==================== design 1
design_1/route_heat.png
Bar = 20 um. The die is cut into 14 by 14 equal tiles; dark purple is low, yellow is high, scaled to the fullest tile. Values are wire area over tile area, all layers added.
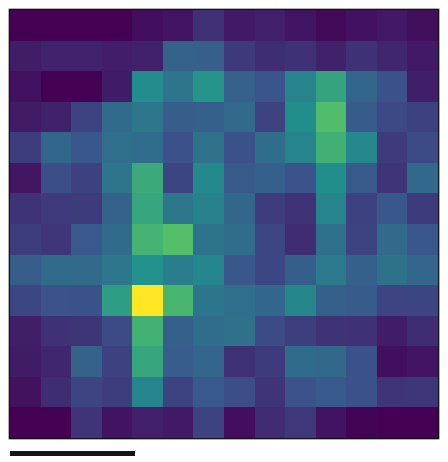
design_1/clock_wires.png
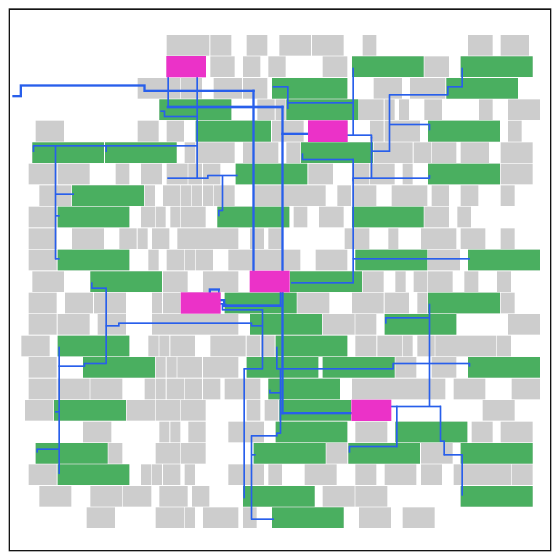
<file path="src/rtl/inv_pipe.sv">
// Elastic pipeline that passes, inverts, masks or alternately inverts each
// accepted word, plus a count of delivered words.
module inv_pipe #(
  parameter int WIDTH  = 8,
  parameter int STAGES = 2
) (
  input  logic             clk,
  input  logic             rst_n,
  input  logic             cfg_we,
  input  logic [1:0]       cfg_mode,
  input  logic [WIDTH-1:0] cfg_mask,
  input  logic             in_valid,
  output logic             in_ready,
  input  logic [WIDTH-1:0] A,
  output logic             out_valid,
  input  logic             out_ready,
  output logic [WIDTH-1:0] Y,
  output logic             busy,
  output logic [15:0]      word_cnt
);

  localparam logic [1:0] MODE_PASS = 2'b00;
  localparam logic [1:0] MODE_INV  = 2'b01;
  localparam logic [1:0] MODE_MASK = 2'b10;
  localparam logic [1:0] MODE_ALT  = 2'b11;

  logic [STAGES-1:0] valid_q, valid_d;
  logic [WIDTH-1:0]  data_q [STAGES];
  logic [WIDTH-1:0]  data_d [STAGES];
  logic [1:0]        mode_q, mode_d;
  logic [WIDTH-1:0]  mask_q, mask_d;
  logic              phase_q, phase_d;
  logic [15:0]       word_cnt_q, word_cnt_d;

  logic [STAGES-1:0] adv;
  logic [STAGES-1:0] load;
  logic              accept;
  logic              deliver;
  logic [WIDTH-1:0]  xform;

  // A stage advances when the output drains or any later stage has a hole,
  // written without a ripple chain through adv itself.
  always_comb begin
    adv = '0;
    for (int i = 0; i < STAGES; i++) begin
      adv[i] = out_ready;
      for (int j = i + 1; j < STAGES; j++) begin
        if (!valid_q[j]) adv[i] = 1'b1;
      end
    end
  end

  assign load      = ~valid_q | adv;
  assign in_ready  = rst_n & load[0];
  assign accept    = in_valid & in_ready;
  assign deliver   = valid_q[STAGES-1] & out_ready;
  assign out_valid = valid_q[STAGES-1];
  assign Y         = data_q[STAGES-1];
  assign busy      = |valid_q;
  assign word_cnt  = word_cnt_q;

  always_comb begin
    xform = A;
    case (mode_q)
      MODE_PASS: xform = A;
      MODE_INV:  xform = ~A;
      MODE_MASK: xform = A ^ mask_q;
      MODE_ALT:  xform = phase_q ? ~A : A;
      default:   xform = A;
    endcase
  end

  always_comb begin
    valid_d = valid_q;
    data_d  = data_q;
    if (load[0]) valid_d[0] = in_valid;
    if (accept)  data_d[0]  = xform;
    for (int i = 1; i < STAGES; i++) begin
      if (load[i]) begin
        valid_d[i] = valid_q[i-1];
        if (valid_q[i-1]) data_d[i] = data_q[i-1];
      end
    end

    mode_d  = mode_q;
    mask_d  = mask_q;
    phase_d = phase_q;
    if (accept && (mode_q == MODE_ALT)) phase_d = ~phase_q;
    // A config write restarts the alternate sequence even on an accept cycle.
    if (cfg_we) begin
      mode_d  = cfg_mode;
      mask_d  = cfg_mask;
      phase_d = 1'b0;
    end

    word_cnt_d = word_cnt_q + {15'd0, deliver};
  end

  always_ff @(posedge clk or negedge rst_n) begin
    if (!rst_n) begin
      valid_q    <= '0;
      for (int i = 0; i < STAGES; i++) data_q[i] <= '0;
      mode_q     <= MODE_PASS;
      mask_q     <= '0;
      phase_q    <= 1'b0;
      word_cnt_q <= '0;
    end else begin
      valid_q    <= valid_d;
      for (int i = 0; i < STAGES; i++) data_q[i] <= data_d[i];
      mode_q     <= mode_d;
      mask_q     <= mask_d;
      phase_q    <= phase_d;
      word_cnt_q <= word_cnt_d;
    end
  end

endmodule

</file>
<file path="config.mk">
export PLATFORM = sky130hd
export DESIGN_NAME = inv_pipe
export DESIGN_NICKNAME = d
export VERILOG_FILES = /design/src/rtl/inv_pipe.sv
export SDC_FILE = /design/constraint.sdc
export NUM_CORES = 1
export LEC_CHECK = 0
export ABC_AREA = 0
export CORE_UTILIZATION = 50
export CTS_CLUSTER_SIZE = 10
export DETAILED_ROUTE_END_ITERATION = 10
export GPL_TIMING_DRIVEN = 0
export PLACE_DENSITY = 0.8
export SYNTH_ARGS = -nofsm -noshare
export SYNTH_HDL_FRONTEND = slang
export SYNTH_SLANG_ARGS = --single-unit
</file>
<file path="constraint.sdc">
create_clock -name clk -period 1.6 [get_ports clk]
set_input_delay 0.4 -clock clk [delete_from_list [all_inputs] [get_ports clk]]
set_output_delay 0.4 -clock clk [all_outputs]
set_load 0.05 [all_outputs]
</file>
==> qor.txt <==
violated checks -> negative setup slack
Final setup viols -> 2
Yosys Chip Area -> 0.002203 mm^2
status -> finished, violations left
met2 usage -> 35.66%
buffer share of cell area -> 22.13%
via-per-instance ratio -> 5.421
flop share of the area -> 37.52%
period utilization -> 108.9%
clk tree area frac -> 3.993%
Cells after Synth -> 191
Max Buffers Root-to-Sink -> 2
Critical Path Sink Type -> output pin
Pwr top -> registers
detailed placement HPWL -> 3.100 mm
met2 wire length -> 2.094 mm
Placed Area -> 0.002815 mm^2
Layout area overhead -> 36.51%
worst setup margin -> -0.1421 ns
Post-CTS Setup Inserts -> 3
About design_1/route_heat.png:
emptiest ninth of the die: upper left
tiles over half the peak: 7.1%
mean over tiles: 0.15
fullest tile: 0.59

About design_1/clock_wires.png:
[flip-flops] green | count: 45
[clock wires] blue | length: 541 um
[clock-net drivers] magenta | count: 5
flops lie: spread over the die
routed clock nets: 6


==================== design 2
design_2/clock_wires.png
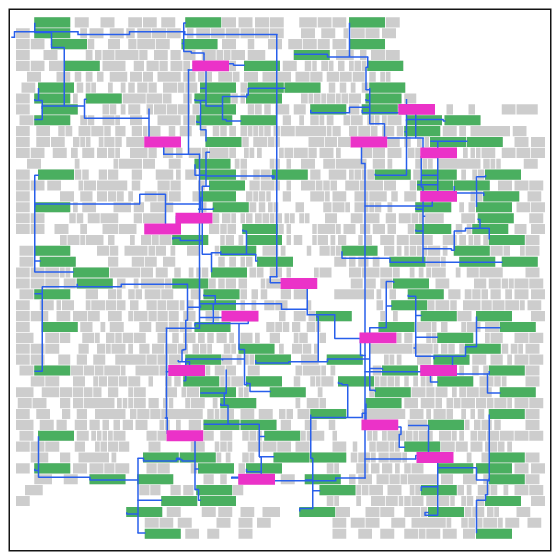
design_2/placed.png
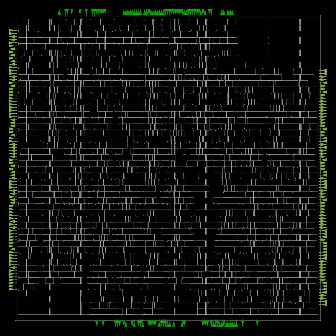
design_2/route_heat.png
Bar = 50 um. The die is cut into 27 by 27 equal tiles; dark purple is low, yellow is high, scaled to the fullest tile. Values are wire area over tile area, all layers added.
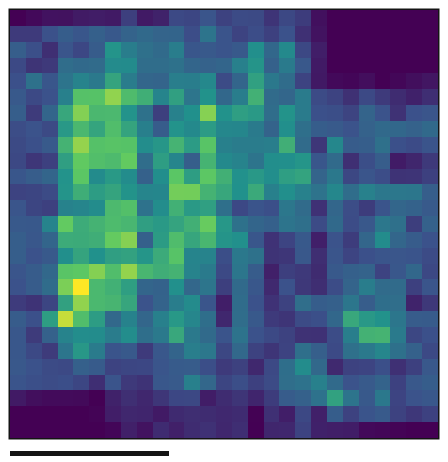
<file path="src/rtl/mult_hilo_ctrl.sv">
// rtl/mult_hilo_ctrl.sv - HI/LO owner and multicycle sequencer for the shared 32x32 multiplier
module mult_hilo_ctrl #(
    parameter int LATENCY = 4
) (
    input  logic        clk,
    input  logic        rst_n,
    input  logic        start,
    input  logic [1:0]  op,
    input  logic [31:0] a,
    input  logic [31:0] b,
    input  logic        flush,
    output logic [31:0] mul_a,
    output logic [31:0] mul_b,
    input  logic [63:0] mul_product,
    output logic        busy,
    output logic        done,
    output logic [31:0] hi,
    output logic [31:0] lo
);

    typedef enum logic {
        IDLE,
        CALC
    } state_t;

    localparam logic [1:0] OP_MULTU = 2'b00;
    localparam logic [1:0] OP_MULT  = 2'b01;
    localparam logic [1:0] OP_MTHI  = 2'b10;
    localparam logic [1:0] OP_MTLO  = 2'b11;

    // Counter starts at LATENCY-1 so the write happens LATENCY cycles after acceptance.
    localparam logic [3:0] CNT_INIT = 4'(LATENCY - 1);

    state_t      state;
    logic [3:0]  cnt;
    logic        neg;
    logic [31:0] a_mag;
    logic [31:0] b_mag;
    logic [63:0] result;

    // Two's-complement magnitudes; 0x80000000 negates to itself, which is the
    // correct unsigned magnitude.
    always_comb begin
        a_mag  = a[31] ? (~a + 32'd1) : a;
        b_mag  = b[31] ? (~b + 32'd1) : b;
        result = neg ? (~mul_product + 64'd1) : mul_product;
    end

    // Sequencer: operand capture, settle countdown, sign correction and HI/LO write.
    always_ff @(posedge clk or negedge rst_n) begin
        if (!rst_n) begin
            state <= IDLE;
            cnt   <= 4'd0;
            neg   <= 1'b0;
            mul_a <= 32'd0;
            mul_b <= 32'd0;
            busy  <= 1'b0;
            done  <= 1'b0;
            hi    <= 32'd0;
            lo    <= 32'd0;
        end else begin
            done <= 1'b0;
            case (state)
                IDLE: begin
                    if (start && !flush) begin
                        case (op)
                            OP_MULTU: begin
                                mul_a <= a;
                                mul_b <= b;
                                neg   <= 1'b0;
                                cnt   <= CNT_INIT;
                                busy  <= 1'b1;
                                state <= CALC;
                            end
                            OP_MULT: begin
                                mul_a <= a_mag;
                                mul_b <= b_mag;
                                neg   <= a[31] ^ b[31];
                                cnt   <= CNT_INIT;
                                busy  <= 1'b1;
                                state <= CALC;
                            end
                            OP_MTHI: hi <= a;
                            OP_MTLO: lo <= a;
                            default: ;
                        endcase
                    end
                end
                CALC: begin
                    if (flush) begin
                        busy  <= 1'b0;
                        state <= IDLE;
                    end else if (cnt != 4'd0) begin
                        cnt <= cnt - 4'd1;
                    end else begin
                        hi    <= result[63:32];
                        lo    <= result[31:0];
                        done  <= 1'b1;
                        busy  <= 1'b0;
                        state <= IDLE;
                    end
                end
                default: begin
                    busy  <= 1'b0;
                    state <= IDLE;
                end
            endcase
        end
    end

endmodule

</file>
<file path="config.mk">
export PLATFORM = sky130hd
export DESIGN_NAME = mult_hilo_ctrl
export DESIGN_NICKNAME = d
export VERILOG_FILES = /design/src/rtl/mult_hilo_ctrl.sv
export SDC_FILE = /design/constraint.sdc
export NUM_CORES = 1
export LEC_CHECK = 0
export CAP_MARGIN = 10
export CORE_UTILIZATION = 47
export CTS_CLUSTER_DIAMETER = 120
export CTS_CLUSTER_SIZE = 30
export DETAILED_ROUTE_END_ITERATION = 10
export GPL_TIMING_DRIVEN = 0
export PLACE_DENSITY = 0.85
export SLEW_MARGIN = 20
export SYNTH_ARGS = -nofsm -noshare
export SYNTH_HDL_FRONTEND = slang
export SYNTH_SLANG_ARGS = --single-unit
</file>
<file path="constraint.sdc">
create_clock -name clk -period 2.6 [get_ports clk]
set_input_delay 0.52 -clock clk [delete_from_list [all_inputs] [get_ports clk]]
set_output_delay 0.52 -clock clk [all_outputs]
set_load 0.02 [all_outputs]
</file>
==> qor.txt <==
switching share of power -> 36.27%
Initial Util -> 48.07%
setup TNS -> 0 ns
startpoint types -> input pin
Buf/Inv on CP -> 1
crit-path cells -> clkdlybuf4s50_1 -> or4_1 -> nor3_2 -> nand3_2 -> o21ai_0 -> xor2_1 -> o21ai_0
Non-clk bufs -> 329
logic area -> 0.004893 mm^2
first-pass GRT wire length -> 47.11 mm
status -> finished, final reports clean
Syn Nets -> 1094
largest net degree at the start of global routing -> 77
max-cap violations -> 0
crit path max fanout -> 6
I/O pin count -> 264
comb pwr -> 3.85 mW
Final Wtd Congestion -> 1.052
Storage cell area -> 0.003403 mm^2
Layout area overhead -> 47.46%
Max Used Layer -> met4
Worst Hold Slack -> 0.02028 ns
Pwr top -> combinational logic
max incr delay on CP -> 0.68 ns
buffer share of cell area -> 24.29%
cells resized by post-CTS repair -> 23
post-route ant nets -> 0
About design_2/clock_wires.png:
[clock wires] blue | length: 1870 um
[clock-net drivers] magenta | count: 17
[flip-flops] green | count: 136
routed clock nets: 18

About design_2/placed.png:
core area: 0.01730 mm^2
final core occ: 70.88%
Well Taps: 225
FILL cells: 1331
flop share of the area: 27.76%

About design_2/route_heat.png:
tiles over half the peak: 18%
densest ninth of the die: middle left
mean over tiles: 0.30
nearly empty tiles: 7.1%
fullest tile: 0.93


==================== design 3
<file path="src/rtl/sc_bernstein_eval.sv">
// Stochastic Bernstein polynomial evaluator: popcount of the input stream bits selects
// a coefficient, which is compared against an LFSR to produce the output stochastic bit.
module sc_bernstein_eval #(
    parameter int unsigned DEGREE = 3,
    parameter int unsigned CW     = 6,
    parameter int unsigned LW     = 10
) (
    input  logic              clk,
    input  logic              reset,
    input  logic              cfg_we,
    input  logic [2:0]        cfg_addr,
    input  logic [CW-1:0]     cfg_data,
    input  logic [CW-1:0]     seed,
    input  logic [LW-1:0]     len,
    input  logic              start,
    input  logic              x_valid,
    input  logic [DEGREE-1:0] x,
    output logic              z_valid,
    output logic              z,
    output logic              busy,
    output logic              done,
    output logic [LW-1:0]     count
);

    typedef enum logic {IDLE, RUN} state_t;

    // Feedback tap masks (bit n-1 set for 1-indexed tap n), chosen for maximal length.
    localparam logic [7:0] TAPS = (CW == 4) ? 8'h0C :
                                  (CW == 5) ? 8'h14 :
                                  (CW == 6) ? 8'h30 :
                                  (CW == 7) ? 8'h60 : 8'hB8;

    state_t          state_q, state_d;
    logic [CW-1:0]   coef_q [DEGREE+1];
    logic [CW-1:0]   coef_d [DEGREE+1];
    logic [CW-1:0]   lfsr_q, lfsr_d;
    logic [LW-1:0]   rem_q, rem_d;
    logic [LW-1:0]   count_q, count_d;
    logic            z_q, z_d;
    logic            zv_q, zv_d;
    logic            done_q, done_d;

    logic [2:0]      k;
    logic [CW-1:0]   c_sel;
    logic            z_next;

    function automatic logic [CW-1:0] lfsr_step(input logic [CW-1:0] v);
        logic fb;
        fb = ^(v & TAPS[CW-1:0]);
        return {v[CW-2:0], fb};
    endfunction

    always_comb begin
        k = '0;
        for (int unsigned i = 0; i < DEGREE; i++) begin
            k = k + 3'(x[i]);
        end
        c_sel = '0;
        for (int unsigned i = 0; i <= DEGREE; i++) begin
            if (k == 3'(i)) c_sel = coef_q[i];
        end
        z_next = (lfsr_q < c_sel);
    end

    always_comb begin
        state_d = state_q;
        coef_d  = coef_q;
        lfsr_d  = lfsr_q;
        rem_d   = rem_q;
        count_d = count_q;
        z_d     = z_q;
        zv_d    = 1'b0;
        done_d  = 1'b0;
        unique case (state_q)
            IDLE: begin
                if (cfg_we) begin
                    for (int unsigned i = 0; i <= DEGREE; i++) begin
                        if (cfg_addr == 3'(i)) coef_d[i] = cfg_data;
                    end
                end
                if (start) begin
                    count_d = '0;
                    if (len != '0) begin
                        rem_d   = len;
                        lfsr_d  = (seed == '0) ? CW'(1) : seed;
                        state_d = RUN;
                    end else begin
                        done_d = 1'b1;
                    end
                end
            end
            RUN: begin
                if (x_valid) begin
                    z_d     = z_next;
                    zv_d    = 1'b1;
                    lfsr_d  = lfsr_step(lfsr_q);
                    rem_d   = rem_q - LW'(1);
                    count_d = count_q + LW'(z_next);
                    if (rem_q == LW'(1)) begin
                        state_d = IDLE;
                        done_d  = 1'b1;
                    end
                end
            end
            default: state_d = IDLE;
        endcase
    end

    always_ff @(posedge clk or posedge reset) begin
        if (reset) begin
            state_q <= IDLE;
            for (int unsigned i = 0; i <= DEGREE; i++) coef_q[i] <= '0;
            lfsr_q  <= CW'(1);
            rem_q   <= '0;
            count_q <= '0;
            z_q     <= 1'b0;
            zv_q    <= 1'b0;
            done_q  <= 1'b0;
        end else begin
            state_q <= state_d;
            for (int unsigned i = 0; i <= DEGREE; i++) coef_q[i] <= coef_d[i];
            lfsr_q  <= lfsr_d;
            rem_q   <= rem_d;
            count_q <= count_d;
            z_q     <= z_d;
            zv_q    <= zv_d;
            done_q  <= done_d;
        end
    end

    assign z_valid = zv_q;
    assign z       = z_q;
    assign busy    = (state_q == RUN);
    assign done    = done_q;
    assign count   = count_q;

endmodule
</file>
<file path="config.mk">
export PLATFORM = sky130hd
export DESIGN_NAME = sc_bernstein_eval
export DESIGN_NICKNAME = d
export VERILOG_FILES = /design/src/rtl/sc_bernstein_eval.sv
export SDC_FILE = /design/constraint.sdc
export NUM_CORES = 1
export LEC_CHECK = 0
export ABC_AREA = 1
export CAP_MARGIN = 30
export CORE_AREA = 2 2 106 77
export DETAILED_ROUTE_END_ITERATION = 7
export DIE_AREA = 0 0 108 79
export GPL_TIMING_DRIVEN = 0
export PLACE_DENSITY = 0.59
export SYNTH_ARGS = -nofsm -noshare
export SYNTH_HDL_FRONTEND = slang
export SYNTH_SLANG_ARGS = --single-unit
</file>
<file path="constraint.sdc">
create_clock -name clk -period 4.95 [get_ports clk]
set_input_delay 0.495 -clock clk [delete_from_list [all_inputs] [get_ports clk]]
set_output_delay 0.495 -clock clk [all_outputs]
set_load 0.03 [all_outputs]
</file>
design_3/sizing.png
Bar = 20 um.
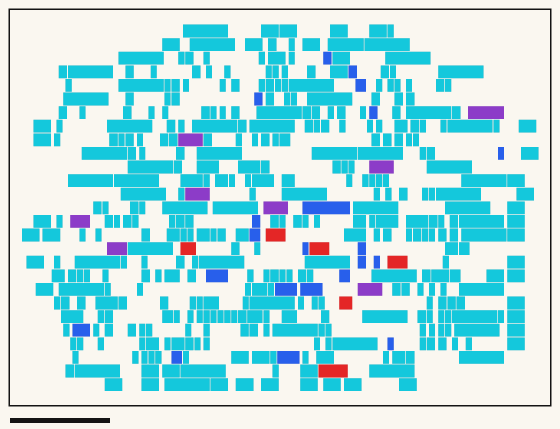
| size | color | cells | share |
|---|---|---|---|
| x6 and larger | purple | 8 | 1.9% |
| x2 | blue | 21 | 4.9% |
| x3 and x4 | red | 6 | 1.4% |
| x1 and smaller | cyan | 393 | 92% |

design_3/route_heat.png
Bar = 20 um. The die is cut into 22 by 16 equal tiles; dark purple is low, yellow is high, scaled to the fullest tile. Values are wire area over tile area, all layers added.
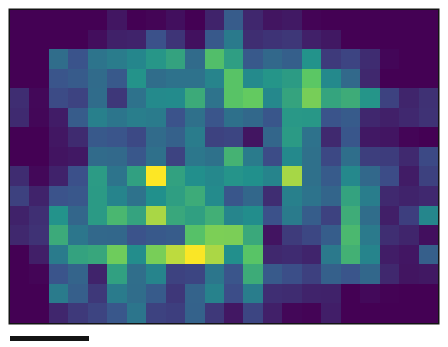
mean over tiles: 0.13
fullest tile: 0.48
densest ninth of the die: center
nearly empty tiles: 17%
tiles over half the peak: 17%

==> qor.txt <==
status -> finished, final reports clean
Storage cell area -> 0.001353 mm^2
I/O pin count -> 47
share of layout cells above drive strength 1 -> 8.178%
Comb power frac -> 44.6%
Critical Path Sink Type -> flop
NetSw -> 0.7563 mW
Non-clk bufs -> 60
xor/xnor share -> 1.479%
Synth Area per Inst -> 7.937 um^2
Well Taps -> 101
post-synthesis register bit count -> 54
final slew viol count -> 0
relative slew slack -> 64.55%
core area -> 0.007601 mm^2
post-DR wirelength/cell -> 13.40 um
PD cells -> 497.9 mW/mm^2
grt met3 use -> 3.038%
area share, top type -> 44.80%
Req. time, crit path -> 5.16 ns
CTS tree -> built
diodes inserted -> 0
initial antenna violation count -> 0
vias in the first global route -> 2433
post-route ant nets -> 0
clk root buf -> clkbuf_8
clk tree area frac -> 2.363%

==================== design 4
File: config.mk
export PLATFORM = sky130hd
export DESIGN_NAME = in_port_ctrl_flat
export DESIGN_NICKNAME = d
export VERILOG_FILES = /design/src/rtl/in_port_if.sv /design/src/rtl/in_port_ctrl.sv /design/src/flat_wrapper.sv
export SDC_FILE = /design/constraint.sdc
export NUM_CORES = 1
export LEC_CHECK = 0
export ABC_AREA = 0
export CAP_MARGIN = 20
export CORE_MARGIN = 3
export CORE_UTILIZATION = 45
export DETAILED_ROUTE_END_ITERATION = 6
export PLACE_DENSITY = 0.77
export SYNTH_ARGS = -nofsm -noshare
export SYNTH_HDL_FRONTEND = slang
export SYNTH_SLANG_ARGS = --single-unit
File: constraint.sdc
create_clock -name clock -period 2.2 [get_ports clock]
set_clock_uncertainty 0.1 [all_clocks]
set_input_delay 0.44 -clock clock [delete_from_list [all_inputs] [get_ports clock]]
set_output_delay 0.44 -clock clock [all_outputs]
set_load 0.01 [all_outputs]
File: src/rtl/in_port_if.sv
// Handshake and bus signals between the input device, the CPU bus mux and the
// input-port controller. The controller sits on the slave side.
interface in_port_if #(
    parameter int DATA_W = 32
) ();
    logic [DATA_W-1:0] dev_data;
    logic              dev_valid;
    logic              dev_ready;
    logic              InPortout;
    logic              StatusOut;
    logic              int_ack;
    logic [DATA_W-1:0] BusMuxIn_InPort;
    logic              data_avail;
    logic              overrun;
    logic              irq;

    modport slave (
        input  dev_data, dev_valid, InPortout, StatusOut, int_ack,
        output dev_ready, BusMuxIn_InPort, data_avail, overrun, irq
    );

    modport master (
        output dev_data, dev_valid, InPortout, StatusOut, int_ack,
        input  dev_ready, BusMuxIn_InPort, data_avail, overrun, irq
    );
endinterface

File: src/rtl/in_port_ctrl.sv
// Input-port controller: buffers device words in a small circular FIFO and
// presents the head word or a status word to the Mini SRC InPort bus source.
module in_port_ctrl #(
    parameter int DATA_W    = 32,
    parameter int DEPTH     = 4,
    parameter int ADDR_W    = 2,
    parameter int IRQ_LEVEL = 1
) (
    input logic     clock,
    input logic     clear,
    in_port_if.slave port
);
    localparam logic [ADDR_W:0] FULL_CNT = (ADDR_W + 1)'(DEPTH);
    localparam logic [ADDR_W:0] IRQ_CNT  = (ADDR_W + 1)'(IRQ_LEVEL);
    localparam logic [ADDR_W:0] CNT_ONE  = (ADDR_W + 1)'(1);
    localparam logic [ADDR_W-1:0] PTR_ONE = ADDR_W'(1);

    logic [DATA_W-1:0] mem [DEPTH];
    logic [ADDR_W-1:0] wr_ptr;
    logic [ADDR_W-1:0] rd_ptr;
    logic [ADDR_W:0]   count;
    logic [ADDR_W:0]   count_next;
    logic              overrun_q;
    logic              overrun_next;
    logic              irq_q;
    logic              empty;
    logic              full;
    logic              push;
    logic              pop;
    logic [DATA_W-1:0] status_word;
    logic [DATA_W-1:0] bus_word;

    assign empty = (count == '0);
    assign full  = (count == FULL_CNT);

    // Ready depends only on registered occupancy, never on dev_valid.
    assign push = port.dev_valid && !full;
    assign pop  = port.InPortout && !empty;

    always_comb begin
        count_next = count;
        case ({push, pop})
            2'b10:   count_next = count + CNT_ONE;
            2'b01:   count_next = count - CNT_ONE;
            default: count_next = count;
        endcase
    end

    // A word offered while full is dropped; setting beats the acknowledge.
    always_comb begin
        overrun_next = overrun_q;
        if (port.dev_valid && full) begin
            overrun_next = 1'b1;
        end else if (port.int_ack) begin
            overrun_next = 1'b0;
        end
    end

    always_ff @(posedge clock or negedge clear) begin
        if (!clear) begin
            wr_ptr    <= '0;
            rd_ptr    <= '0;
            count     <= '0;
            overrun_q <= 1'b0;
            irq_q     <= 1'b0;
        end else begin
            if (push) begin
                wr_ptr <= wr_ptr + PTR_ONE;
            end
            if (pop) begin
                rd_ptr <= rd_ptr + PTR_ONE;
            end
            count     <= count_next;
            overrun_q <= overrun_next;
            irq_q     <= (count_next >= IRQ_CNT) || overrun_next;
        end
    end

    // Storage carries data only, so it is left out of the reset.
    always_ff @(posedge clock) begin
        if (push) begin
            mem[wr_ptr] <= port.dev_data;
        end
    end

    always_comb begin
        status_word                 = '0;
        status_word[0]              = empty;
        status_word[1]              = full;
        status_word[2]              = overrun_q;
        status_word[3]              = irq_q;
        status_word[8 +: ADDR_W+1]  = count;
    end

    always_comb begin
        bus_word = '0;
        if (port.StatusOut) begin
            bus_word = status_word;
        end else if (port.InPortout && !empty) begin
            bus_word = mem[rd_ptr];
        end
    end

    assign port.dev_ready       = !full;
    assign port.data_avail      = !empty;
    assign port.overrun         = overrun_q;
    assign port.irq             = irq_q;
    assign port.BusMuxIn_InPort = bus_word;
endmodule

File: src/flat_wrapper.sv
// flat-port wrapper written by rule: the top's interface ports become plain ports
module in_port_ctrl_flat 
#(
    parameter int DATA_W    = 32,
    parameter int DEPTH     = 4,
    parameter int ADDR_W    = 2,
    parameter int IRQ_LEVEL = 1
)
  (clock, clear, port_dev_data, port_dev_valid, port_InPortout, port_StatusOut, port_int_ack, port_dev_ready, port_BusMuxIn_InPort, port_data_avail, port_overrun, port_irq);
  in_port_if #(.DATA_W(DATA_W)) port_i ();
  input logic clock;
  input logic clear;
  input wire logic [$bits(port_i.dev_data)-1:0] port_dev_data;
  input wire logic [$bits(port_i.dev_valid)-1:0] port_dev_valid;
  input wire logic [$bits(port_i.InPortout)-1:0] port_InPortout;
  input wire logic [$bits(port_i.StatusOut)-1:0] port_StatusOut;
  input wire logic [$bits(port_i.int_ack)-1:0] port_int_ack;
  output wire logic [$bits(port_i.dev_ready)-1:0] port_dev_ready;
  output wire logic [$bits(port_i.BusMuxIn_InPort)-1:0] port_BusMuxIn_InPort;
  output wire logic [$bits(port_i.data_avail)-1:0] port_data_avail;
  output wire logic [$bits(port_i.overrun)-1:0] port_overrun;
  output wire logic [$bits(port_i.irq)-1:0] port_irq;
  assign port_i.dev_data = port_dev_data;
  assign port_i.dev_valid = port_dev_valid;
  assign port_i.InPortout = port_InPortout;
  assign port_i.StatusOut = port_StatusOut;
  assign port_i.int_ack = port_int_ack;
  assign port_dev_ready = port_i.dev_ready;
  assign port_BusMuxIn_InPort = port_i.BusMuxIn_InPort;
  assign port_data_avail = port_i.data_avail;
  assign port_overrun = port_i.overrun;
  assign port_irq = port_i.irq;
  in_port_ctrl #(.DATA_W(DATA_W), .DEPTH(DEPTH), .ADDR_W(ADDR_W), .IRQ_LEVEL(IRQ_LEVEL)) u_core (.clock(clock), .clear(clear), .port(port_i));
endmodule
design_4/clock_wires.png
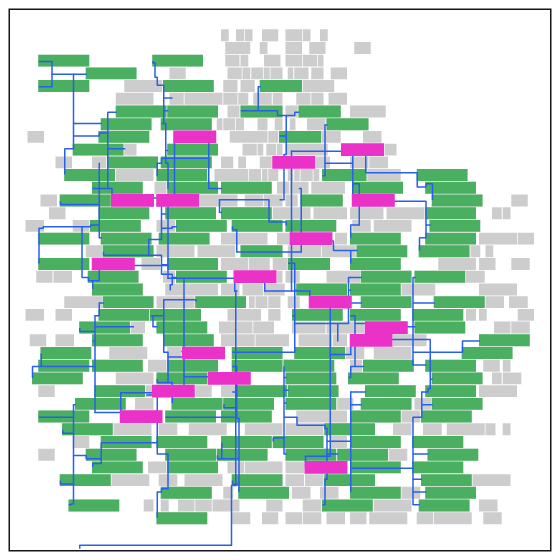
[clock wires] blue | length: 1410 um
[clock-net drivers] magenta | count: 17
[flip-flops] green | count: 137
flops lie: spread over the die
routed clock nets: 18

==> qor.txt <==
status -> finished, violations left
violated checks -> negative setup slack
Most common reg cell -> edfxtp_1
non-filler instance count after layout -> 532
Tot Pwr -> 9.769 mW
worst setup margin -> -0.2738 ns
I/O pin count -> 74
Final setup viols -> 33
GRT Resource Usage Total -> 18.39%
Worst R2R Path Depth -> 10
share of layout cells above drive strength 1 -> 44.47%
Buf/Inv on CP -> 3
largest net degree at the start of global routing -> 27
Unique cell types -> 28
Min Clock Period, post-route -> 2.474 ns
GR Util met1 -> 23.61%
P_leak -> 2.694 nW
FILL cells -> 755
max incr delay on CP -> 0.53 ns
Req. time, crit path -> 1.66 ns
and+or+nand+nor area frac -> 4.610%

==================== design 5
===== config.mk =====
export PLATFORM = sky130hd
export DESIGN_NAME = cfg_commit_sequencer_flat
export DESIGN_NICKNAME = d
export VERILOG_FILES = /design/src/rtl/cfg_commit_sequencer_if.sv /design/src/rtl/cfg_commit_sequencer.sv /design/src/flat_wrapper.sv
export SDC_FILE = /design/constraint.sdc
export NUM_CORES = 1
export LEC_CHECK = 0
export ABC_CLOCK_PERIOD_IN_PS = 4900
export CAP_MARGIN = 5
export CORE_ASPECT_RATIO = 2
export CORE_MARGIN = 2
export CORE_UTILIZATION = 40
export CTS_CLUSTER_DIAMETER = 50
export CTS_CLUSTER_SIZE = 8
export DETAILED_ROUTE_END_ITERATION = 10
export HOLD_SLACK_MARGIN = 0.1
export PLACE_DENSITY = 0.69
export SYNTH_ARGS = -nofsm -noshare
export SYNTH_HDL_FRONTEND = slang
export SYNTH_SLANG_ARGS = --single-unit

===== constraint.sdc =====
create_clock -name clk -period 4.9 [get_ports clk]
set_input_delay 1.47 -clock clk [delete_from_list [all_inputs] [get_ports clk]]
set_output_delay 1.47 -clock clk [all_outputs]
set_load 0.03 [all_outputs]

===== src/rtl/cfg_commit_sequencer_if.sv =====
// cfg_commit_sequencer_if: 32-bit command word valid/ready stream
interface cfg_commit_sequencer_if;
    logic        s_valid;
    logic        s_ready;
    logic [31:0] s_data;
    modport master (output s_valid, output s_data, input s_ready);
    modport slave (input s_valid, input s_data, output s_ready);
endinterface


===== src/rtl/cfg_commit_sequencer.sv =====
// cfg_commit_sequencer: turns command words into shadow-bank write strobes and guarded commit handshakes
module cfg_commit_sequencer #(
    parameter int IDX_W       = 10,
    parameter int GAIN_W      = 18,
    parameter int TIMEOUT_CYC = 65535
) (
    input  logic                  clk,
    input  logic                  rst,
    cfg_commit_sequencer_if.slave cmd,
    output logic                  idx_we,
    output logic                  gain_we,
    output logic                  wr_ch,
    output logic [2:0]            wr_tone,
    output logic [IDX_W-1:0]      wr_index,
    output logic [GAIN_W-1:0]     wr_gain,
    output logic                  commit_req,
    input  logic                  commit_safe,
    input  logic                  active_bank,
    output logic                  busy,
    output logic [7:0]            pending_writes,
    output logic [15:0]           commit_cnt,
    output logic                  err_timeout,
    output logic                  err_noflip
);
    localparam int TW = $clog2(TIMEOUT_CYC + 1);

    typedef enum logic [1:0] {IDLE, WAIT_SAFE, CHECK} state_t;

    state_t        state, state_nx;
    logic [TW-1:0] tcnt;
    logic          expected;
    logic          acc;
    logic [1:0]    op;
    logic          tmo;
    logic          unused_bits;

    assign acc         = cmd.s_valid && cmd.s_ready;
    assign op          = cmd.s_data[31:30];
    assign tmo         = tcnt == TW'(TIMEOUT_CYC - 1);
    assign unused_bits = ^cmd.s_data[25:0];

    // state register
    always_ff @(posedge clk) begin
        if (rst) state <= IDLE;
        else     state <= state_nx;
    end

    // next state: a commit word opens the handshake, safe or timeout closes it
    always_comb begin
        state_nx = (state == IDLE)      ? ((acc && op == 2'b10) ? WAIT_SAFE : IDLE) :
                   (state == WAIT_SAFE) ? (commit_safe ? CHECK : (tmo ? IDLE : WAIT_SAFE)) :
                                          IDLE;
    end

    // state-decoded outputs; commit_req is high only while waiting for the boundary
    always_comb begin
        cmd.s_ready = state == IDLE;
        busy        = state != IDLE;
        commit_req  = state == WAIT_SAFE;
    end

    // write strobes, write fields, timeout counter, bank-flip check and status counters
    always_ff @(posedge clk) begin
        if (rst) begin
            idx_we         <= 1'b0;
            gain_we        <= 1'b0;
            wr_ch          <= 1'b0;
            wr_tone        <= '0;
            wr_index       <= '0;
            wr_gain        <= '0;
            pending_writes <= '0;
            commit_cnt     <= '0;
            err_timeout    <= 1'b0;
            err_noflip     <= 1'b0;
            expected       <= 1'b0;
            tcnt           <= '0;
        end else begin
            idx_we  <= acc && op == 2'b00;
            gain_we <= acc && op == 2'b01;
            if (acc && !op[1]) begin
                wr_ch          <= cmd.s_data[29];
                wr_tone        <= cmd.s_data[28:26];
                pending_writes <= (pending_writes == 8'hff) ? pending_writes : pending_writes + 8'd1;
                if (op[0]) wr_gain  <= cmd.s_data[GAIN_W-1:0];
                else       wr_index <= cmd.s_data[IDX_W-1:0];
            end
            if (acc && op == 2'b10) begin
                expected <= ~active_bank;
                tcnt     <= '0;
            end
            if (acc && op == 2'b11) begin
                err_timeout    <= 1'b0;
                err_noflip     <= 1'b0;
                pending_writes <= '0;
            end
            if (state == WAIT_SAFE && !commit_safe) begin
                tcnt <= tcnt + TW'(1);
                if (tmo) err_timeout <= 1'b1;
            end
            if (state == CHECK) begin
                if (active_bank == expected) begin
                    commit_cnt     <= commit_cnt + 16'd1;
                    pending_writes <= '0;
                end else begin
                    err_noflip <= 1'b1;
                end
            end
        end
    end
endmodule

===== src/flat_wrapper.sv =====
// flat-port wrapper written by rule: the top's interface ports become plain ports
module cfg_commit_sequencer_flat 
#(
    parameter int IDX_W       = 10,
    parameter int GAIN_W      = 18,
    parameter int TIMEOUT_CYC = 65535
)
  (clk, rst, idx_we, gain_we, wr_ch, wr_tone, wr_index, wr_gain, commit_req, commit_safe, active_bank, busy, pending_writes, commit_cnt, err_timeout, err_noflip, cmd_s_valid, cmd_s_data, cmd_s_ready);
  cfg_commit_sequencer_if cmd_i ();
  input  logic clk;
  input  logic rst;
  output logic idx_we;
  output logic gain_we;
  output logic wr_ch;
  output logic [2:0] wr_tone;
  output logic [IDX_W-1:0] wr_index;
  output logic [GAIN_W-1:0] wr_gain;
  output logic commit_req;
  input  logic commit_safe;
  input  logic active_bank;
  output logic busy;
  output logic [7:0] pending_writes;
  output logic [15:0] commit_cnt;
  output logic err_timeout;
  output logic err_noflip;
  input wire logic [$bits(cmd_i.s_valid)-1:0] cmd_s_valid;
  input wire logic [$bits(cmd_i.s_data)-1:0] cmd_s_data;
  output wire logic [$bits(cmd_i.s_ready)-1:0] cmd_s_ready;
  assign cmd_i.s_valid = cmd_s_valid;
  assign cmd_i.s_data = cmd_s_data;
  assign cmd_s_ready = cmd_i.s_ready;
  cfg_commit_sequencer #(.IDX_W(IDX_W), .GAIN_W(GAIN_W), .TIMEOUT_CYC(TIMEOUT_CYC)) u_core (.clk(clk), .rst(rst), .cmd(cmd_i), .idx_we(idx_we), .gain_we(gain_we), .wr_ch(wr_ch), .wr_tone(wr_tone), .wr_index(wr_index), .wr_gain(wr_gain), .commit_req(commit_req), .commit_safe(commit_safe), .active_bank(active_bank), .busy(busy), .pending_writes(pending_writes), .commit_cnt(commit_cnt), .err_timeout(err_timeout), .err_noflip(err_noflip));
endmodule

==> qor.txt <==
Hold WC Path Type -> reg -> reg
Most Used Layer, Global Route -> met2
Non-clk bufs -> 93
Layout area overhead -> 36.52%
hold wc startpoint -> u_core.wr_gain[0]
Final Instance Area -> 0.004639 mm^2
Well Taps -> 98
Worst R2R Path Depth -> 4
status -> finished, final reports clean
buffer share of cell area -> 19.85%
met2 wire length -> 4.897 mm
cell depth of the worst setup path -> 3
Comb gates -> 295
Worst EP arrival -> 1.80 ns
DP Worst Slack -> 1.402 ns
unrepaired setup endpoints after global routing -> no
Pint -> 1.100 mW
placed insts -> 574
Syn Nets -> 444
WHS Path Cells -> 2
design_5/m4.png
Bar = 20 um. Supply wires on this layer in gray.
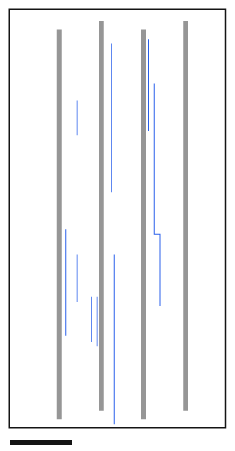
longest straight run: 54.4 um
wire length on this layer: 294 um
main direction: vertical
nets with wire on the layer: 7

design_5/ff_map.png
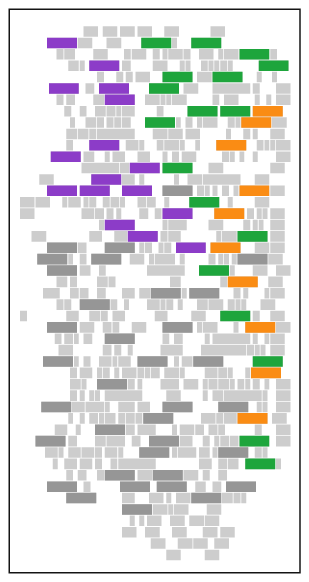
| name in the netlist | color | placed flops |
|---|---|---|
| `u_core.commit_cnt` | purple | 16 |
| `u_core.wr_gain` | green | 18 |
| `u_core.wr_index` | orange | 10 |
not colored: 35


==================== design 6
`config.mk`:
```
export PLATFORM = sky130hd
export DESIGN_NAME = mux_scan_ctrl
export DESIGN_NICKNAME = d
export VERILOG_FILES = /design/src/rtl/mux_scan_ctrl.sv
export SDC_FILE = /design/constraint.sdc
export NUM_CORES = 1
export LEC_CHECK = 0
export ABC_AREA = 1
export CAP_MARGIN = 20
export CORE_MARGIN = 2
export CORE_UTILIZATION = 49
export CTS_BUF_LIST = sky130_fd_sc_hd__clkbuf_4
export DETAILED_ROUTE_END_ITERATION = 10
export PLACE_DENSITY = 0.83
export SYNTH_ARGS = -nofsm -noshare
export SYNTH_HDL_FRONTEND = slang
export SYNTH_SLANG_ARGS = --single-unit
```
`constraint.sdc`:
```
create_clock -name clk -period 1.6 [get_ports clk]
set_input_delay 0.16 -clock clk [delete_from_list [all_inputs] [get_ports clk]]
set_output_delay 0.16 -clock clk [all_outputs]
set_load 0.01 [all_outputs]
```
`src/rtl/mux_scan_ctrl.sv`:
```
// Channel scanner for an N-bit MUX: drives a latched word on w, sweeps s,
// samples f back per channel and reports the rebuilt word and a loopback match.
// Optional macro SCAN_PARITY_EN adds a parity_err output.
module mux_scan_ctrl #(
    parameter int N     = 4,
    parameter int DWELL = 1
) (
    input  logic                 clk,
    input  logic                 rst_n,
    input  logic                 start,
    input  logic [N-1:0]         w_in,
    input  logic                 f,
    output logic [N-1:0]         w,
    output logic [$clog2(N)-1:0] s,
    output logic                 busy,
    output logic                 done,
    output logic [N-1:0]         data_out,
    output logic                 match,
`ifdef SCAN_PARITY_EN
    output logic                 parity_err,
`endif
    output logic [1:0]           state_dbg
);

    localparam int SW = $clog2(N);
    localparam int CW = (DWELL > 1) ? $clog2(DWELL) : 1;

    localparam logic [1:0] IDLE = 2'd0;
    localparam logic [1:0] SCAN = 2'd1;
    localparam logic [1:0] DONE = 2'd2;

    localparam logic [SW-1:0] S_LAST   = SW'(N - 1);
    localparam logic [SW-1:0] S_ONE    = SW'(1);
    localparam logic [CW-1:0] CNT_LAST = CW'(DWELL - 1);
    localparam logic [CW-1:0] CNT_ONE  = CW'(1);

    logic [1:0]    state;
    logic [CW-1:0] cnt;
    logic [N-1:0]  capture;
    logic [N-1:0]  cap_next;

    // Capture with the current channel's sample merged in; this is what
    // data_out loads on the final sample so it is valid in the done cycle.
    always_comb begin
        cap_next    = capture;
        cap_next[s] = f;
    end

    assign busy      = (state == SCAN);
    assign done      = (state == DONE);
    assign state_dbg = state;

    always_ff @(posedge clk or negedge rst_n) begin
        if (!rst_n) begin
            state    <= IDLE;
            w        <= '0;
            s        <= '0;
            cnt      <= '0;
            capture  <= '0;
            data_out <= '0;
            match    <= 1'b0;
`ifdef SCAN_PARITY_EN
            parity_err <= 1'b0;
`endif
        end else begin
            case (state)
                IDLE: begin
                    if (start) begin
                        w       <= w_in;
                        s       <= '0;
                        cnt     <= '0;
                        capture <= '0;
                        state   <= SCAN;
                    end
                end
                SCAN: begin
                    if (cnt == CNT_LAST) begin
                        cnt     <= '0;
                        capture <= cap_next;
                        // s stops at N-1 so it never leaves the valid channel range.
                        if (s == S_LAST) begin
                            state    <= DONE;
                            data_out <= cap_next;
                            match    <= (cap_next == w);
`ifdef SCAN_PARITY_EN
                            parity_err <= ((^cap_next) != (^w));
`endif
                        end else begin
                            s <= s + S_ONE;
                        end
                    end else begin
                        cnt <= cnt + CNT_ONE;
                    end
                end
                DONE: begin
                    state <= IDLE;
                end
                default: begin
                    state <= IDLE;
                end
            endcase
        end
    end

endmodule

```
design_6/clock_wires.png
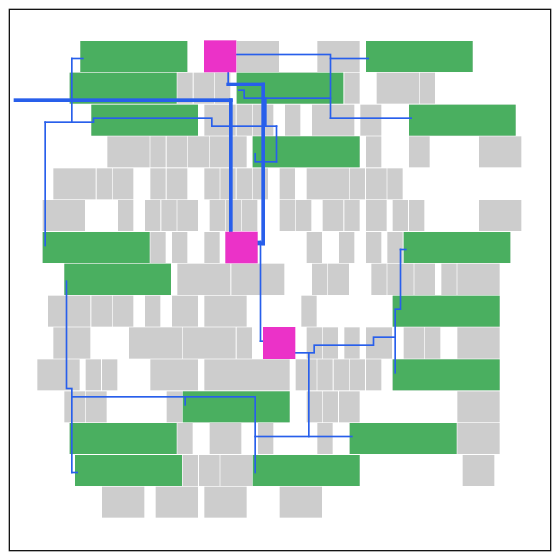
[clock wires] blue | length: 218 um
[flip-flops] green | count: 17
[clock-net drivers] magenta | count: 3
flops lie: spread over the die
routed clock nets: 4

design_6/ff_map.png
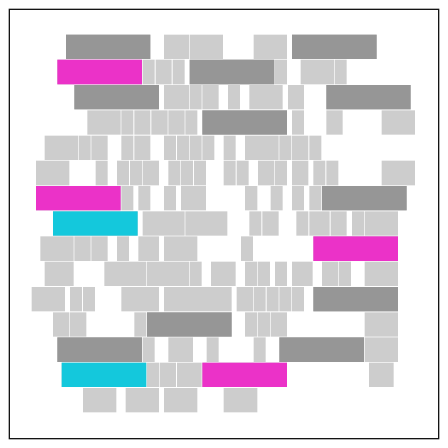
| name in the netlist | color | placed flops |
|---|---|---|
| `capture` | magenta | 4 |
| `s` | cyan | 2 |

==> qor.txt <==
status -> finished, final reports clean
post-synthesis register bit count -> 17
startpoint types -> flop
vias in the first global route -> 700
Synth Area per Inst -> 7.978 um^2
Seq pwr share -> 33.4%
largest class -> registers
P_leak -> 0.6035 nW
comb pwr -> 1.25 mW
crit path max-delay cell type -> clkdlybuf4s50_1
NetSw -> 0.9468 mW
Max Buffers Root-to-Sink -> 2
GR Util met1 -> 23.13%
final hold violation count -> 0
max incr delay on CP -> 0.56 ns
clock share of power -> 11.0%
max-cap violations -> 0
DR pass1 iterations -> 4
CP endpoint -> done
worst setup margin -> 0.04704 ns
fin nets -> 150
most numerous logic cell after layout -> nand2_1
Comb gates -> 71
met2 usage -> 32.78%
yosys stat cell total -> 109

==================== design 7
--- src/rtl/bitcount_sequencer.sv ---
// Feeds queued operands to the ASMD bit-counter over the s/done handshake and
// accumulates the returned counts into a saturating total with sticky error flags.
module bitcount_sequencer #(
    parameter int DATA_W    = 8,
    parameter int CNT_W     = 4,
    parameter int DEPTH     = 4,
    parameter int TOTAL_W   = 8,
    parameter int SETUP_CYC = 2,
    parameter int TIMEOUT   = 64
) (
    input  logic               clk,
    input  logic               reset,
    input  logic               load,
    input  logic [DATA_W-1:0]  data_in,
    input  logic               done,
    input  logic [CNT_W-1:0]   count,
    output logic [DATA_W-1:0]  A,
    output logic               s,
    output logic [CNT_W-1:0]   last_count,
    output logic [TOTAL_W-1:0] total,
    output logic               busy,
    output logic               empty,
    output logic               full,
    output logic               overflow,
    output logic               timeout_err
);
    localparam int PTR_W   = (DEPTH > 1) ? $clog2(DEPTH) : 1;
    localparam int OCC_W   = $clog2(DEPTH + 1);
    localparam int TMR_MAX = (TIMEOUT > SETUP_CYC) ? TIMEOUT : SETUP_CYC;
    localparam int TMR_W   = $clog2(TMR_MAX + 1);

    typedef enum logic [2:0] {IDLE, SETUP, START, CAPTURE, RELEASE} state_t;

    state_t             state_q, state_d;
    logic [DATA_W-1:0]  mem_q [DEPTH];
    logic [DATA_W-1:0]  mem_d [DEPTH];
    logic [PTR_W-1:0]   wr_ptr_q, wr_ptr_d, rd_ptr_q, rd_ptr_d;
    logic [OCC_W-1:0]   occ_q, occ_d;
    logic [TMR_W-1:0]   timer_q, timer_d;
    logic [DATA_W-1:0]  a_q, a_d;
    logic               s_q, s_d;
    logic [CNT_W-1:0]   last_count_q, last_count_d;
    logic [TOTAL_W-1:0] total_q, total_d;
    logic               overflow_q, overflow_d;
    logic               timeout_err_q, timeout_err_d;
    logic               push, pop;
    logic [TOTAL_W:0]   sum;

    assign empty = (occ_q == '0);
    assign full  = (occ_q == OCC_W'(DEPTH));

    // FIFO: full is the registered occupancy, so a load while full is dropped
    // even when the FSM pops in the same cycle.
    always_comb begin
        push       = load && !full;
        mem_d      = mem_q;
        wr_ptr_d   = wr_ptr_q;
        rd_ptr_d   = rd_ptr_q;
        occ_d      = occ_q;
        overflow_d = overflow_q | (load & full);
        if (push) begin
            mem_d[wr_ptr_q] = data_in;
            wr_ptr_d        = wr_ptr_q + 1'b1;
        end
        if (pop) rd_ptr_d = rd_ptr_q + 1'b1;
        case ({push, pop})
            2'b10:   occ_d = occ_q + 1'b1;
            2'b01:   occ_d = occ_q - 1'b1;
            default: occ_d = occ_q;
        endcase
    end

    always_comb begin
        state_d       = state_q;
        timer_d       = timer_q;
        a_d           = a_q;
        s_d           = s_q;
        pop           = 1'b0;
        last_count_d  = last_count_q;
        total_d       = total_q;
        timeout_err_d = timeout_err_q;
        sum           = {1'b0, total_q} + (TOTAL_W + 1)'(count);
        case (state_q)
            IDLE: begin
                s_d = 1'b0;
                if (!empty) begin
                    a_d     = mem_q[rd_ptr_q];
                    timer_d = '0;
                    state_d = SETUP;
                end
            end
            SETUP: begin
                if (timer_q == TMR_W'(SETUP_CYC - 1)) begin
                    timer_d = '0;
                    s_d     = 1'b1;
                    state_d = START;
                end else begin
                    timer_d = timer_q + 1'b1;
                end
            end
            START: begin
                timer_d = timer_q + 1'b1;
                if (done) begin
                    state_d = CAPTURE;
                end else if (timer_q == TMR_W'(TIMEOUT - 1)) begin
                    timeout_err_d = 1'b1;
                    pop           = 1'b1;
                    s_d           = 1'b0;
                    state_d       = RELEASE;
                end
            end
            CAPTURE: begin
                last_count_d = count;
                total_d      = sum[TOTAL_W] ? '1 : sum[TOTAL_W-1:0];
                pop          = 1'b1;
                s_d          = 1'b0;
                state_d      = RELEASE;
            end
            RELEASE: begin
                // Controller holds done until it sees s low; wait it out.
                if (!done) state_d = IDLE;
            end
            default: begin
                s_d     = 1'b0;
                state_d = IDLE;
            end
        endcase
    end

    always_ff @(posedge clk) begin
        if (reset) begin
            state_q       <= IDLE;
            wr_ptr_q      <= '0;
            rd_ptr_q      <= '0;
            occ_q         <= '0;
            timer_q       <= '0;
            a_q           <= '0;
            s_q           <= 1'b0;
            last_count_q  <= '0;
            total_q       <= '0;
            overflow_q    <= 1'b0;
            timeout_err_q <= 1'b0;
        end else begin
            state_q       <= state_d;
            wr_ptr_q      <= wr_ptr_d;
            rd_ptr_q      <= rd_ptr_d;
            occ_q         <= occ_d;
            timer_q       <= timer_d;
            a_q           <= a_d;
            s_q           <= s_d;
            last_count_q  <= last_count_d;
            total_q       <= total_d;
            overflow_q    <= overflow_d;
            timeout_err_q <= timeout_err_d;
        end
    end

    // Storage needs no reset; occupancy and pointers define validity.
    always_ff @(posedge clk) begin
        mem_q <= mem_d;
    end

    assign A           = a_q;
    assign s           = s_q;
    assign last_count  = last_count_q;
    assign total       = total_q;
    assign busy        = (state_q != IDLE);
    assign overflow    = overflow_q;
    assign timeout_err = timeout_err_q;
endmodule
--- config.mk ---
export PLATFORM = sky130hd
export DESIGN_NAME = bitcount_sequencer
export DESIGN_NICKNAME = d
export VERILOG_FILES = /design/src/rtl/bitcount_sequencer.sv
export SDC_FILE = /design/constraint.sdc
export NUM_CORES = 1
export LEC_CHECK = 0
export ABC_CLOCK_PERIOD_IN_PS = 2400
export CAP_MARGIN = 30
export CORE_UTILIZATION = 45
export CTS_CLUSTER_SIZE = 28
export DETAILED_ROUTE_END_ITERATION = 8
export GPL_ROUTABILITY_DRIVEN = 1
export PLACE_DENSITY = 0.74
export SYNTH_ARGS = -nofsm -noshare
export SYNTH_HDL_FRONTEND = slang
export SYNTH_SLANG_ARGS = --single-unit
--- constraint.sdc ---
create_clock -name clk -period 2.4 [get_ports clk]
set_input_delay 0.48 -clock clk [delete_from_list [all_inputs] [get_ports clk]]
set_output_delay 0.48 -clock clk [all_outputs]
set_load 0.01 [all_outputs]
design_7/sizing.png
Bar = 20 um.
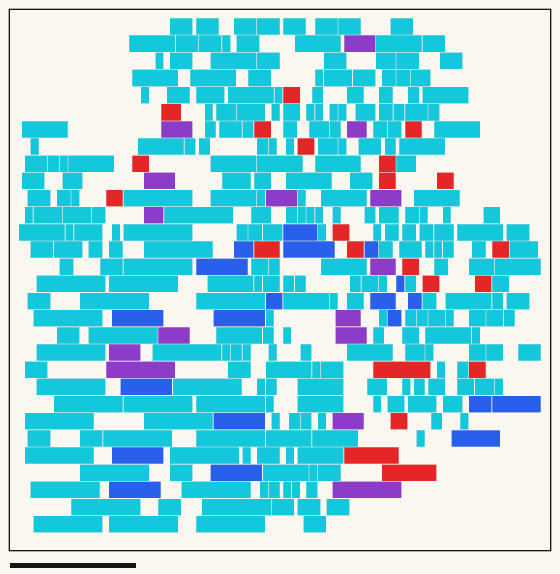
| size | color | cells | share |
|---|---|---|---|
| x6 and larger | purple | 15 | 4.4% |
| x3 and x4 | red | 22 | 6.5% |
| x1 and smaller | cyan | 281 | 83% |
| x2 | blue | 20 | 5.9% |

design_7/clock_wires.png
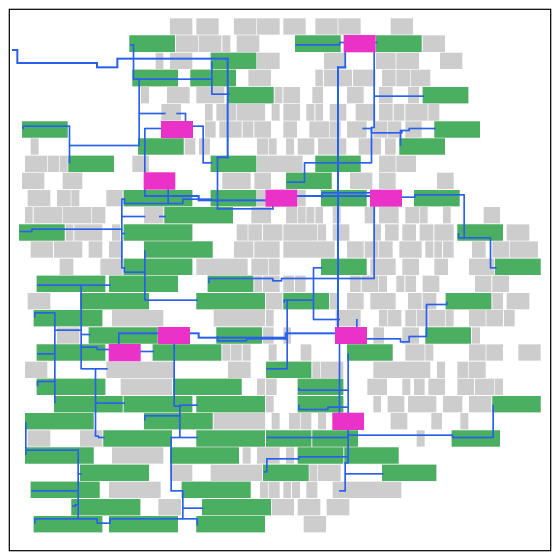
[clock wires] blue | length: 909 um
[clock-net drivers] magenta | count: 9
[flip-flops] green | count: 72
routed clock nets: 10
flops lie: spread over the die

==> qor.txt <==
# DRC -> 0
max-cap violations -> 0
first-pass GRT wire length -> 10.19 mm
grt met3 use -> 4.524%
Hold Buf Count CTS -> 0
area fraction in mux cells -> 7.962%
CP Class -> reg -> reg
clk root buf -> clkbuf_8
comb pwr -> 0.485 mW
port bufs -> 41
Commonest cells post-synth -> dfxtp_1, edfxtp_1, nor2_1, a21oi_1, nand2_1
top cells, area -> edfxtp_1, dfxtp_1, mux4_2
GRT Resource Usage Total -> 17.95%
Max VDD drop -> 0.5258 mV
period utilization -> 94.26%
WHS Path Cells -> 2
Placed Area -> 0.003750 mm^2
CTS tree -> built
xor/xnor share -> 2.508%
logic area -> 0.001306 mm^2
dominant kind of combinational cell -> simple AND/OR/NAND/NOR gates
count leader, synth -> dfxtp_1
I/O pin count -> 42
status -> finished, final reports clean
Top Family by Delay on Critical Path -> adder cells
startpoint types -> flop
Post-CTS Setup Inserts -> 1

==================== design 8
design_8/placed.png
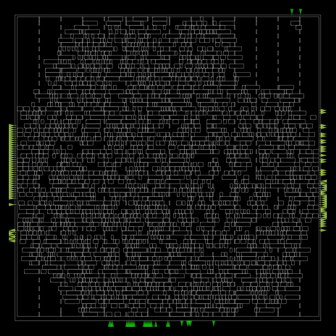
design_8/clock_wires.png
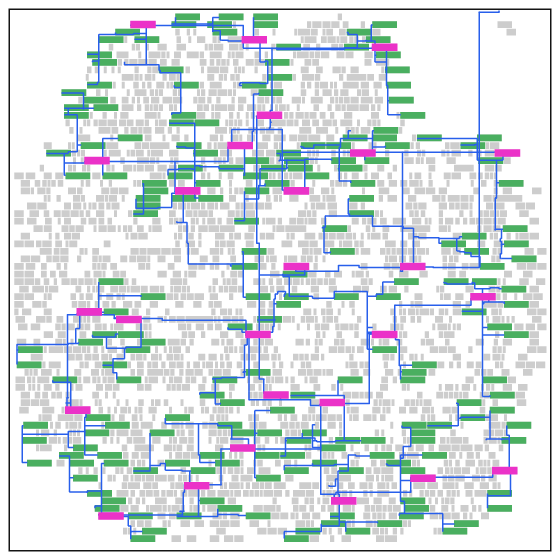
design_8/ff_map.png
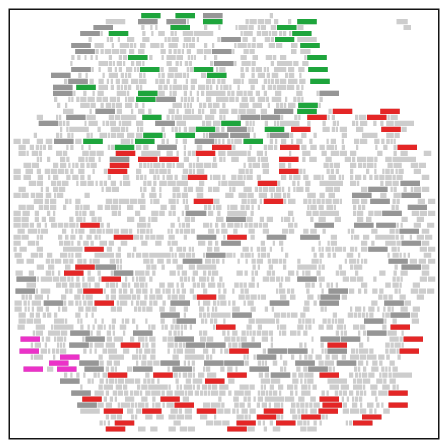
===== src/rtl/muldiv_unit.sv =====
// Iterative RV32M multiply/divide unit with valid/ready handshakes and flush.
// Shift-add multiply and restoring divide run on operand magnitudes; the sign is applied once at the end.
module muldiv_unit #(
  parameter int unsigned XLEN         = 32,
  parameter bit          FAST_SPECIAL = 1'b1
) (
  input  logic            clk_i,
  input  logic            rst_ni,
  input  logic            valid_i,
  output logic            ready_o,
  input  logic [2:0]      op_i,
  input  logic [XLEN-1:0] operand_a_i,
  input  logic [XLEN-1:0] operand_b_i,
  input  logic            flush_i,
  output logic            valid_o,
  input  logic            ready_i,
  output logic [XLEN-1:0] result_o,
  output logic            busy_o
);

  localparam int unsigned     CW       = $clog2(XLEN + 1);
  localparam logic [XLEN-1:0] MOST_NEG = {1'b1, {(XLEN-1){1'b0}}};

  typedef enum logic [1:0] {S_IDLE, S_MUL, S_DIV, S_DONE} state_t;

  state_t            r_state, w_next;
  logic [1:0]        r_op;
  logic              r_neg, r_fast;
  logic [CW-1:0]     r_cnt;
  logic [XLEN-1:0]   r_a, r_b, r_rem, r_result;
  logic [2*XLEN-1:0] r_acc;

  logic              w_accept, w_signed_a, w_signed_b, w_sa, w_sb;
  logic              w_div0, w_ovf, w_special, w_neg, w_last;
  logic [XLEN-1:0]   w_a_mag, w_b_mag, w_special_res;
  logic [XLEN-1:0]   w_mul_res, w_div_sel, w_div_res;
  logic [XLEN:0]     w_sum, w_rem_sh, w_diff;
  logic [2*XLEN-1:0] w_prod;

  assign w_accept   = (r_state == S_IDLE) && valid_i && !flush_i;
  assign w_signed_a = (op_i == 3'b001) || (op_i == 3'b010) || (op_i == 3'b100) || (op_i == 3'b110);
  assign w_signed_b = (op_i == 3'b001) || (op_i == 3'b100) || (op_i == 3'b110);
  assign w_sa       = w_signed_a && operand_a_i[XLEN-1];
  assign w_sb       = w_signed_b && operand_b_i[XLEN-1];
  assign w_a_mag    = w_sa ? -operand_a_i : operand_a_i;
  assign w_b_mag    = w_sb ? -operand_b_i : operand_b_i;
  assign w_div0     = (operand_b_i == '0);
  assign w_ovf      = ((op_i == 3'b100) || (op_i == 3'b110)) &&
                      (operand_a_i == MOST_NEG) && (operand_b_i == '1);
  assign w_special  = op_i[2] && (w_div0 || w_ovf);

  always_comb begin
    w_special_res = '0;
    if (w_div0) w_special_res = op_i[1] ? operand_a_i : '1;
    else        w_special_res = op_i[1] ? '0 : MOST_NEG;
  end

  // A zero divisor yields an all-ones quotient magnitude, so the quotient sign is suppressed there
  always_comb begin
    w_neg = 1'b0;
    case (op_i)
      3'b001:  w_neg = w_sa ^ w_sb;
      3'b010:  w_neg = w_sa;
      3'b100:  w_neg = (w_sa ^ w_sb) && !w_div0;
      3'b110:  w_neg = w_sa;
      default: w_neg = 1'b0;
    endcase
  end

  assign w_last    = (r_cnt == CW'(XLEN));
  assign w_sum     = {1'b0, r_acc[2*XLEN-1:XLEN]} + (r_acc[0] ? {1'b0, r_a} : '0);
  assign w_rem_sh  = {r_rem, r_acc[XLEN-1]};
  assign w_diff    = w_rem_sh - {1'b0, r_b};
  assign w_prod    = r_neg ? -r_acc : r_acc;
  assign w_mul_res = (r_op == 2'b00) ? w_prod[XLEN-1:0] : w_prod[2*XLEN-1:XLEN];
  assign w_div_sel = r_op[1] ? r_rem : r_acc[XLEN-1:0];
  assign w_div_res = r_neg ? -w_div_sel : w_div_sel;

  always_ff @(posedge clk_i or negedge rst_ni) begin
    if (!rst_ni) r_state <= S_IDLE;
    else         r_state <= w_next;
  end

  always_comb begin
    w_next  = r_state;
    ready_o = 1'b0;
    valid_o = 1'b0;
    busy_o  = 1'b1;
    case (r_state)
      S_IDLE: begin
        ready_o = 1'b1;
        busy_o  = 1'b0;
        if (w_accept) w_next = op_i[2] ? S_DIV : S_MUL;
      end
      S_MUL: begin
        if (flush_i)     w_next = S_IDLE;
        else if (w_last) w_next = S_DONE;
      end
      S_DIV: begin
        if (flush_i)               w_next = S_IDLE;
        else if (r_fast || w_last) w_next = S_DONE;
      end
      S_DONE: begin
        valid_o = 1'b1;
        if (flush_i || ready_i) w_next = S_IDLE;
      end
      default: w_next = S_IDLE;
    endcase
  end

  // Multiply keeps the multiplier in the low half of r_acc; divide shifts the dividend out of it
  always_ff @(posedge clk_i or negedge rst_ni) begin
    if (!rst_ni) begin
      r_op     <= '0;
      r_neg    <= 1'b0;
      r_fast   <= 1'b0;
      r_cnt    <= '0;
      r_a      <= '0;
      r_b      <= '0;
      r_rem    <= '0;
      r_acc    <= '0;
      r_result <= '0;
    end else if (w_accept) begin
      r_op   <= op_i[1:0];
      r_neg  <= w_neg;
      r_fast <= FAST_SPECIAL && w_special;
      r_cnt  <= '0;
      r_a    <= w_a_mag;
      r_b    <= w_b_mag;
      r_rem  <= '0;
      r_acc  <= {{XLEN{1'b0}}, (op_i[2] ? w_a_mag : w_b_mag)};
      if (FAST_SPECIAL && w_special) r_result <= w_special_res;
    end else if ((r_state == S_MUL || r_state == S_DIV) && !r_fast) begin
      if (!w_last) begin
        r_cnt <= r_cnt + CW'(1);
        if (r_state == S_MUL) begin
          r_acc <= {w_sum, r_acc[XLEN-1:1]};
        end else begin
          r_acc[XLEN-1:0] <= {r_acc[XLEN-2:0], !w_diff[XLEN]};
          r_rem           <= w_diff[XLEN] ? w_rem_sh[XLEN-1:0] : w_diff[XLEN-1:0];
        end
      end else begin
        r_result <= (r_state == S_MUL) ? w_mul_res : w_div_res;
      end
    end
  end

  assign result_o = r_result;

endmodule


===== config.mk =====
export PLATFORM = sky130hd
export DESIGN_NAME = muldiv_unit
export DESIGN_NICKNAME = d
export VERILOG_FILES = /design/src/rtl/muldiv_unit.sv
export SDC_FILE = /design/constraint.sdc
export NUM_CORES = 1
export LEC_CHECK = 0
export CAP_MARGIN = 20
export CORE_UTILIZATION = 47
export DETAILED_ROUTE_END_ITERATION = 16
export HOLD_SLACK_MARGIN = 0.08
export PLACE_DENSITY = 0.72
export SYNTH_ARGS = -nofsm -noshare
export SYNTH_HDL_FRONTEND = slang
export SYNTH_SLANG_ARGS = --single-unit

===== constraint.sdc =====
create_clock -name clk_i -period 4.2 [get_ports clk_i]
set_input_delay 0.42 -clock clk_i [delete_from_list [all_inputs] [get_ports clk_i]]
set_output_delay 0.42 -clock clk_i [all_outputs]
set_load 0.02 [all_outputs]

==> qor.txt <==
status -> finished, final reports clean
max incr delay on CP -> 0.79 ns
DR pass1 iterations -> 5
relative slew slack -> 27.80%
Final Instance Area -> 0.01981 mm^2
Worst Hold Slack -> 0.3491 ns
Critical Path Sink Type -> flop
Hold WC Path Type -> in -> reg
clock buffers -> 34
via-per-instance ratio -> 6.515
met2 wire length -> 28.03 mm
WHS Path Cells -> 4
Syn Nets -> 2347
die width -> 194.3 um
final core occ -> 54.24%
CTS tree -> built
DIE HEIGHT -> 194.3 um
CP Class -> reg -> reg
Yosys Chip Area -> 0.01738 mm^2
cell depth of the worst setup path -> 10
Clock Pin Slew Worst Setup and Hold Paths -> 0.06 ns
Tot Pwr -> 17.39 mW
Max VDD drop -> 0.5804 mV
top cells, area -> dfrtp_1, o21ai_0, nand2_1
Storage cell area -> 0.005107 mm^2
slew of the pin with the lowest slew margin -> 1.083 ns
## Picture notes: design_8/placed.png
core area: 0.03652 mm^2
flop share of the area: 25.78%
seq_cells: 204

## Picture notes: design_8/clock_wires.png
[flip-flops] green | count: 204
[clock wires] blue | length: 3290 um
[clock-net drivers] magenta | count: 26
flops lie: spread over the die
routed clock nets: 27

## Picture notes: design_8/ff_map.png
| name in the netlist | color | placed flops |
|---|---|---|
| `r_acc` | red | 64 |
| `r_rem` | green | 32 |
| `r_cnt` | magenta | 6 |


==================== design 9
==> src/rtl/vga_timing_ctrl.sv <==
// rtl/vga_timing_ctrl.sv - VGA raster sequencer: position counters, active window, syncs, start pulses
//
// Purpose:
//   Walks the raster one pixel per pix_ce_i strobe and presents the
//   position, display-active flag and both syncs for that pixel. All of
//   these outputs are registered together, so they never skew.
//
// Ports:
//   clk_i          system clock, rising edge
//   rst_i          synchronous active-high reset; parks the position on the last
//                  blanking pixel so the first strobe lands on (0,0)
//   pix_ce_i       pixel clock-enable
//   xcol_o/yrow_o  current column / row (11 bits)
//   disp_active    pixel lies in the visible area
//   hsync_o        horizontal sync, SYNC_POL level while asserted
//   vsync_o        vertical sync, SYNC_POL level while asserted
//   line_start_o   one-clk pulse when the column becomes 0
//   frame_start_o  one-clk pulse when the position becomes (0,0)
//   frame_cnt_o    frame counter
//
// Build option:
//   VGA_FRAME_CNT_EN  when defined, frame_cnt_o counts frame_start_o pulses
//                     (16 bits, wrapping); otherwise it is tied to zero.

module vga_timing_ctrl #(
  parameter int H_ACTIVE = 640,
  parameter int H_FP     = 16,
  parameter int H_SYNC   = 96,
  parameter int H_BP     = 48,
  parameter int V_ACTIVE = 480,
  parameter int V_FP     = 10,
  parameter int V_SYNC   = 2,
  parameter int V_BP     = 33,
  parameter int SYNC_POL = 0
) (
  input  logic        clk_i,
  input  logic        rst_i,
  input  logic        pix_ce_i,
  output logic [10:0] xcol_o,
  output logic [10:0] yrow_o,
  output logic        disp_active,
  output logic        hsync_o,
  output logic        vsync_o,
  output logic        line_start_o,
  output logic        frame_start_o,
  output logic [15:0] frame_cnt_o
);

  localparam int H_TOTAL = H_ACTIVE + H_FP + H_SYNC + H_BP;
  localparam int V_TOTAL = V_ACTIVE + V_FP + V_SYNC + V_BP;

  localparam logic [10:0] H_LAST = 11'(H_TOTAL - 1);
  localparam logic [10:0] V_LAST = 11'(V_TOTAL - 1);

  // Window bounds are 12 bits so an end bound of exactly 2048 still compares correctly.
  localparam logic [11:0] H_ACT_END = 12'(H_ACTIVE);
  localparam logic [11:0] V_ACT_END = 12'(V_ACTIVE);
  localparam logic [11:0] HS_BEG    = 12'(H_ACTIVE + H_FP);
  localparam logic [11:0] HS_END    = 12'(H_ACTIVE + H_FP + H_SYNC);
  localparam logic [11:0] VS_BEG    = 12'(V_ACTIVE + V_FP);
  localparam logic [11:0] VS_END    = 12'(V_ACTIVE + V_FP + V_SYNC);

  localparam logic SYNC_ON  = (SYNC_POL != 0);
  localparam logic SYNC_OFF = ~SYNC_ON;

  logic [10:0] r_x;
  logic [10:0] r_y;
  logic        r_active;
  logic        r_hsync;
  logic        r_vsync;
  logic        r_line_start;
  logic        r_frame_start;

  logic [10:0] w_nx;
  logic [10:0] w_ny;
  logic        w_x_wrap;
  logic        w_n_active;
  logic        w_n_hs_on;
  logic        w_n_vs_on;
  logic        w_n_line_start;
  logic        w_n_frame_start;

  // Next position and the attributes of that next pixel; everything below is
  // registered from the next position so all outputs describe the same pixel.
  always_comb begin
    w_x_wrap = (r_x == H_LAST);
    w_nx     = w_x_wrap ? 11'd0 : r_x + 11'd1;
    w_ny     = r_y;
    if (w_x_wrap) begin
      w_ny = (r_y == V_LAST) ? 11'd0 : r_y + 11'd1;
    end
    w_n_active      = ({1'b0, w_nx} < H_ACT_END) && ({1'b0, w_ny} < V_ACT_END);
    w_n_hs_on       = ({1'b0, w_nx} >= HS_BEG) && ({1'b0, w_nx} < HS_END);
    // y only changes when x wraps to 0, so vsync is line-granular by construction.
    w_n_vs_on       = ({1'b0, w_ny} >= VS_BEG) && ({1'b0, w_ny} < VS_END);
    w_n_line_start  = w_x_wrap;
    w_n_frame_start = w_x_wrap && (r_y == V_LAST);
  end

  always_ff @(posedge clk_i) begin
    if (rst_i) begin
      r_x           <= H_LAST;
      r_y           <= V_LAST;
      r_active      <= 1'b0;
      r_hsync       <= SYNC_OFF;
      r_vsync       <= SYNC_OFF;
      r_line_start  <= 1'b0;
      r_frame_start <= 1'b0;
    end else if (pix_ce_i) begin
      r_x           <= w_nx;
      r_y           <= w_ny;
      r_active      <= w_n_active;
      r_hsync       <= w_n_hs_on ? SYNC_ON : SYNC_OFF;
      r_vsync       <= w_n_vs_on ? SYNC_ON : SYNC_OFF;
      r_line_start  <= w_n_line_start;
      r_frame_start <= w_n_frame_start;
    end else begin
      r_line_start  <= 1'b0;
      r_frame_start <= 1'b0;
    end
  end

`ifdef VGA_FRAME_CNT_EN
  logic [15:0] r_frame_cnt;

  // Updates on the same edge that raises frame_start_o, so frame 1 reads 1.
  always_ff @(posedge clk_i) begin
    if (rst_i) begin
      r_frame_cnt <= 16'h0000;
    end else if (pix_ce_i && w_n_frame_start) begin
      r_frame_cnt <= r_frame_cnt + 16'd1;
    end
  end

  assign frame_cnt_o = r_frame_cnt;
`else
  assign frame_cnt_o = 16'h0000;
`endif

  assign xcol_o        = r_x;
  assign yrow_o        = r_y;
  assign disp_active   = r_active;
  assign hsync_o       = r_hsync;
  assign vsync_o       = r_vsync;
  assign line_start_o  = r_line_start;
  assign frame_start_o = r_frame_start;

endmodule

==> config.mk <==
export PLATFORM = sky130hd
export DESIGN_NAME = vga_timing_ctrl
export DESIGN_NICKNAME = d
export VERILOG_FILES = /design/src/rtl/vga_timing_ctrl.sv
export SDC_FILE = /design/constraint.sdc
export NUM_CORES = 1
export LEC_CHECK = 0
export CAP_MARGIN = 20
export CORE_UTILIZATION = 49
export DETAILED_ROUTE_END_ITERATION = 8
export PLACE_DENSITY = 0.8
export SLEW_MARGIN = 20
export SYNTH_ARGS = -nofsm -noshare
export SYNTH_HDL_FRONTEND = slang
export SYNTH_SLANG_ARGS = --single-unit
==> constraint.sdc <==
create_clock -name clk_i -period 2.45 [get_ports clk_i]
set_clock_uncertainty 0.15 [all_clocks]
set_input_delay 0.49 -clock clk_i [delete_from_list [all_inputs] [get_ports clk_i]]
set_output_delay 0.49 -clock clk_i [all_outputs]
set_load 0.01 [all_outputs]
design_9/placed.png
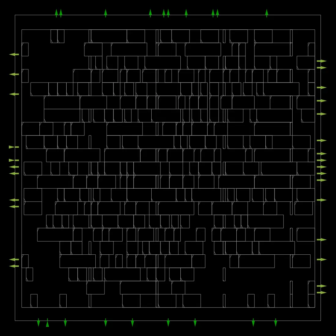
seq_cells: 27
Well Taps: 46
FILL cells: 318

design_9/m1.png
Bar = 20 um. Supply wires on this layer in gray. Cells faint in the background.
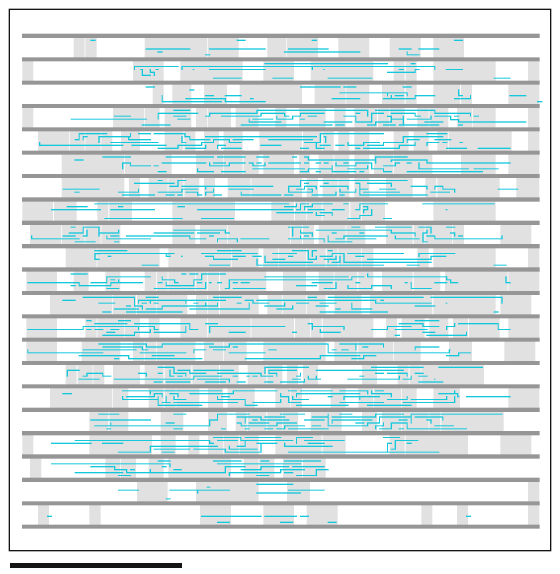
share of all routed wire: 44%
main direction: horizontal
wire length on this layer: 2050 um
nets with wire on the layer: 239

==> qor.txt <==
largest class -> logic gates
Most Used Layer, Global Route -> met2
Synth Area per Inst -> 7.591 um^2
fa+ha+maj area frac -> 2.069%
post-DR wirelength/cell -> 14.36 um
core area -> 0.003442 mm^2
switching share of power -> 35.76%
status -> finished, final reports clean
cells resized by post-CTS repair -> 0
Worst R2R Path Depth -> 7
Worst EP arrival -> 2.35 ns
GR Overflow Total -> 0
non-filler instance count after layout -> 322
Hold Buf Count CTS -> 0
Max Used Layer -> met4
Post-CTS Setup Inserts -> 0
NetSw -> 0.4341 mW
GR Util met1 -> 32.48%
Final Instance Area -> 0.002250 mm^2
Worst Hold Slack -> 0.3357 ns
clk tree area frac -> 2.058%
Req. time, crit path -> 2.47 ns
clock share of power -> 21.7%
FF-to-FF setup slack -> 0.13 ns
number of non-clock inverters -> 7
Latency at later pin -> 0.28 ns
max-cap violations -> 0
yosys stat cell total -> 239
Tot Pwr -> 1.214 mW

==================== design 10
design_10/placed.png
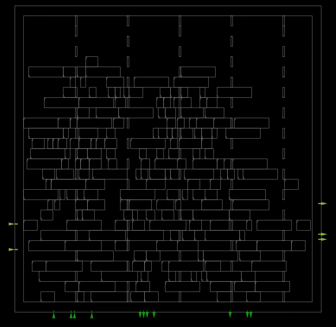
design_10/clock_wires.png
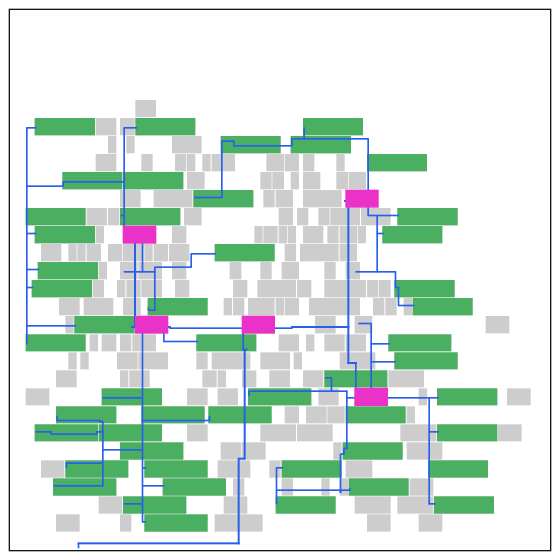
<file path="src/rtl/kpd_pkg.sv">
// Shared definitions for the matrix keypad scanner: FSM states, idle patterns
// and one-hot-low helpers used for both row and column lines.
package kpd_pkg;

    typedef enum logic [1:0] {
        ST_SCAN,
        ST_PRESS,
        ST_HOLD,
        ST_RELEASE
    } kpd_state_t;

    localparam logic [3:0] ROW_IDLE = 4'b1110;
    localparam logic [3:0] COL_NONE = 4'b1111;

    // True when exactly one line is pulled low; ghosting patterns read as no key.
    function automatic logic is_single_low(input logic [3:0] v);
        case (v)
            4'b1110, 4'b1101, 4'b1011, 4'b0111: return 1'b1;
            default:                            return 1'b0;
        endcase
    endfunction

    function automatic logic [1:0] low_idx(input logic [3:0] v);
        case (v)
            4'b1101: return 2'd1;
            4'b1011: return 2'd2;
            4'b0111: return 2'd3;
            default: return 2'd0;
        endcase
    endfunction

endpackage

</file>
<file path="src/rtl/kpd_tick_gen.sv">
// Free-running divider producing a one-clock scan tick at CLK_HZ/SCAN_HZ.
module kpd_tick_gen #(
    parameter int unsigned CLK_HZ  = 50_000_000,
    parameter int unsigned SCAN_HZ = 1000
) (
    input  logic clk,
    input  logic rst,
    output logic tick
);

    localparam int unsigned DIV = CLK_HZ / SCAN_HZ;
    localparam int unsigned W   = (DIV > 1) ? $clog2(DIV) : 1;
    localparam logic [W-1:0] TC = W'(DIV - 1);

    logic [W-1:0] r_cnt;

    always_ff @(posedge clk or negedge rst) begin
        if (!rst) begin
            r_cnt <= '0;
        end else if (r_cnt == TC) begin
            r_cnt <= '0;
        end else begin
            r_cnt <= r_cnt + 1'b1;
        end
    end

    assign tick = (r_cnt == TC);

endmodule

</file>
<file path="src/rtl/keypad_scanner.sv">
// 4x4 matrix keypad scanner: rotates active-low row drive, debounces press and
// release of a single key, and emits one code/valid event per key stroke.
module keypad_scanner
    import kpd_pkg::*;
#(
    parameter int unsigned CLK_HZ         = 50_000_000,
    parameter int unsigned SCAN_HZ        = 1000,
    parameter int unsigned DEBOUNCE_TICKS = 20
) (
    input  logic       clk,
    input  logic       rst,
    output logic [3:0] row,
    input  logic [3:0] col,
    output logic [3:0] key_code,
    output logic       key_valid,
    output logic       key_down
);

    localparam int unsigned DW = $clog2(DEBOUNCE_TICKS + 1);
    localparam logic [DW-1:0] DEB_LAST = DW'(DEBOUNCE_TICKS - 1);

    logic             w_tick;
    logic [3:0]       r_col_m;
    logic [3:0]       r_col_s;
    logic [3:0]       r_row;
    logic [3:0]       r_pat;
    logic [3:0]       r_code_pend;
    logic [DW-1:0]    r_deb;
    logic [DW-1:0]    w_deb_inc;
    logic             w_deb_done;
    kpd_state_t       r_state;

    kpd_tick_gen #(
        .CLK_HZ (CLK_HZ),
        .SCAN_HZ(SCAN_HZ)
    ) u_tick (
        .clk (clk),
        .rst (rst),
        .tick(w_tick)
    );

    // Saturating count; the debounce completes on the tick that reaches the last value.
    assign w_deb_inc  = (r_deb == DEB_LAST) ? r_deb : r_deb + 1'b1;
    assign w_deb_done = (w_deb_inc == DEB_LAST);

    always_ff @(posedge clk or negedge rst) begin
        if (!rst) begin
            r_col_m     <= COL_NONE;
            r_col_s     <= COL_NONE;
            r_row       <= ROW_IDLE;
            r_pat       <= COL_NONE;
            r_code_pend <= '0;
            r_deb       <= '0;
            r_state     <= ST_SCAN;
            key_code    <= '0;
            key_valid   <= 1'b0;
            key_down    <= 1'b0;
        end else begin
            r_col_m   <= col;
            r_col_s   <= r_col_m;
            key_valid <= 1'b0;
            if (w_tick) begin
                case (r_state)
                    ST_SCAN: begin
                        if (is_single_low(r_col_s)) begin
                            r_pat       <= r_col_s;
                            r_code_pend <= {low_idx(r_row), low_idx(r_col_s)};
                            r_deb       <= '0;
                            r_state     <= ST_PRESS;
                        end else begin
                            r_row <= {r_row[2:0], r_row[3]};
                        end
                    end
                    ST_PRESS: begin
                        if (r_col_s == r_pat) begin
                            r_deb <= w_deb_inc;
                            if (w_deb_done) begin
                                key_code  <= r_code_pend;
                                key_valid <= 1'b1;
                                key_down  <= 1'b1;
                                r_state   <= ST_HOLD;
                            end
                        end else begin
                            r_state <= ST_SCAN;
                        end
                    end
                    ST_HOLD: begin
                        if (r_col_s == COL_NONE) begin
                            r_deb   <= '0;
                            r_state <= ST_RELEASE;
                        end
                    end
                    ST_RELEASE: begin
                        if (r_col_s == COL_NONE) begin
                            r_deb <= w_deb_inc;
                            if (w_deb_done) begin
                                key_down <= 1'b0;
                                r_row    <= ROW_IDLE;
                                r_state  <= ST_SCAN;
                            end
                        end else begin
                            r_state <= ST_HOLD;
                        end
                    end
                    default: r_state <= ST_SCAN;
                endcase
            end
        end
    end

    assign row = r_row;

endmodule
</file>
<file path="config.mk">
export PLATFORM = sky130hd
export DESIGN_NAME = keypad_scanner
export DESIGN_NICKNAME = d
export VERILOG_FILES = /design/src/rtl/kpd_pkg.sv /design/src/rtl/kpd_tick_gen.sv /design/src/rtl/keypad_scanner.sv
export SDC_FILE = /design/constraint.sdc
export NUM_CORES = 1
export LEC_CHECK = 0
export CORE_MARGIN = 2
export CORE_UTILIZATION = 39
export CTS_BUF_LIST = sky130_fd_sc_hd__clkbuf_2 sky130_fd_sc_hd__clkbuf_4 sky130_fd_sc_hd__clkbuf_8
export DETAILED_ROUTE_END_ITERATION = 8
export GPL_TIMING_DRIVEN = 1
export PLACE_DENSITY = 0.66
export SYNTH_ARGS = -nofsm -noshare
export SYNTH_HDL_FRONTEND = slang
export SYNTH_SLANG_ARGS = --single-unit
</file>
<file path="constraint.sdc">
create_clock -name clk -period 4.6 [get_ports clk]
set_input_delay 0.92 -clock clk [delete_from_list [all_inputs] [get_ports clk]]
set_output_delay 0.92 -clock clk [all_outputs]
set_load 0.02 [all_outputs]
</file>
==> qor.txt <==
Worst EP arrival -> 1.50 ns
final slew viol count -> 0
Top Layout Cells -> dfrtp_1, dfstp_2, clkdlybuf4s50_1
reg2reg end -> row[2]
Worst Clk Skew -> 0.006907 ns
count leader, synth -> dfrtp_1
AND-OR/OR-AND share of the synthesized area -> 10.46%
first-pass GRT wire length -> 7.155 mm
vias in the first global route -> 1554
post-DR wirelength/cell -> 13.59 um
flop share of the area -> 47.36%
WHS Path Cells -> 0
share of layout cells above drive strength 1 -> 22.07%
Min Clock Period, post-route -> 2.417 ns
Peak Freq -> 413.8 MHz
crit path max fanout -> 5
final hold violation count -> 0
Cells after Synth -> 196
Critical Path Sink Type -> output pin
status -> finished, final reports clean
CTS Buf Count -> 5
yosys stat cell total -> 196
Post-synth seq share -> 53.12%
dominant kind of combinational cell -> simple AND/OR/NAND/NOR gates
FF-to-FF Start -> u_tick.r_cnt[0]
most numerous logic cell after layout -> dfrtp_1
CP endpoint -> row[1]
buffer share of cell area -> 5.521%
About design_10/placed.png:
final core occ: 44.93%
non-filler instance count after layout: 288

About design_10/clock_wires.png:
[clock wires] blue | length: 546 um
[flip-flops] green | count: 49
[clock-net drivers] magenta | count: 5
flops lie: spread over the die
routed clock nets: 6


==================== design 11
design_11/route_heat.png
Bar = 50 um. The die is cut into 30 by 30 equal tiles; dark purple is low, yellow is high, scaled to the fullest tile. Values are wire area over tile area, all layers added.
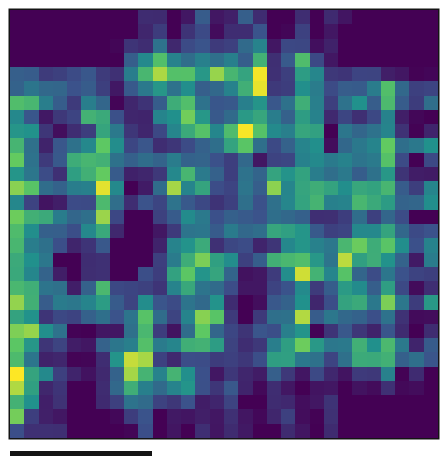
design_11/placed.png
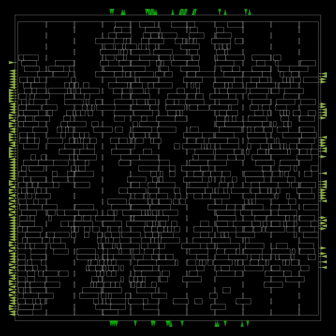
===== src/rtl/fft_pkg.sv =====
// Shared types and helpers for the FFT frame I/O block.
package fft_pkg;

   // Output buffer depth: one beat in the FIFO, one read in flight, one spare.
   localparam int FIFO_DEPTH = 3;
   localparam int FIFO_CNT_W = $clog2(FIFO_DEPTH + 1);

   // Frame phases: fill BRAM, hand it to the core, drain BRAM.
   typedef enum logic [1:0] {
      ST_LOAD    = 2'd0,
      ST_COMPUTE = 2'd1,
      ST_UNLOAD  = 2'd2
   } fft_state_e;

   // One complex sample as stored in the BRAM.
   typedef struct packed {
      logic signed [15:0] re;
      logic signed [15:0] im;
   } sample_t;

   // Reverse the low addr_w bits of addr. Upper result bits are zero.
   function automatic logic [31:0] bitrev(input logic [31:0] addr, input int addr_w);
      logic [31:0] a;
      logic [31:0] r;
      a = addr;
      r = '0;
      for (int i = 0; i < 32; i++) begin
         if (i < addr_w) begin
            r = {r[30:0], a[0]};
            a = a >> 1;
         end
      end
      return r;
   endfunction

endpackage


===== src/rtl/fft_out_fifo.sv =====
// Small synchronous FIFO with occupancy count, used to absorb the BRAM
// read latency in front of the output handshake.
module fft_out_fifo
   import fft_pkg::*;
#(
   parameter int WIDTH = 33,
   parameter int DEPTH = FIFO_DEPTH,
   localparam int PTR_W = (DEPTH > 1) ? $clog2(DEPTH) : 1,
   localparam int CNT_W = $clog2(DEPTH + 1)
) (
   input  logic             clk,
   input  logic             rst_n,
   input  logic             clr,
   input  logic             push,
   input  logic [WIDTH-1:0] push_data,
   input  logic             pop,
   output logic [WIDTH-1:0] head,
   output logic             empty,
   output logic [CNT_W-1:0] count
);

   localparam logic [PTR_W-1:0] PTR_LAST = PTR_W'(DEPTH - 1);
   localparam logic [CNT_W-1:0] CNT_FULL = CNT_W'(DEPTH);

   logic [WIDTH-1:0] mem_q [DEPTH];
   logic [PTR_W-1:0] wr_ptr_q;
   logic [PTR_W-1:0] rd_ptr_q;
   logic [CNT_W-1:0] count_q;
   logic             do_push;
   logic             do_pop;

   function automatic logic [PTR_W-1:0] next_ptr(input logic [PTR_W-1:0] p);
      return (p == PTR_LAST) ? '0 : p + PTR_W'(1);
   endfunction

   // A push into a full FIFO or a pop from an empty one is dropped.
   always_comb begin
      do_push = push && (count_q != CNT_FULL);
      do_pop  = pop && (count_q != '0);
   end

   // Storage, pointers and occupancy; clr empties the FIFO in one cycle.
   always_ff @(posedge clk or negedge rst_n) begin
      if (!rst_n) begin
         wr_ptr_q <= '0;
         rd_ptr_q <= '0;
         count_q  <= '0;
         for (int i = 0; i < DEPTH; i++) mem_q[i] <= '0;
      end else if (clr) begin
         wr_ptr_q <= '0;
         rd_ptr_q <= '0;
         count_q  <= '0;
      end else begin
         if (do_push) begin
            mem_q[wr_ptr_q] <= push_data;
            wr_ptr_q        <= next_ptr(wr_ptr_q);
         end
         if (do_pop) rd_ptr_q <= next_ptr(rd_ptr_q);
         case ({do_push, do_pop})
            2'b10:   count_q <= count_q + CNT_W'(1);
            2'b01:   count_q <= count_q - CNT_W'(1);
            default: count_q <= count_q;
         endcase
      end
   end

   assign head  = mem_q[rd_ptr_q];
   assign empty = (count_q == '0);
   assign count = count_q;

endmodule


===== src/rtl/fft_frame_io.sv =====
// Frame-level master for the FFT working-memory BRAM: loads a frame in
// bit-reversed order, hands the memory to the FFT core, then streams the
// result back out in natural order with valid/ready backpressure.
//
// Handshakes: a beat transfers on a rising edge where valid & ready are both
// high; valid never waits on ready, and a presented beat (data, last) holds
// until it transfers. s_ready depends only on the current phase.
module fft_frame_io
   import fft_pkg::*;
#(
   parameter int POINTS       = 1024,
   parameter int SAMPLE_WIDTH = 32,
   localparam int ADDR_W      = $clog2(POINTS)
) (
   input  logic                    clk,
   input  logic                    rst_n,
   input  logic [SAMPLE_WIDTH-1:0] s_data,
   input  logic                    s_valid,
   output logic                    s_ready,
   output logic                    fft_start,
   input  logic                    fft_done,
   output logic                    mem_own,
   output logic [ADDR_W-1:0]       mem_addr_a,
   output logic [SAMPLE_WIDTH-1:0] mem_din_a,
   output logic                    mem_we_a,
   output logic [ADDR_W-1:0]       mem_addr_b,
   input  logic [SAMPLE_WIDTH-1:0] mem_dout_b,
   output logic [SAMPLE_WIDTH-1:0] m_data,
   output logic                    m_valid,
   input  logic                    m_ready,
   output logic                    m_last,
   output logic [1:0]              dbg_state,
   output logic [FIFO_CNT_W-1:0]   dbg_fifo_count
);

   localparam logic [ADDR_W-1:0] WR_LAST = ADDR_W'(POINTS - 1);
   localparam logic [ADDR_W:0]   RD_END  = (ADDR_W + 1)'(POINTS);
   localparam logic [ADDR_W:0]   RD_LAST = (ADDR_W + 1)'(POINTS - 1);
   localparam logic [FIFO_CNT_W:0] BUF_LIMIT = (FIFO_CNT_W + 1)'(FIFO_DEPTH);

   fft_state_e state_q;
   fft_state_e state_d;

   logic [ADDR_W-1:0]     wr_cnt_q;
   logic [ADDR_W:0]       rd_cnt_q;
   logic                  inflight_q;
   logic                  inflight_last_q;
   logic                  start_q;
   logic                  accept;
   logic                  rd_issue;
   logic                  pop;
   logic                  frame_end;
   logic [FIFO_CNT_W:0]   buf_used;
   logic [FIFO_CNT_W-1:0] fifo_count;
   logic                  fifo_empty;
   logic [SAMPLE_WIDTH:0] fifo_head;

   // Phase register.
   always_ff @(posedge clk or negedge rst_n) begin
      if (!rst_n) state_q <= ST_LOAD;
      else        state_q <= state_d;
   end

   // Next phase and all phase-dependent outputs (BRAM ports, handshakes).
   always_comb begin
      state_d    = state_q;
      s_ready    = 1'b0;
      mem_own    = 1'b1;
      mem_we_a   = 1'b0;
      mem_addr_a = '0;
      mem_din_a  = '0;
      mem_addr_b = '0;
      accept     = 1'b0;
      rd_issue   = 1'b0;
      pop        = 1'b0;
      frame_end  = 1'b0;
      m_valid    = 1'b0;
      m_data     = '0;
      m_last     = 1'b0;
      buf_used   = {1'b0, fifo_count} + (FIFO_CNT_W + 1)'(inflight_q);
      case (state_q)
         ST_LOAD: begin
            s_ready = 1'b1;
            accept  = s_valid;
            if (accept) begin
               mem_we_a   = 1'b1;
               mem_addr_a = ADDR_W'(bitrev(32'(wr_cnt_q), ADDR_W));
               mem_din_a  = s_data;
               if (wr_cnt_q == WR_LAST) state_d = ST_COMPUTE;
            end
         end
         ST_COMPUTE: begin
            mem_own = 1'b0;
            if (fft_done) state_d = ST_UNLOAD;
         end
         ST_UNLOAD: begin
            mem_addr_b = rd_cnt_q[ADDR_W-1:0];
            // Only issue a read when its data is guaranteed a FIFO slot.
            rd_issue   = (rd_cnt_q < RD_END) && (buf_used < BUF_LIMIT);
            m_valid    = !fifo_empty;
            if (m_valid) begin
               m_data = fifo_head[SAMPLE_WIDTH-1:0];
               m_last = fifo_head[SAMPLE_WIDTH];
            end
            pop = m_valid && m_ready;
            if (pop && m_last) begin
               frame_end = 1'b1;
               state_d   = ST_LOAD;
            end
         end
         default: state_d = ST_LOAD;
      endcase
   end

   // Frame counters, start pulse and the read-in-flight tracker.
   always_ff @(posedge clk or negedge rst_n) begin
      if (!rst_n) begin
         wr_cnt_q        <= '0;
         rd_cnt_q        <= '0;
         inflight_q      <= 1'b0;
         inflight_last_q <= 1'b0;
         start_q         <= 1'b0;
      end else begin
         start_q         <= (state_q == ST_LOAD) && (state_d == ST_COMPUTE);
         inflight_q      <= rd_issue;
         inflight_last_q <= rd_issue && (rd_cnt_q == RD_LAST);
         if (accept) wr_cnt_q <= (wr_cnt_q == WR_LAST) ? '0 : wr_cnt_q + ADDR_W'(1);
         if (rd_issue) rd_cnt_q <= rd_cnt_q + (ADDR_W + 1)'(1);
         if (frame_end) begin
            rd_cnt_q        <= '0;
            inflight_q      <= 1'b0;
            inflight_last_q <= 1'b0;
         end
      end
   end

   // Read data lands one cycle after issue and is tagged with its last flag.
   fft_out_fifo #(
      .WIDTH (SAMPLE_WIDTH + 1),
      .DEPTH (FIFO_DEPTH)
   ) u_fifo (
      .clk       (clk),
      .rst_n     (rst_n),
      .clr       (frame_end),
      .push      (inflight_q),
      .push_data ({inflight_last_q, mem_dout_b}),
      .pop       (pop),
      .head      (fifo_head),
      .empty     (fifo_empty),
      .count     (fifo_count)
   );

   assign fft_start      = start_q;
   assign dbg_state      = state_q;
   assign dbg_fifo_count = fifo_count;

endmodule


===== config.mk =====
export PLATFORM = sky130hd
export DESIGN_NAME = fft_frame_io
export DESIGN_NICKNAME = d
export VERILOG_FILES = /design/src/rtl/fft_pkg.sv /design/src/rtl/fft_out_fifo.sv /design/src/rtl/fft_frame_io.sv
export SDC_FILE = /design/constraint.sdc
export NUM_CORES = 1
export LEC_CHECK = 0
export CAP_MARGIN = 10
export CORE_UTILIZATION = 30
export DETAILED_ROUTE_END_ITERATION = 6
export PLACE_DENSITY = 0.49
export SYNTH_ARGS = -nofsm -noshare
export SYNTH_HDL_FRONTEND = slang
export SYNTH_SLANG_ARGS = --single-unit

===== constraint.sdc =====
create_clock -name clk -period 2.5 [get_ports clk]
set_input_delay 0.375 -clock clk [delete_from_list [all_inputs] [get_ports clk]]
set_output_delay 0.375 -clock clk [all_outputs]
set_load 0.05 [all_outputs]

==> qor.txt <==
switching share of power -> 33.65%
DR pass1 iterations -> 4
crit path max fanout -> 17
Final Instance Area -> 0.01013 mm^2
post-synthesis register bit count -> 131
clock buffers -> 19
violated checks -> negative hold slack
status -> finished, violations left
Worst Hold Slack -> -0.0006172 ns
Max Buffers Root-to-Sink -> 2
DP Worst Slack -> 0.1866 ns
final hold violation count -> 1
GR Overflow Total -> 0
Critical Path Sink Type -> output pin
xor/xnor share -> 1.994%
About design_11/route_heat.png:
mean over tiles: 0.12
nearly empty tiles: 17%
fullest tile: 0.41
densest ninth of the die: middle right
tiles over half the peak: 19%

About design_11/placed.png:
flop share of the area: 32.37%
final core occ: 47.59%
Well Taps: 275
FILL cells: 1899


==================== design 12
`src/rtl/activation_writer_bram.sv`:
```
// Streams a snapshot of a flat element vector into a single-port BRAM, one
// element per cycle, then optionally reads every word back and counts mismatches.
module activation_writer_bram #(
   parameter int NUM_ELEMS  = 8,
   parameter int W          = 8,
   parameter int ADDR_WIDTH = 15,
   parameter int BASE_ADDR  = 0,
   parameter int VERIFY_EN  = 1,
   parameter int CNT_W      = 16
) (
   input  logic                   clk,
   input  logic                   rst_n,
   input  logic                   start,
   input  logic [NUM_ELEMS*W-1:0] data_in,
   output logic                   busy,
   output logic                   done,
   output logic                   error,
   output logic [CNT_W-1:0]       mismatch_count,
   output logic                   bram_en,
   output logic                   bram_ren,
   output logic                   bram_wen,
   output logic [ADDR_WIDTH-1:0]  bram_addr,
   output logic [W-1:0]           bram_din,
   input  logic [W-1:0]           bram_dout
);

   typedef enum logic [1:0] {IDLE, WRITE, VERIFY, DONE} state_t;

   localparam int unsigned          N    = NUM_ELEMS;
   localparam int                   IW   = $clog2(NUM_ELEMS + 2) + 1;
   localparam logic [ADDR_WIDTH-1:0] BASE = ADDR_WIDTH'(BASE_ADDR);

   state_t                 state, state_nx;
   logic [IW-1:0]          cnt, cnt_nx;
   logic [NUM_ELEMS*W-1:0] snap, snap_nx;
   logic [CNT_W-1:0]       mm_nx;
   logic                   busy_nx, done_nx, error_nx;
   logic                   en_nx, ren_nx, wen_nx;
   logic [ADDR_WIDTH-1:0]  addr_nx;
   logic [W-1:0]           din_nx;
   int unsigned            k;

   // Next-state and next-output computation; every output is registered below.
   always_comb begin
      state_nx = state;
      cnt_nx   = cnt;
      snap_nx  = snap;
      mm_nx    = mismatch_count;
      busy_nx  = 1'b0;
      done_nx  = 1'b0;
      error_nx = 1'b0;
      en_nx    = 1'b0;
      ren_nx   = 1'b0;
      wen_nx   = 1'b0;
      addr_nx  = '0;
      din_nx   = '0;
      k        = 32'(cnt);

      case (state)
         IDLE, DONE: begin
            done_nx  = (state == DONE);
            error_nx = (state == DONE) && error;
            if (start) begin
               snap_nx  = data_in;
               mm_nx    = '0;
               cnt_nx   = '0;
               state_nx = WRITE;
               busy_nx  = 1'b1;
               done_nx  = 1'b0;
               error_nx = 1'b0;
               en_nx    = 1'b1;
               wen_nx   = 1'b1;
               addr_nx  = BASE;
               din_nx   = data_in[W-1:0];
            end
         end

         WRITE: begin
            busy_nx = 1'b1;
            if (k + 1 < N) begin
               cnt_nx  = IW'(k + 1);
               en_nx   = 1'b1;
               wen_nx  = 1'b1;
               addr_nx = BASE + ADDR_WIDTH'(k + 1);
               din_nx  = snap[(k + 1) * W +: W];
            end else if (k + 1 == N && VERIFY_EN != 0) begin
               state_nx = VERIFY;
               cnt_nx   = '0;
               en_nx    = 1'b1;
               ren_nx   = 1'b1;
               addr_nx  = BASE;
            end else if (k + 1 == N) begin
               // without read-back, one idle tail cycle separates the last write from DONE
               cnt_nx = IW'(N);
            end else begin
               state_nx = DONE;
               busy_nx  = 1'b0;
               done_nx  = 1'b1;
               error_nx = (mismatch_count != '0);
            end
         end

         VERIFY: begin
            busy_nx = 1'b1;
            // read data for address k-2 arrives this cycle
            if (k >= 2) begin
               if (bram_dout != snap[(k - 2) * W +: W] && mismatch_count != '1)
                  mm_nx = mismatch_count + 1'b1;
            end
            if (k == N + 1) begin
               state_nx = DONE;
               busy_nx  = 1'b0;
               done_nx  = 1'b1;
               error_nx = (mm_nx != '0);
            end else begin
               cnt_nx = IW'(k + 1);
               en_nx  = 1'b1;
               if (k + 1 < N) begin
                  ren_nx  = 1'b1;
                  addr_nx = BASE + ADDR_WIDTH'(k + 1);
               end
            end
         end

         default: state_nx = IDLE;
      endcase
   end

   // State, counters, snapshot and output registers with asynchronous clear.
   always_ff @(posedge clk or negedge rst_n) begin
      if (!rst_n) begin
         state          <= IDLE;
         cnt            <= '0;
         snap           <= '0;
         mismatch_count <= '0;
         busy           <= 1'b0;
         done           <= 1'b0;
         error          <= 1'b0;
         bram_en        <= 1'b0;
         bram_ren       <= 1'b0;
         bram_wen       <= 1'b0;
         bram_addr      <= '0;
         bram_din       <= '0;
      end else begin
         state          <= state_nx;
         cnt            <= cnt_nx;
         snap           <= snap_nx;
         mismatch_count <= mm_nx;
         busy           <= busy_nx;
         done           <= done_nx;
         error          <= error_nx;
         bram_en        <= en_nx;
         bram_ren       <= ren_nx;
         bram_wen       <= wen_nx;
         bram_addr      <= addr_nx;
         bram_din       <= din_nx;
      end
   end

endmodule

```
`config.mk`:
```
export PLATFORM = sky130hd
export DESIGN_NAME = activation_writer_bram
export DESIGN_NICKNAME = d
export VERILOG_FILES = /design/src/rtl/activation_writer_bram.sv
export SDC_FILE = /design/constraint.sdc
export NUM_CORES = 1
export LEC_CHECK = 0
export CAP_MARGIN = 20
export CORE_MARGIN = 4
export CORE_UTILIZATION = 25
export CTS_CLUSTER_DIAMETER = 40
export DETAILED_ROUTE_END_ITERATION = 7
export SLEW_MARGIN = 15
export SYNTH_ARGS = -nofsm -noshare
export SYNTH_HDL_FRONTEND = slang
export SYNTH_SLANG_ARGS = --single-unit
```
`constraint.sdc`:
```
create_clock -name clk -period 6.82 [get_ports clk]
set_input_delay 1.364 -clock clk [delete_from_list [all_inputs] [get_ports clk]]
set_output_delay 1.364 -clock clk [all_outputs]
set_load 0.05 [all_outputs]
```
design_12/clock_wires.png
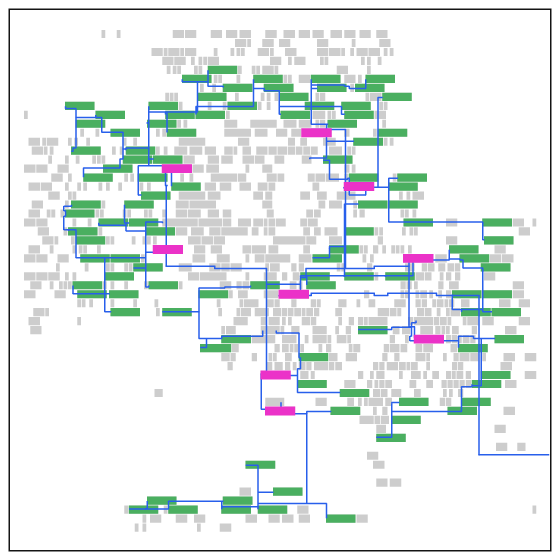
[clock-net drivers] magenta | count: 9
[clock wires] blue | length: 1440 um
[flip-flops] green | count: 106
routed clock nets: 10

design_12/route_heat.png
Bar = 50 um. The die is cut into 33 by 33 equal tiles; dark purple is low, yellow is high, scaled to the fullest tile. Values are wire area over tile area, all layers added.
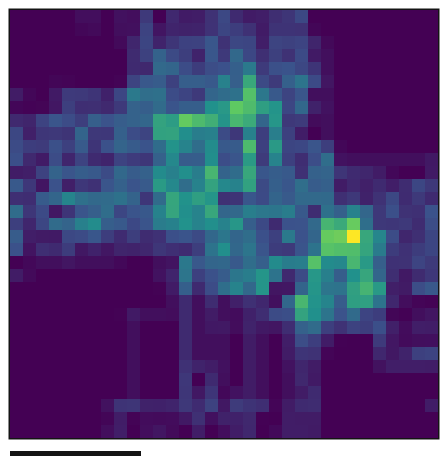
emptiest ninth of the die: lower left
mean over tiles: 0.11
nearly empty tiles: 34%
fullest tile: 0.68

==> qor.txt <==
DR pass1 iterations -> 7
P_clk -> 0.566 mW
seq_cells -> 106
# clock sinks -> 106
Worst Hold Slack -> 0.4854 ns
Hold Path Sink -> snap[0]
cell depth of the worst setup path -> 11
most numerous logic cell after layout -> nand2_1
Most common reg cell -> dfrtp_1
GR Overflow Total -> 0
crit path max-delay cell type -> dfrtp_1
H-tree depth -> 3
clk root buf -> clkbuf_16
met2 usage -> 18.64%
startpoint types -> flop
Top Layout Cells -> nand2_1, clkdlybuf4s50_1, dfrtp_1
Max Used Layer -> met4
top cells, area -> dfrtp_1, nand2_1, mux2_2
CP endpoint -> error
detailed placement HPWL -> 13.40 mm
Hold Buf Count CTS -> 0
grt met3 use -> 2.448%
ys async rst share -> 100.0%
Non-clk bufs -> 115
DR vias -> 5242
and+or+nand+nor area frac -> 23.02%
Req. time, crit path -> 7.04 ns
status -> finished, final reports clean
Top Family by Delay on Critical Path -> simple AND/OR/NAND/NOR gates

==================== design 13
design_13/ff_map.png
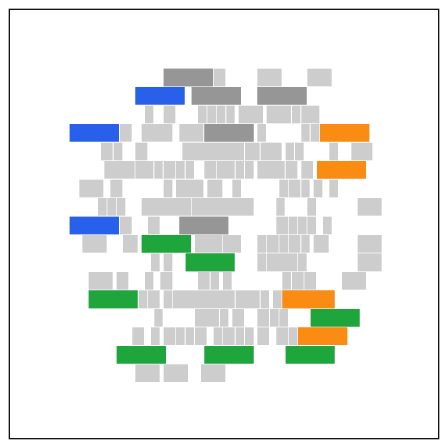
design_13/sizing.png
Bar = 20 um.
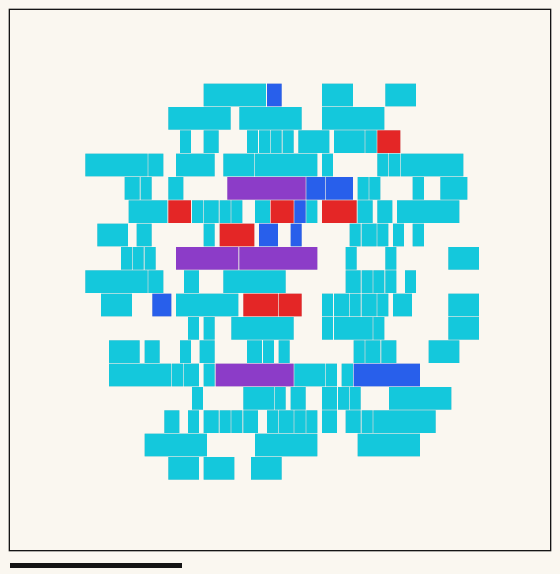
==> config.mk <==
export PLATFORM = sky130hd
export DESIGN_NAME = ej3_w_serial_tx
export DESIGN_NICKNAME = d
export VERILOG_FILES = /design/src/rtl/ej3_w_serial_tx.sv
export SDC_FILE = /design/constraint.sdc
export NUM_CORES = 1
export LEC_CHECK = 0
export ABC_AREA = 1
export CAP_MARGIN = 0
export CORE_MARGIN = 8
export CORE_UTILIZATION = 40
export CTS_BUF_LIST = sky130_fd_sc_hd__clkbuf_16
export CTS_CLUSTER_DIAMETER = 80
export DETAILED_ROUTE_END_ITERATION = 8
export PLACE_DENSITY = 0.65
export SLEW_MARGIN = 20
export SYNTH_ARGS = -nofsm -noshare
export SYNTH_HDL_FRONTEND = slang
export SYNTH_SLANG_ARGS = --single-unit
==> constraint.sdc <==
create_clock -name clk -period 1.5 [get_ports clk]
set_input_delay 0.225 -clock clk [delete_from_list [all_inputs] [get_ports clk]]
set_output_delay 0.225 -clock clk [all_outputs]
set_load 0.01 [all_outputs]
==> src/rtl/ej3_w_serial_tx.sv <==
// Serial W-bit transmitter for the ej3 Moore FSM. It sends a parallel pattern MSB first,
// then idles for GAP cycles, and keeps a count of adjacent 1-1 bit pairs in the frame.
module ej3_w_serial_tx #(
   parameter int WIDTH = 8,
   parameter int GAP   = 1,
   parameter int CNT_W = 4
) (
   input  logic             clk,
   input  logic             reset_n,
   input  logic             load,
   input  logic [WIDTH-1:0] data,
   output logic             ready,
   output logic             W,
   output logic             valid,
   output logic             done,
   output logic [CNT_W-1:0] pair_cnt
);

   localparam int IDX_W = $clog2(WIDTH);
   localparam int GAP_W = (GAP > 1) ? $clog2(GAP) : 1;
   localparam logic [IDX_W-1:0] LAST_IDX = IDX_W'(WIDTH - 1);
   localparam logic [GAP_W-1:0] LAST_GAP = (GAP > 0) ? GAP_W'(GAP - 1) : '0;

   typedef enum logic [1:0] {
      ST_IDLE,
      ST_SHIFT,
      ST_GAP
   } state_t;

   state_t           state_q, state_d;
   logic [WIDTH-1:0] shift_q, shift_d;
   logic [IDX_W-1:0] idx_q, idx_d;
   logic [GAP_W-1:0] gap_q, gap_d;
   logic             w_q, w_d;
   logic             valid_q, valid_d;
   logic             done_q, done_d;
   logic [CNT_W-1:0] pair_q, pair_d;

   // Reset is synchronous and active-high even though the port is named reset_n.
   always_ff @(posedge clk) begin
      if (reset_n) begin
         state_q <= ST_IDLE;
         shift_q <= '0;
         idx_q   <= '0;
         gap_q   <= '0;
         w_q     <= 1'b0;
         valid_q <= 1'b0;
         done_q  <= 1'b0;
         pair_q  <= '0;
      end else begin
         state_q <= state_d;
         shift_q <= shift_d;
         idx_q   <= idx_d;
         gap_q   <= gap_d;
         w_q     <= w_d;
         valid_q <= valid_d;
         done_q  <= done_d;
         pair_q  <= pair_d;
      end
   end

   // shift_q holds the bits still to be sent, left-aligned. w_q doubles as the previous
   // bit, which is what the pair count compares against.
   always_comb begin
      state_d = state_q;
      shift_d = shift_q;
      idx_d   = idx_q;
      gap_d   = gap_q;
      w_d     = 1'b0;
      valid_d = 1'b0;
      done_d  = 1'b0;
      pair_d  = pair_q;
      case (state_q)
         ST_IDLE: begin
            if (load) begin
               state_d = ST_SHIFT;
               shift_d = {data[WIDTH-2:0], 1'b0};
               idx_d   = '0;
               pair_d  = '0;
               w_d     = data[WIDTH-1];
               valid_d = 1'b1;
            end
         end
         ST_SHIFT: begin
            if (idx_q == LAST_IDX) begin
               done_d  = 1'b1;
               gap_d   = '0;
               state_d = (GAP > 0) ? ST_GAP : ST_IDLE;
            end else begin
               w_d     = shift_q[WIDTH-1];
               valid_d = 1'b1;
               shift_d = shift_q << 1;
               idx_d   = idx_q + IDX_W'(1);
               if (w_q && shift_q[WIDTH-1]) begin
                  pair_d = pair_q + CNT_W'(1);
               end
            end
         end
         ST_GAP: begin
            if (gap_q == LAST_GAP) begin
               state_d = ST_IDLE;
            end else begin
               gap_d = gap_q + GAP_W'(1);
            end
         end
         default: begin
            state_d = ST_IDLE;
         end
      endcase
   end

   assign ready    = (state_q == ST_IDLE);
   assign W        = w_q;
   assign valid    = valid_q;
   assign done     = done_q;
   assign pair_cnt = pair_q;

endmodule

==> qor.txt <==
FILL cells -> 201
number of non-clock inverters -> 17
status -> finished, final reports clean
xor/xnor share -> 0%
initial antenna violation count -> 0
crit path max fanout -> 5
DP Worst Slack -> 0.09156 ns
relative slew slack -> 77.85%
final slew viol count -> 0
vias in the first global route -> 749
DR vias -> 781
final core occ -> 55.74%
Min Clock Period, post-route -> 1.441 ns
max reg flops -> 7
Unique cell types -> 17
CP endpoint -> pair_cnt[1]
# DRC -> 0
Post-synth seq share -> 43.12%
comb pwr -> 0.185 mW
Notes on design_13/ff_map.png above:
| name in the netlist | color | placed flops |
|---|---|---|
| `pair_cnt` | orange | 4 |
| `idx_q` | blue | 3 |
| `shift_q` | green | 7 |

Notes on design_13/sizing.png above:
| size | color | cells | share |
|---|---|---|---|
| x6 and larger | purple | 4 | 2.8% |
| x3 and x4 | red | 7 | 4.8% |
| x1 and smaller | cyan | 126 | 87% |
| x2 | blue | 8 | 5.5% |


==================== design 14
design_14/route_heat.png
Bar = 50 um. The die is cut into 28 by 28 equal tiles; dark purple is low, yellow is high, scaled to the fullest tile. Values are wire area over tile area, all layers added.
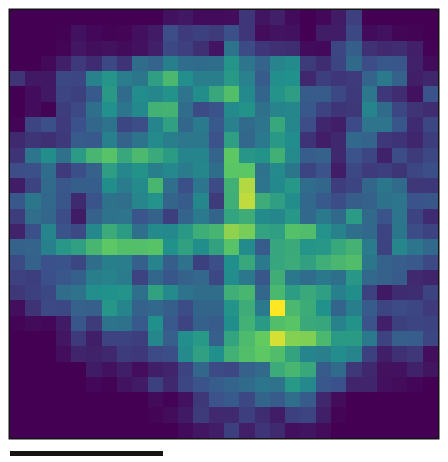
design_14/placed.png
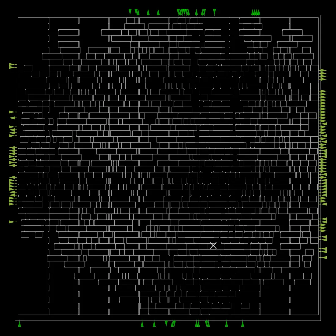
### src/rtl/decode_stage.sv
// Decode/operand-fetch stage: reads the register file, forwards the execute result,
// stalls one cycle on back-to-back dependencies and writes results back two cycles later.
module decode_stage #(
    parameter int unsigned NREG = 8,
    parameter int unsigned DW   = 16
) (
    input  logic          clk,
    input  logic          reset,
    input  logic [31:0]   instr,
    input  logic          instr_valid,
    output logic          instr_ready,
    input  logic [DW-1:0] ans_ex,
    input  logic [1:0]    flag_ex,
    output logic [5:0]    op_dec,
    output logic [DW-1:0] A,
    output logic [DW-1:0] B,
    output logic [15:0]   pc,
    output logic [1:0]    status_flags
);

    localparam logic [5:0] OP_BUBBLE = 6'b000011;

    logic [5:0]    op;
    logic [2:0]    rd;
    logic [2:0]    rs;
    logic [2:0]    rt;
    logic [DW-1:0] imm;
    logic          unused_instr_bit;

    assign op               = instr[31:26];
    assign rd               = instr[25:23];
    assign rs               = instr[22:20];
    assign rt               = instr[19:17];
    assign imm              = DW'(instr[15:0]);
    assign unused_instr_bit = instr[16];

    logic [DW-1:0] rf [NREG];

    logic       ex_we;
    logic [2:0] ex_rd;
    logic       wb_we;
    logic [2:0] wb_rd;

    logic          use_imm;
    logic          op_writes;
    logic          issue_we;
    logic          stall;
    logic          issue;
    logic [DW-1:0] rs_val;
    logic [DW-1:0] rt_val;

    assign use_imm = (op[5:3] == 3'b001);

    always_comb begin
        case (op) inside
            6'b000000, 6'b000001, 6'b000010,
            [6'b000100:6'b000111],
            [6'b001000:6'b001010],
            [6'b001100:6'b001111],
            6'b010110,
            [6'b011001:6'b011011]: op_writes = 1'b1;
            default:               op_writes = 1'b0;
        endcase
    end

    // rd == 0 is treated as a non-writer so it never causes a hazard or a writeback.
    assign issue_we = op_writes && (rd != 3'd0);

    // Operand read: the value sitting on ans_ex is newer than the register file.
    always_comb begin
        rs_val = rf[rs];
        if (wb_we && (wb_rd == rs)) begin
            rs_val = ans_ex;
        end
        if (rs == 3'd0) begin
            rs_val = '0;
        end
    end

    always_comb begin
        rt_val = rf[rt];
        if (wb_we && (wb_rd == rt)) begin
            rt_val = ans_ex;
        end
        if (rt == 3'd0) begin
            rt_val = '0;
        end
    end

    assign stall = instr_valid && ex_we && (ex_rd != 3'd0) &&
                   ((ex_rd == rs) || (!use_imm && (ex_rd == rt)));
    assign instr_ready = !stall;
    assign issue       = instr_valid && !stall;

    always_ff @(posedge clk or posedge reset) begin
        if (reset) begin
            for (int i = 0; i < NREG; i++) begin
                rf[i] <= '0;
            end
            op_dec       <= OP_BUBBLE;
            A            <= '0;
            B            <= '0;
            pc           <= '0;
            ex_we        <= 1'b0;
            ex_rd        <= 3'd0;
            wb_we        <= 1'b0;
            wb_rd        <= 3'd0;
            status_flags <= 2'b00;
        end else begin
            wb_we <= ex_we;
            wb_rd <= ex_rd;
            if (issue) begin
                op_dec <= op;
                A      <= rs_val;
                B      <= use_imm ? imm : rt_val;
                pc     <= pc + 16'd1;
                ex_we  <= issue_we;
                ex_rd  <= rd;
            end else begin
                op_dec <= OP_BUBBLE;
                ex_we  <= 1'b0;
            end
            if (wb_we && (wb_rd != 3'd0)) begin
                rf[wb_rd]    <= ans_ex;
                status_flags <= flag_ex;
            end
        end
    end

endmodule

### config.mk
export PLATFORM = sky130hd
export DESIGN_NAME = decode_stage
export DESIGN_NICKNAME = d
export VERILOG_FILES = /design/src/rtl/decode_stage.sv
export SDC_FILE = /design/constraint.sdc
export NUM_CORES = 1
export LEC_CHECK = 0
export CORE_UTILIZATION = 51
export DETAILED_ROUTE_END_ITERATION = 6
export GPL_TIMING_DRIVEN = 0
export PLACE_DENSITY = 0.76
export SYNTH_ARGS = -nofsm -noshare
export SYNTH_HDL_FRONTEND = slang
export SYNTH_SLANG_ARGS = --single-unit
export TNS_END_PERCENT = 30
### constraint.sdc
create_clock -name clk -period 6.1 [get_ports clk]
set_clock_uncertainty 0.1 [all_clocks]
set_input_delay 1.22 -clock clk [delete_from_list [all_inputs] [get_ports clk]]
set_output_delay 1.22 -clock clk [all_outputs]
set_load 0.02 [all_outputs]
==> qor.txt <==
status -> finished, violations left
violated checks -> design-rule violations
Tool Warnings -> 27
AND-OR/OR-AND share of the synthesized area -> 7.621%
# DRC -> 6
diodes inserted -> 0
P_leak -> 4.952 nW
Req. time, crit path -> 4.78 ns
DP Worst Slack -> 0.9785 ns
Comb power frac -> 27.8%
Critical Path Sink Type -> output pin
GR Overflow Total -> 0
period utilization -> 84.74%
crit path max fanout -> 10
Hold Path Sink -> wb_we
logic area -> 0.004499 mm^2
crit path max-delay cell type -> nor3b_2
Worst EP arrival -> 3.85 ns
vias in the first global route -> 7291
cells resized by post-CTS repair -> 0
Worst Hold Slack -> 0.3055 ns
About design_14/route_heat.png:
densest ninth of the die: center
tiles over half the peak: 16%
nearly empty tiles: 14%
mean over tiles: 0.24
emptiest ninth of the die: lower left
fullest tile: 0.85

About design_14/placed.png:
num rows: 50
seq_cells: 192
FILL cells: 1362


==================== design 15
**src/rtl/botsys_reader_pkg.sv**
```systemverilog
// Shared types and constants for the Rojobot register reader.
// The snapshot layout and the MotCtl field layout are defined here as packed structs.
package botsys_reader_pkg;

  typedef struct packed {
    logic [7:0] loc_x;
    logic [7:0] loc_y;
    logic [7:0] bot_info;
    logic [7:0] sensors;
  } snap_t;

  typedef struct packed {
    logic [2:0] lm_spd;
    logic       lm_dir;
    logic [2:0] rm_spd;
    logic       rm_dir;
  } mot_ctl_t;

  localparam int SNAP_W = $bits(snap_t);

  localparam logic [7:0] MOT_STOP = 8'h00;

  typedef enum logic {
    ST_RUN   = 1'b0,
    ST_STALE = 1'b1
  } wd_state_e;

endpackage

```
**src/rtl/botsys_reader_snap_fifo.sv**
```systemverilog
// Generic synchronous FIFO with registered storage and no fall-through.
// When the FIFO is full, a push is accepted only if a pop happens on the same edge.
module snap_fifo #(
  parameter  int WIDTH = 32,
  parameter  int DEPTH = 4,
  localparam int AW    = $clog2(DEPTH),
  localparam int CW    = AW + 1
) (
  input  logic             clk,
  input  logic             reset,
  input  logic             push_i,
  input  logic [WIDTH-1:0] push_data_i,
  input  logic             pop_i,
  output logic [WIDTH-1:0] head_o,
  output logic             full_o,
  output logic             empty_o,
  output logic [CW-1:0]    count_o
);

  logic [WIDTH-1:0] mem_q [DEPTH];
  logic [AW-1:0]    wr_ptr_q, wr_ptr_d;
  logic [AW-1:0]    rd_ptr_q, rd_ptr_d;
  logic [CW-1:0]    count_q, count_d;
  logic             push_ok, pop_ok;

  assign empty_o = (count_q == '0);
  assign full_o  = (count_q == CW'(DEPTH));
  assign count_o = count_q;

  assign pop_ok  = pop_i & ~empty_o;
  assign push_ok = push_i & (~full_o | pop_ok);

  assign wr_ptr_d = push_ok ? wr_ptr_q + AW'(1) : wr_ptr_q;
  assign rd_ptr_d = pop_ok  ? rd_ptr_q + AW'(1) : rd_ptr_q;
  assign count_d  = count_q + CW'(push_ok) - CW'(pop_ok);

  // An empty FIFO reports zero so the head is defined out of reset.
  assign head_o = empty_o ? '0 : mem_q[rd_ptr_q];

  // NOTE: state registers use non-blocking (<=) so every flop samples pre-edge values.
  always_ff @(posedge clk) begin
    if (!reset) begin
      wr_ptr_q <= '0;
      rd_ptr_q <= '0;
      count_q  <= '0;
    end else begin
      wr_ptr_q <= wr_ptr_d;
      rd_ptr_q <= rd_ptr_d;
      count_q  <= count_d;
    end
  end

  // NOTE: storage has no reset; the pointers and count alone define which entries are live.
  always_ff @(posedge clk) begin
    if (push_ok) mem_q[wr_ptr_q] <= push_data_i;
  end

endmodule

```
**src/rtl/botsys_reader.sv**
```systemverilog
// Rojobot register consumer: snapshots each BOTSIM update into a FIFO and owns MotCtl,
// forcing the motors to stop when updates go stale.
module botsys_reader
  import botsys_reader_pkg::*;
#(
  parameter int DEPTH   = 4,
  parameter int TIMEOUT = 5000000,
  parameter int TMR_W   = 24
) (
  input  logic        clk,
  input  logic        reset,
  input  logic        upd_sysregs,
  input  logic [7:0]  LocX,
  input  logic [7:0]  LocY,
  input  logic [7:0]  BotInfo,
  input  logic [7:0]  Sensors,
  output logic        snap_valid,
  input  logic        snap_ready,
  output logic [31:0] snap_data,
  input  logic [7:0]  mot_cmd,
  input  logic        mot_cmd_wr,
  output logic [7:0]  MotCtl,
  output logic        stale,
  output logic        ovf,
  input  logic        ovf_clr,
  output logic [7:0]  drop_cnt,
  output logic [15:0] upd_cnt
);

  localparam int CNT_W = $clog2(DEPTH) + 1;

  logic             upd_q;
  logic             upd_evt;
  logic             pop, push, drop;
  snap_t            push_snap;
  logic [SNAP_W-1:0] fifo_head;
  logic             fifo_full, fifo_empty;
  logic [CNT_W-1:0] fifo_count;

  wd_state_e   state_q, state_d;
  logic [TMR_W-1:0] timer_q, timer_d;
  logic [7:0]  mot_reg_q, mot_reg_d;
  logic [7:0]  motctl_q, motctl_d;
  logic        ovf_q, ovf_d;
  logic [7:0]  drop_cnt_q, drop_cnt_d;
  logic [15:0] upd_cnt_q, upd_cnt_d;

  assign upd_evt = upd_sysregs ^ upd_q;

  assign push_snap = '{loc_x: LocX, loc_y: LocY, bot_info: BotInfo, sensors: Sensors};

  assign pop  = snap_valid & snap_ready;
  assign push = upd_evt & ((fifo_count < CNT_W'(DEPTH)) | pop);
  assign drop = upd_evt & fifo_full & ~pop;

  snap_fifo #(
    .WIDTH(SNAP_W),
    .DEPTH(DEPTH)
  ) u_fifo (
    .clk        (clk),
    .reset      (reset),
    .push_i     (push),
    .push_data_i(push_snap),
    .pop_i      (pop),
    .head_o     (fifo_head),
    .full_o     (fifo_full),
    .empty_o    (fifo_empty),
    .count_o    (fifo_count)
  );

  assign snap_valid = ~fifo_empty;
  assign snap_data  = fifo_head;

  // NOTE: every always_comb output gets a default first so no path leaves it unassigned (no latch).
  always_comb begin
    state_d    = state_q;
    timer_d    = timer_q;
    mot_reg_d  = mot_reg_q;
    ovf_d      = ovf_q;
    drop_cnt_d = drop_cnt_q;
    upd_cnt_d  = upd_cnt_q;

    case (state_q)
      ST_RUN: begin
        if (upd_evt) begin
          timer_d = '0;
        end else if (timer_q == TMR_W'(TIMEOUT - 1)) begin
          state_d   = ST_STALE;
          timer_d   = '0;
          mot_reg_d = MOT_STOP;
        end else begin
          timer_d = timer_q + TMR_W'(1);
        end
      end
      ST_STALE: begin
        if (upd_evt) begin
          state_d = ST_RUN;
          timer_d = '0;
        end
      end
    endcase

    // A write on the edge that enters STALE still lands in mot_reg; MotCtl stays stopped.
    if (mot_cmd_wr) mot_reg_d = mot_cmd;
    motctl_d = (state_d == ST_STALE) ? MOT_STOP : mot_reg_d;

    if (upd_evt) upd_cnt_d = upd_cnt_q + 16'd1;

    if (drop) begin
      ovf_d = 1'b1;
      if (ovf_clr)                  drop_cnt_d = 8'd1;
      else if (drop_cnt_q != 8'hFF) drop_cnt_d = drop_cnt_q + 8'd1;
    end else if (ovf_clr) begin
      ovf_d      = 1'b0;
      drop_cnt_d = 8'd0;
    end
  end

  // upd_q follows the flag even in reset so reset exit never looks like a toggle.
  always_ff @(posedge clk) begin
    upd_q <= upd_sysregs;
    if (!reset) begin
      state_q    <= ST_RUN;
      timer_q    <= '0;
      mot_reg_q  <= MOT_STOP;
      motctl_q   <= MOT_STOP;
      ovf_q      <= 1'b0;
      drop_cnt_q <= 8'd0;
      upd_cnt_q  <= 16'd0;
    end else begin
      state_q    <= state_d;
      timer_q    <= timer_d;
      mot_reg_q  <= mot_reg_d;
      motctl_q   <= motctl_d;
      ovf_q      <= ovf_d;
      drop_cnt_q <= drop_cnt_d;
      upd_cnt_q  <= upd_cnt_d;
    end
  end

  assign MotCtl   = motctl_q;
  assign stale    = (state_q == ST_STALE);
  assign ovf      = ovf_q;
  assign drop_cnt = drop_cnt_q;
  assign upd_cnt  = upd_cnt_q;

endmodule

```
**config.mk**
```make
export PLATFORM = sky130hd
export DESIGN_NAME = botsys_reader
export DESIGN_NICKNAME = d
export VERILOG_FILES = /design/src/rtl/botsys_reader_pkg.sv /design/src/rtl/botsys_reader_snap_fifo.sv /design/src/rtl/botsys_reader.sv
export SDC_FILE = /design/constraint.sdc
export NUM_CORES = 1
export LEC_CHECK = 0
export CAP_MARGIN = 0
export CORE_ASPECT_RATIO = 0.7
export CORE_MARGIN = 2
export CORE_UTILIZATION = 55
export DETAILED_ROUTE_END_ITERATION = 10
export PLACE_DENSITY = 0.83
export SYNTH_ARGS = -nofsm -noshare
export SYNTH_HDL_FRONTEND = slang
export SYNTH_HIERARCHICAL = 1
export SYNTH_SLANG_ARGS = --single-unit
```
**constraint.sdc**
```tcl
create_clock -name clk -period 3.5 [get_ports clk]
set_input_delay 0.7 -clock clk [delete_from_list [all_inputs] [get_ports clk]]
set_output_delay 0.7 -clock clk [all_outputs]
set_load 0.1 [all_outputs]
```
design_15/placed.png
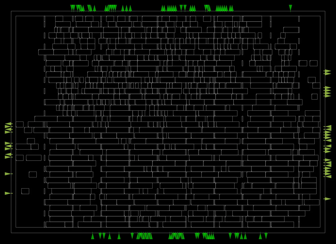
non-filler instance count after layout: 931
Well Taps: 200

design_15/clock_wires.png
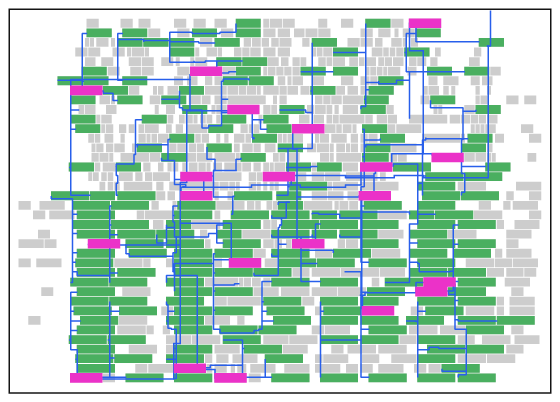
[clock wires] blue | length: 2180 um
[clock-net drivers] magenta | count: 20
[flip-flops] green | count: 204
flops lie: spread over the die
routed clock nets: 21

design_15/m4.png
Bar = 50 um. Supply wires on this layer in gray.
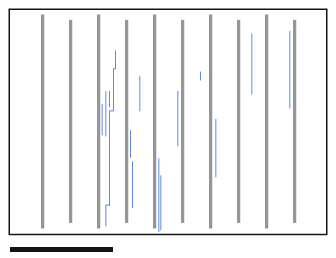
longest straight run: 45.7 um
main direction: vertical
nets with wire on the layer: 12
wire length on this layer: 373 um

==> qor.txt <==
initial antenna violation count -> 0
Placed Area -> 0.01021 mm^2
Final setup viols -> 0
largest class -> registers
diodes inserted -> 0
max reg flops -> 128
I/O pin count -> 113
met3 routed WL -> 1.031 mm
WHS Path Cells -> 1
cells resized by post-CTS repair -> 0
AND-OR/OR-AND share of the synthesized area -> 5.543%
fin nets -> 774
clk tree area frac -> 6.756%
H-tree depth -> 1
core area -> 0.01536 mm^2
crit path max fanout -> 6
Hold WC Path Type -> reg -> reg
status -> finished, final reports clean
Min Clock Period, post-route -> 2.788 ns
crit-path cells -> clkdlybuf4s50_1 -> xnor2_1 -> a21oi_1 -> or3b_2 -> nand3_1 -> ha_1 -> fa_1 -> xnor2_1 -> xnor2_1 -> and2_1
vias in the first global route -> 5535
Worst R2R Path Depth -> 9
Final Wtd Congestion -> 0.8132


==> screenshots <==
Register map, names as in the netlist.
picture 1
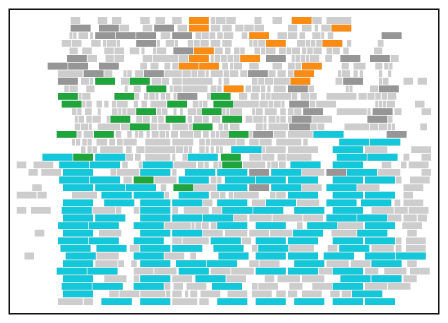
picture 2
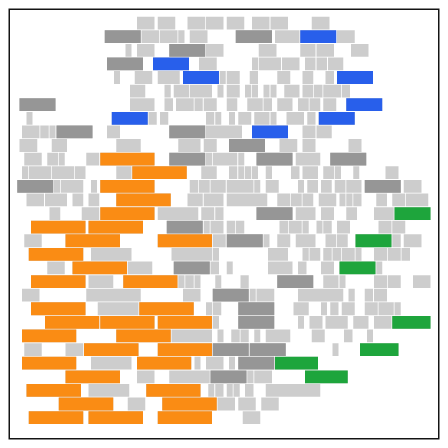
picture 3
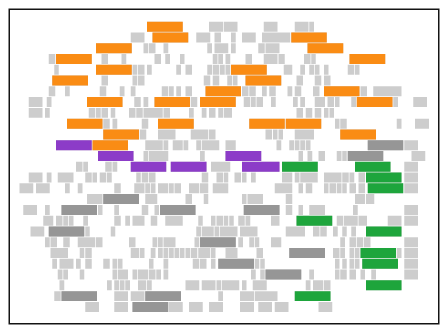
picture 4
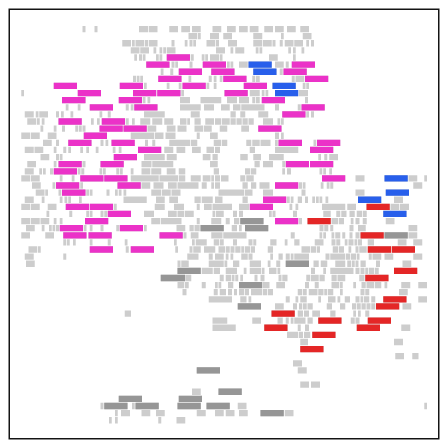
picture 5
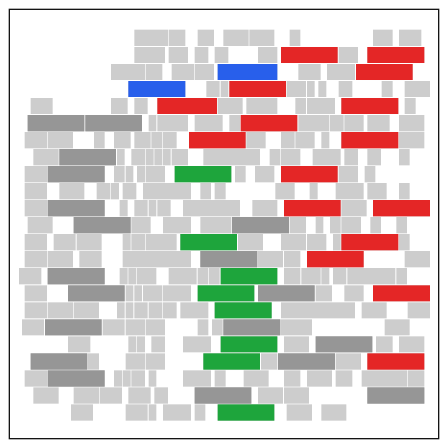
picture 6
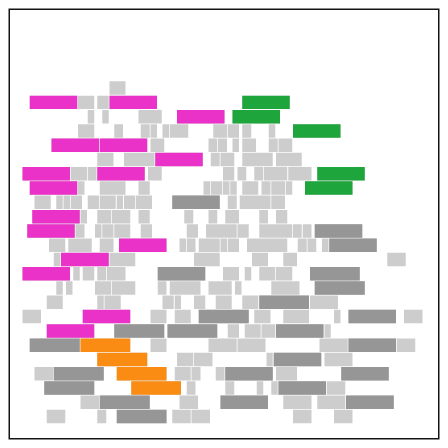
Of these, most cells: picture 4
| from | picture |
|---|---|
| design 10 | picture 6 |
| design 1 | picture 5 |
| design 3 | picture 3 |
| design 15 | picture 1 |
| design 7 | picture 2 |
| design 12 | picture 4 |

Key to picture 5:
| name in the netlist | color | placed flops |
|---|---|---|
| `valid_q` | blue | 2 |
| `data_q` | green | 8 |
| `word_cnt` | red | 16 |
not colored: 19


## Gallery

Clock wires, drivers and flops.
(a)
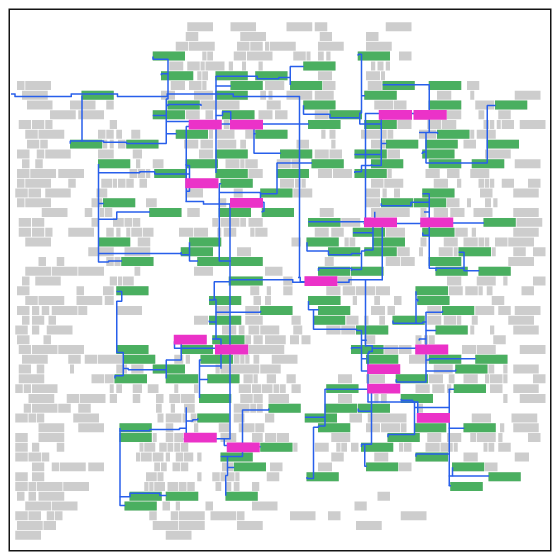
(b)
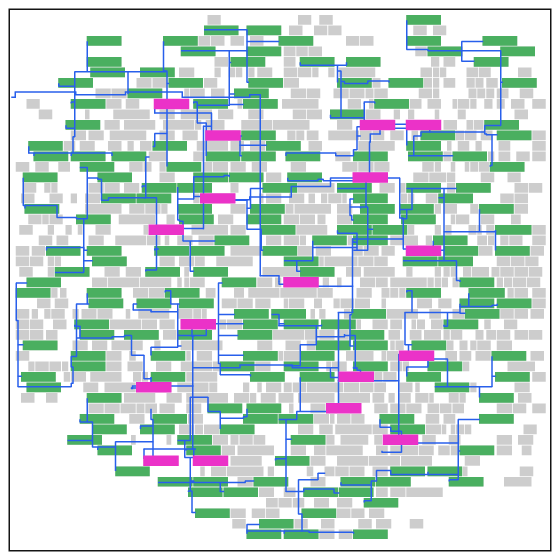
(c)
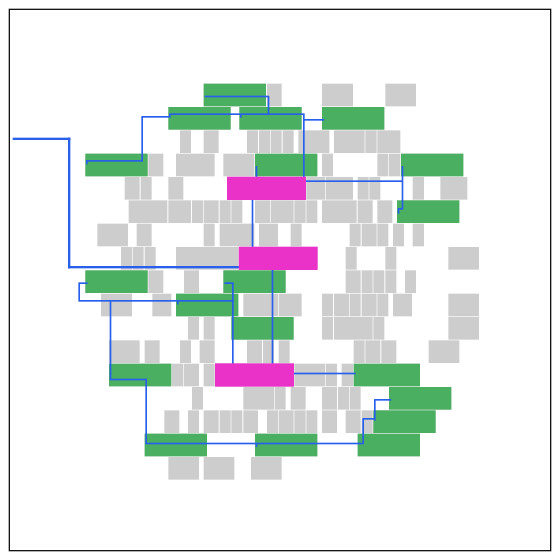
(d)
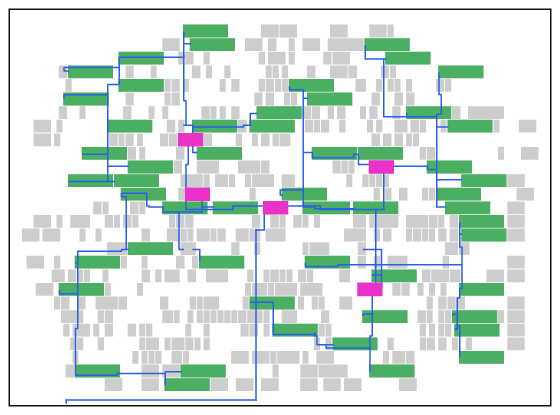
(e)
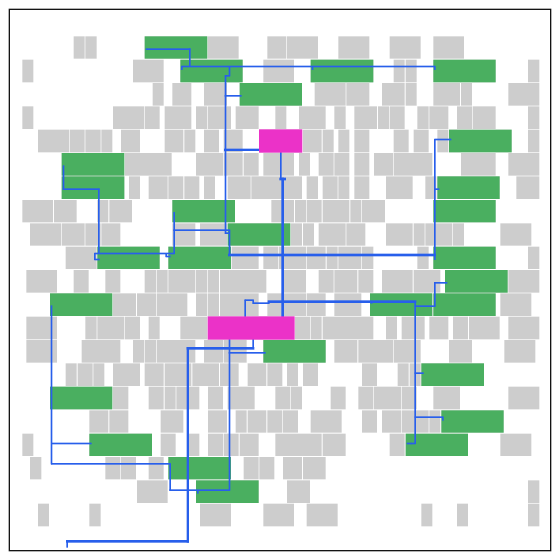
(f)
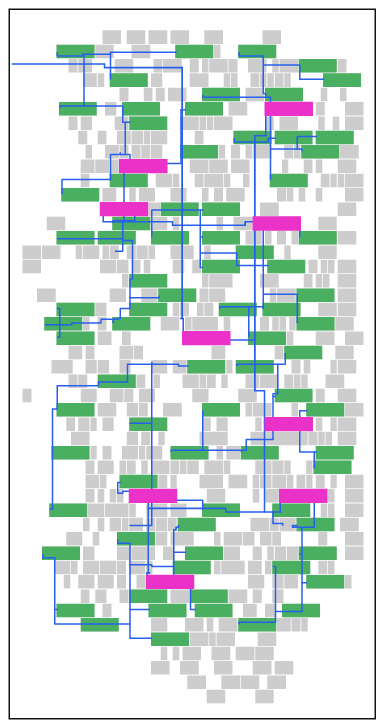
Design 9 is (e).
Design 3 is (d).
Design 13 is (c).
Design 14 is (b).
Design 5 is (f).
Design 11 is (a).
- fewest sequential cells: (c)
- most sequential cells: (b)

Key to (f):
[clock-net drivers] magenta | count: 9
[flip-flops] green | count: 79
[clock wires] blue | length: 952 um
flops lie: spread over the die

No activity file was given, so power comes from the tool's default toggle rates.
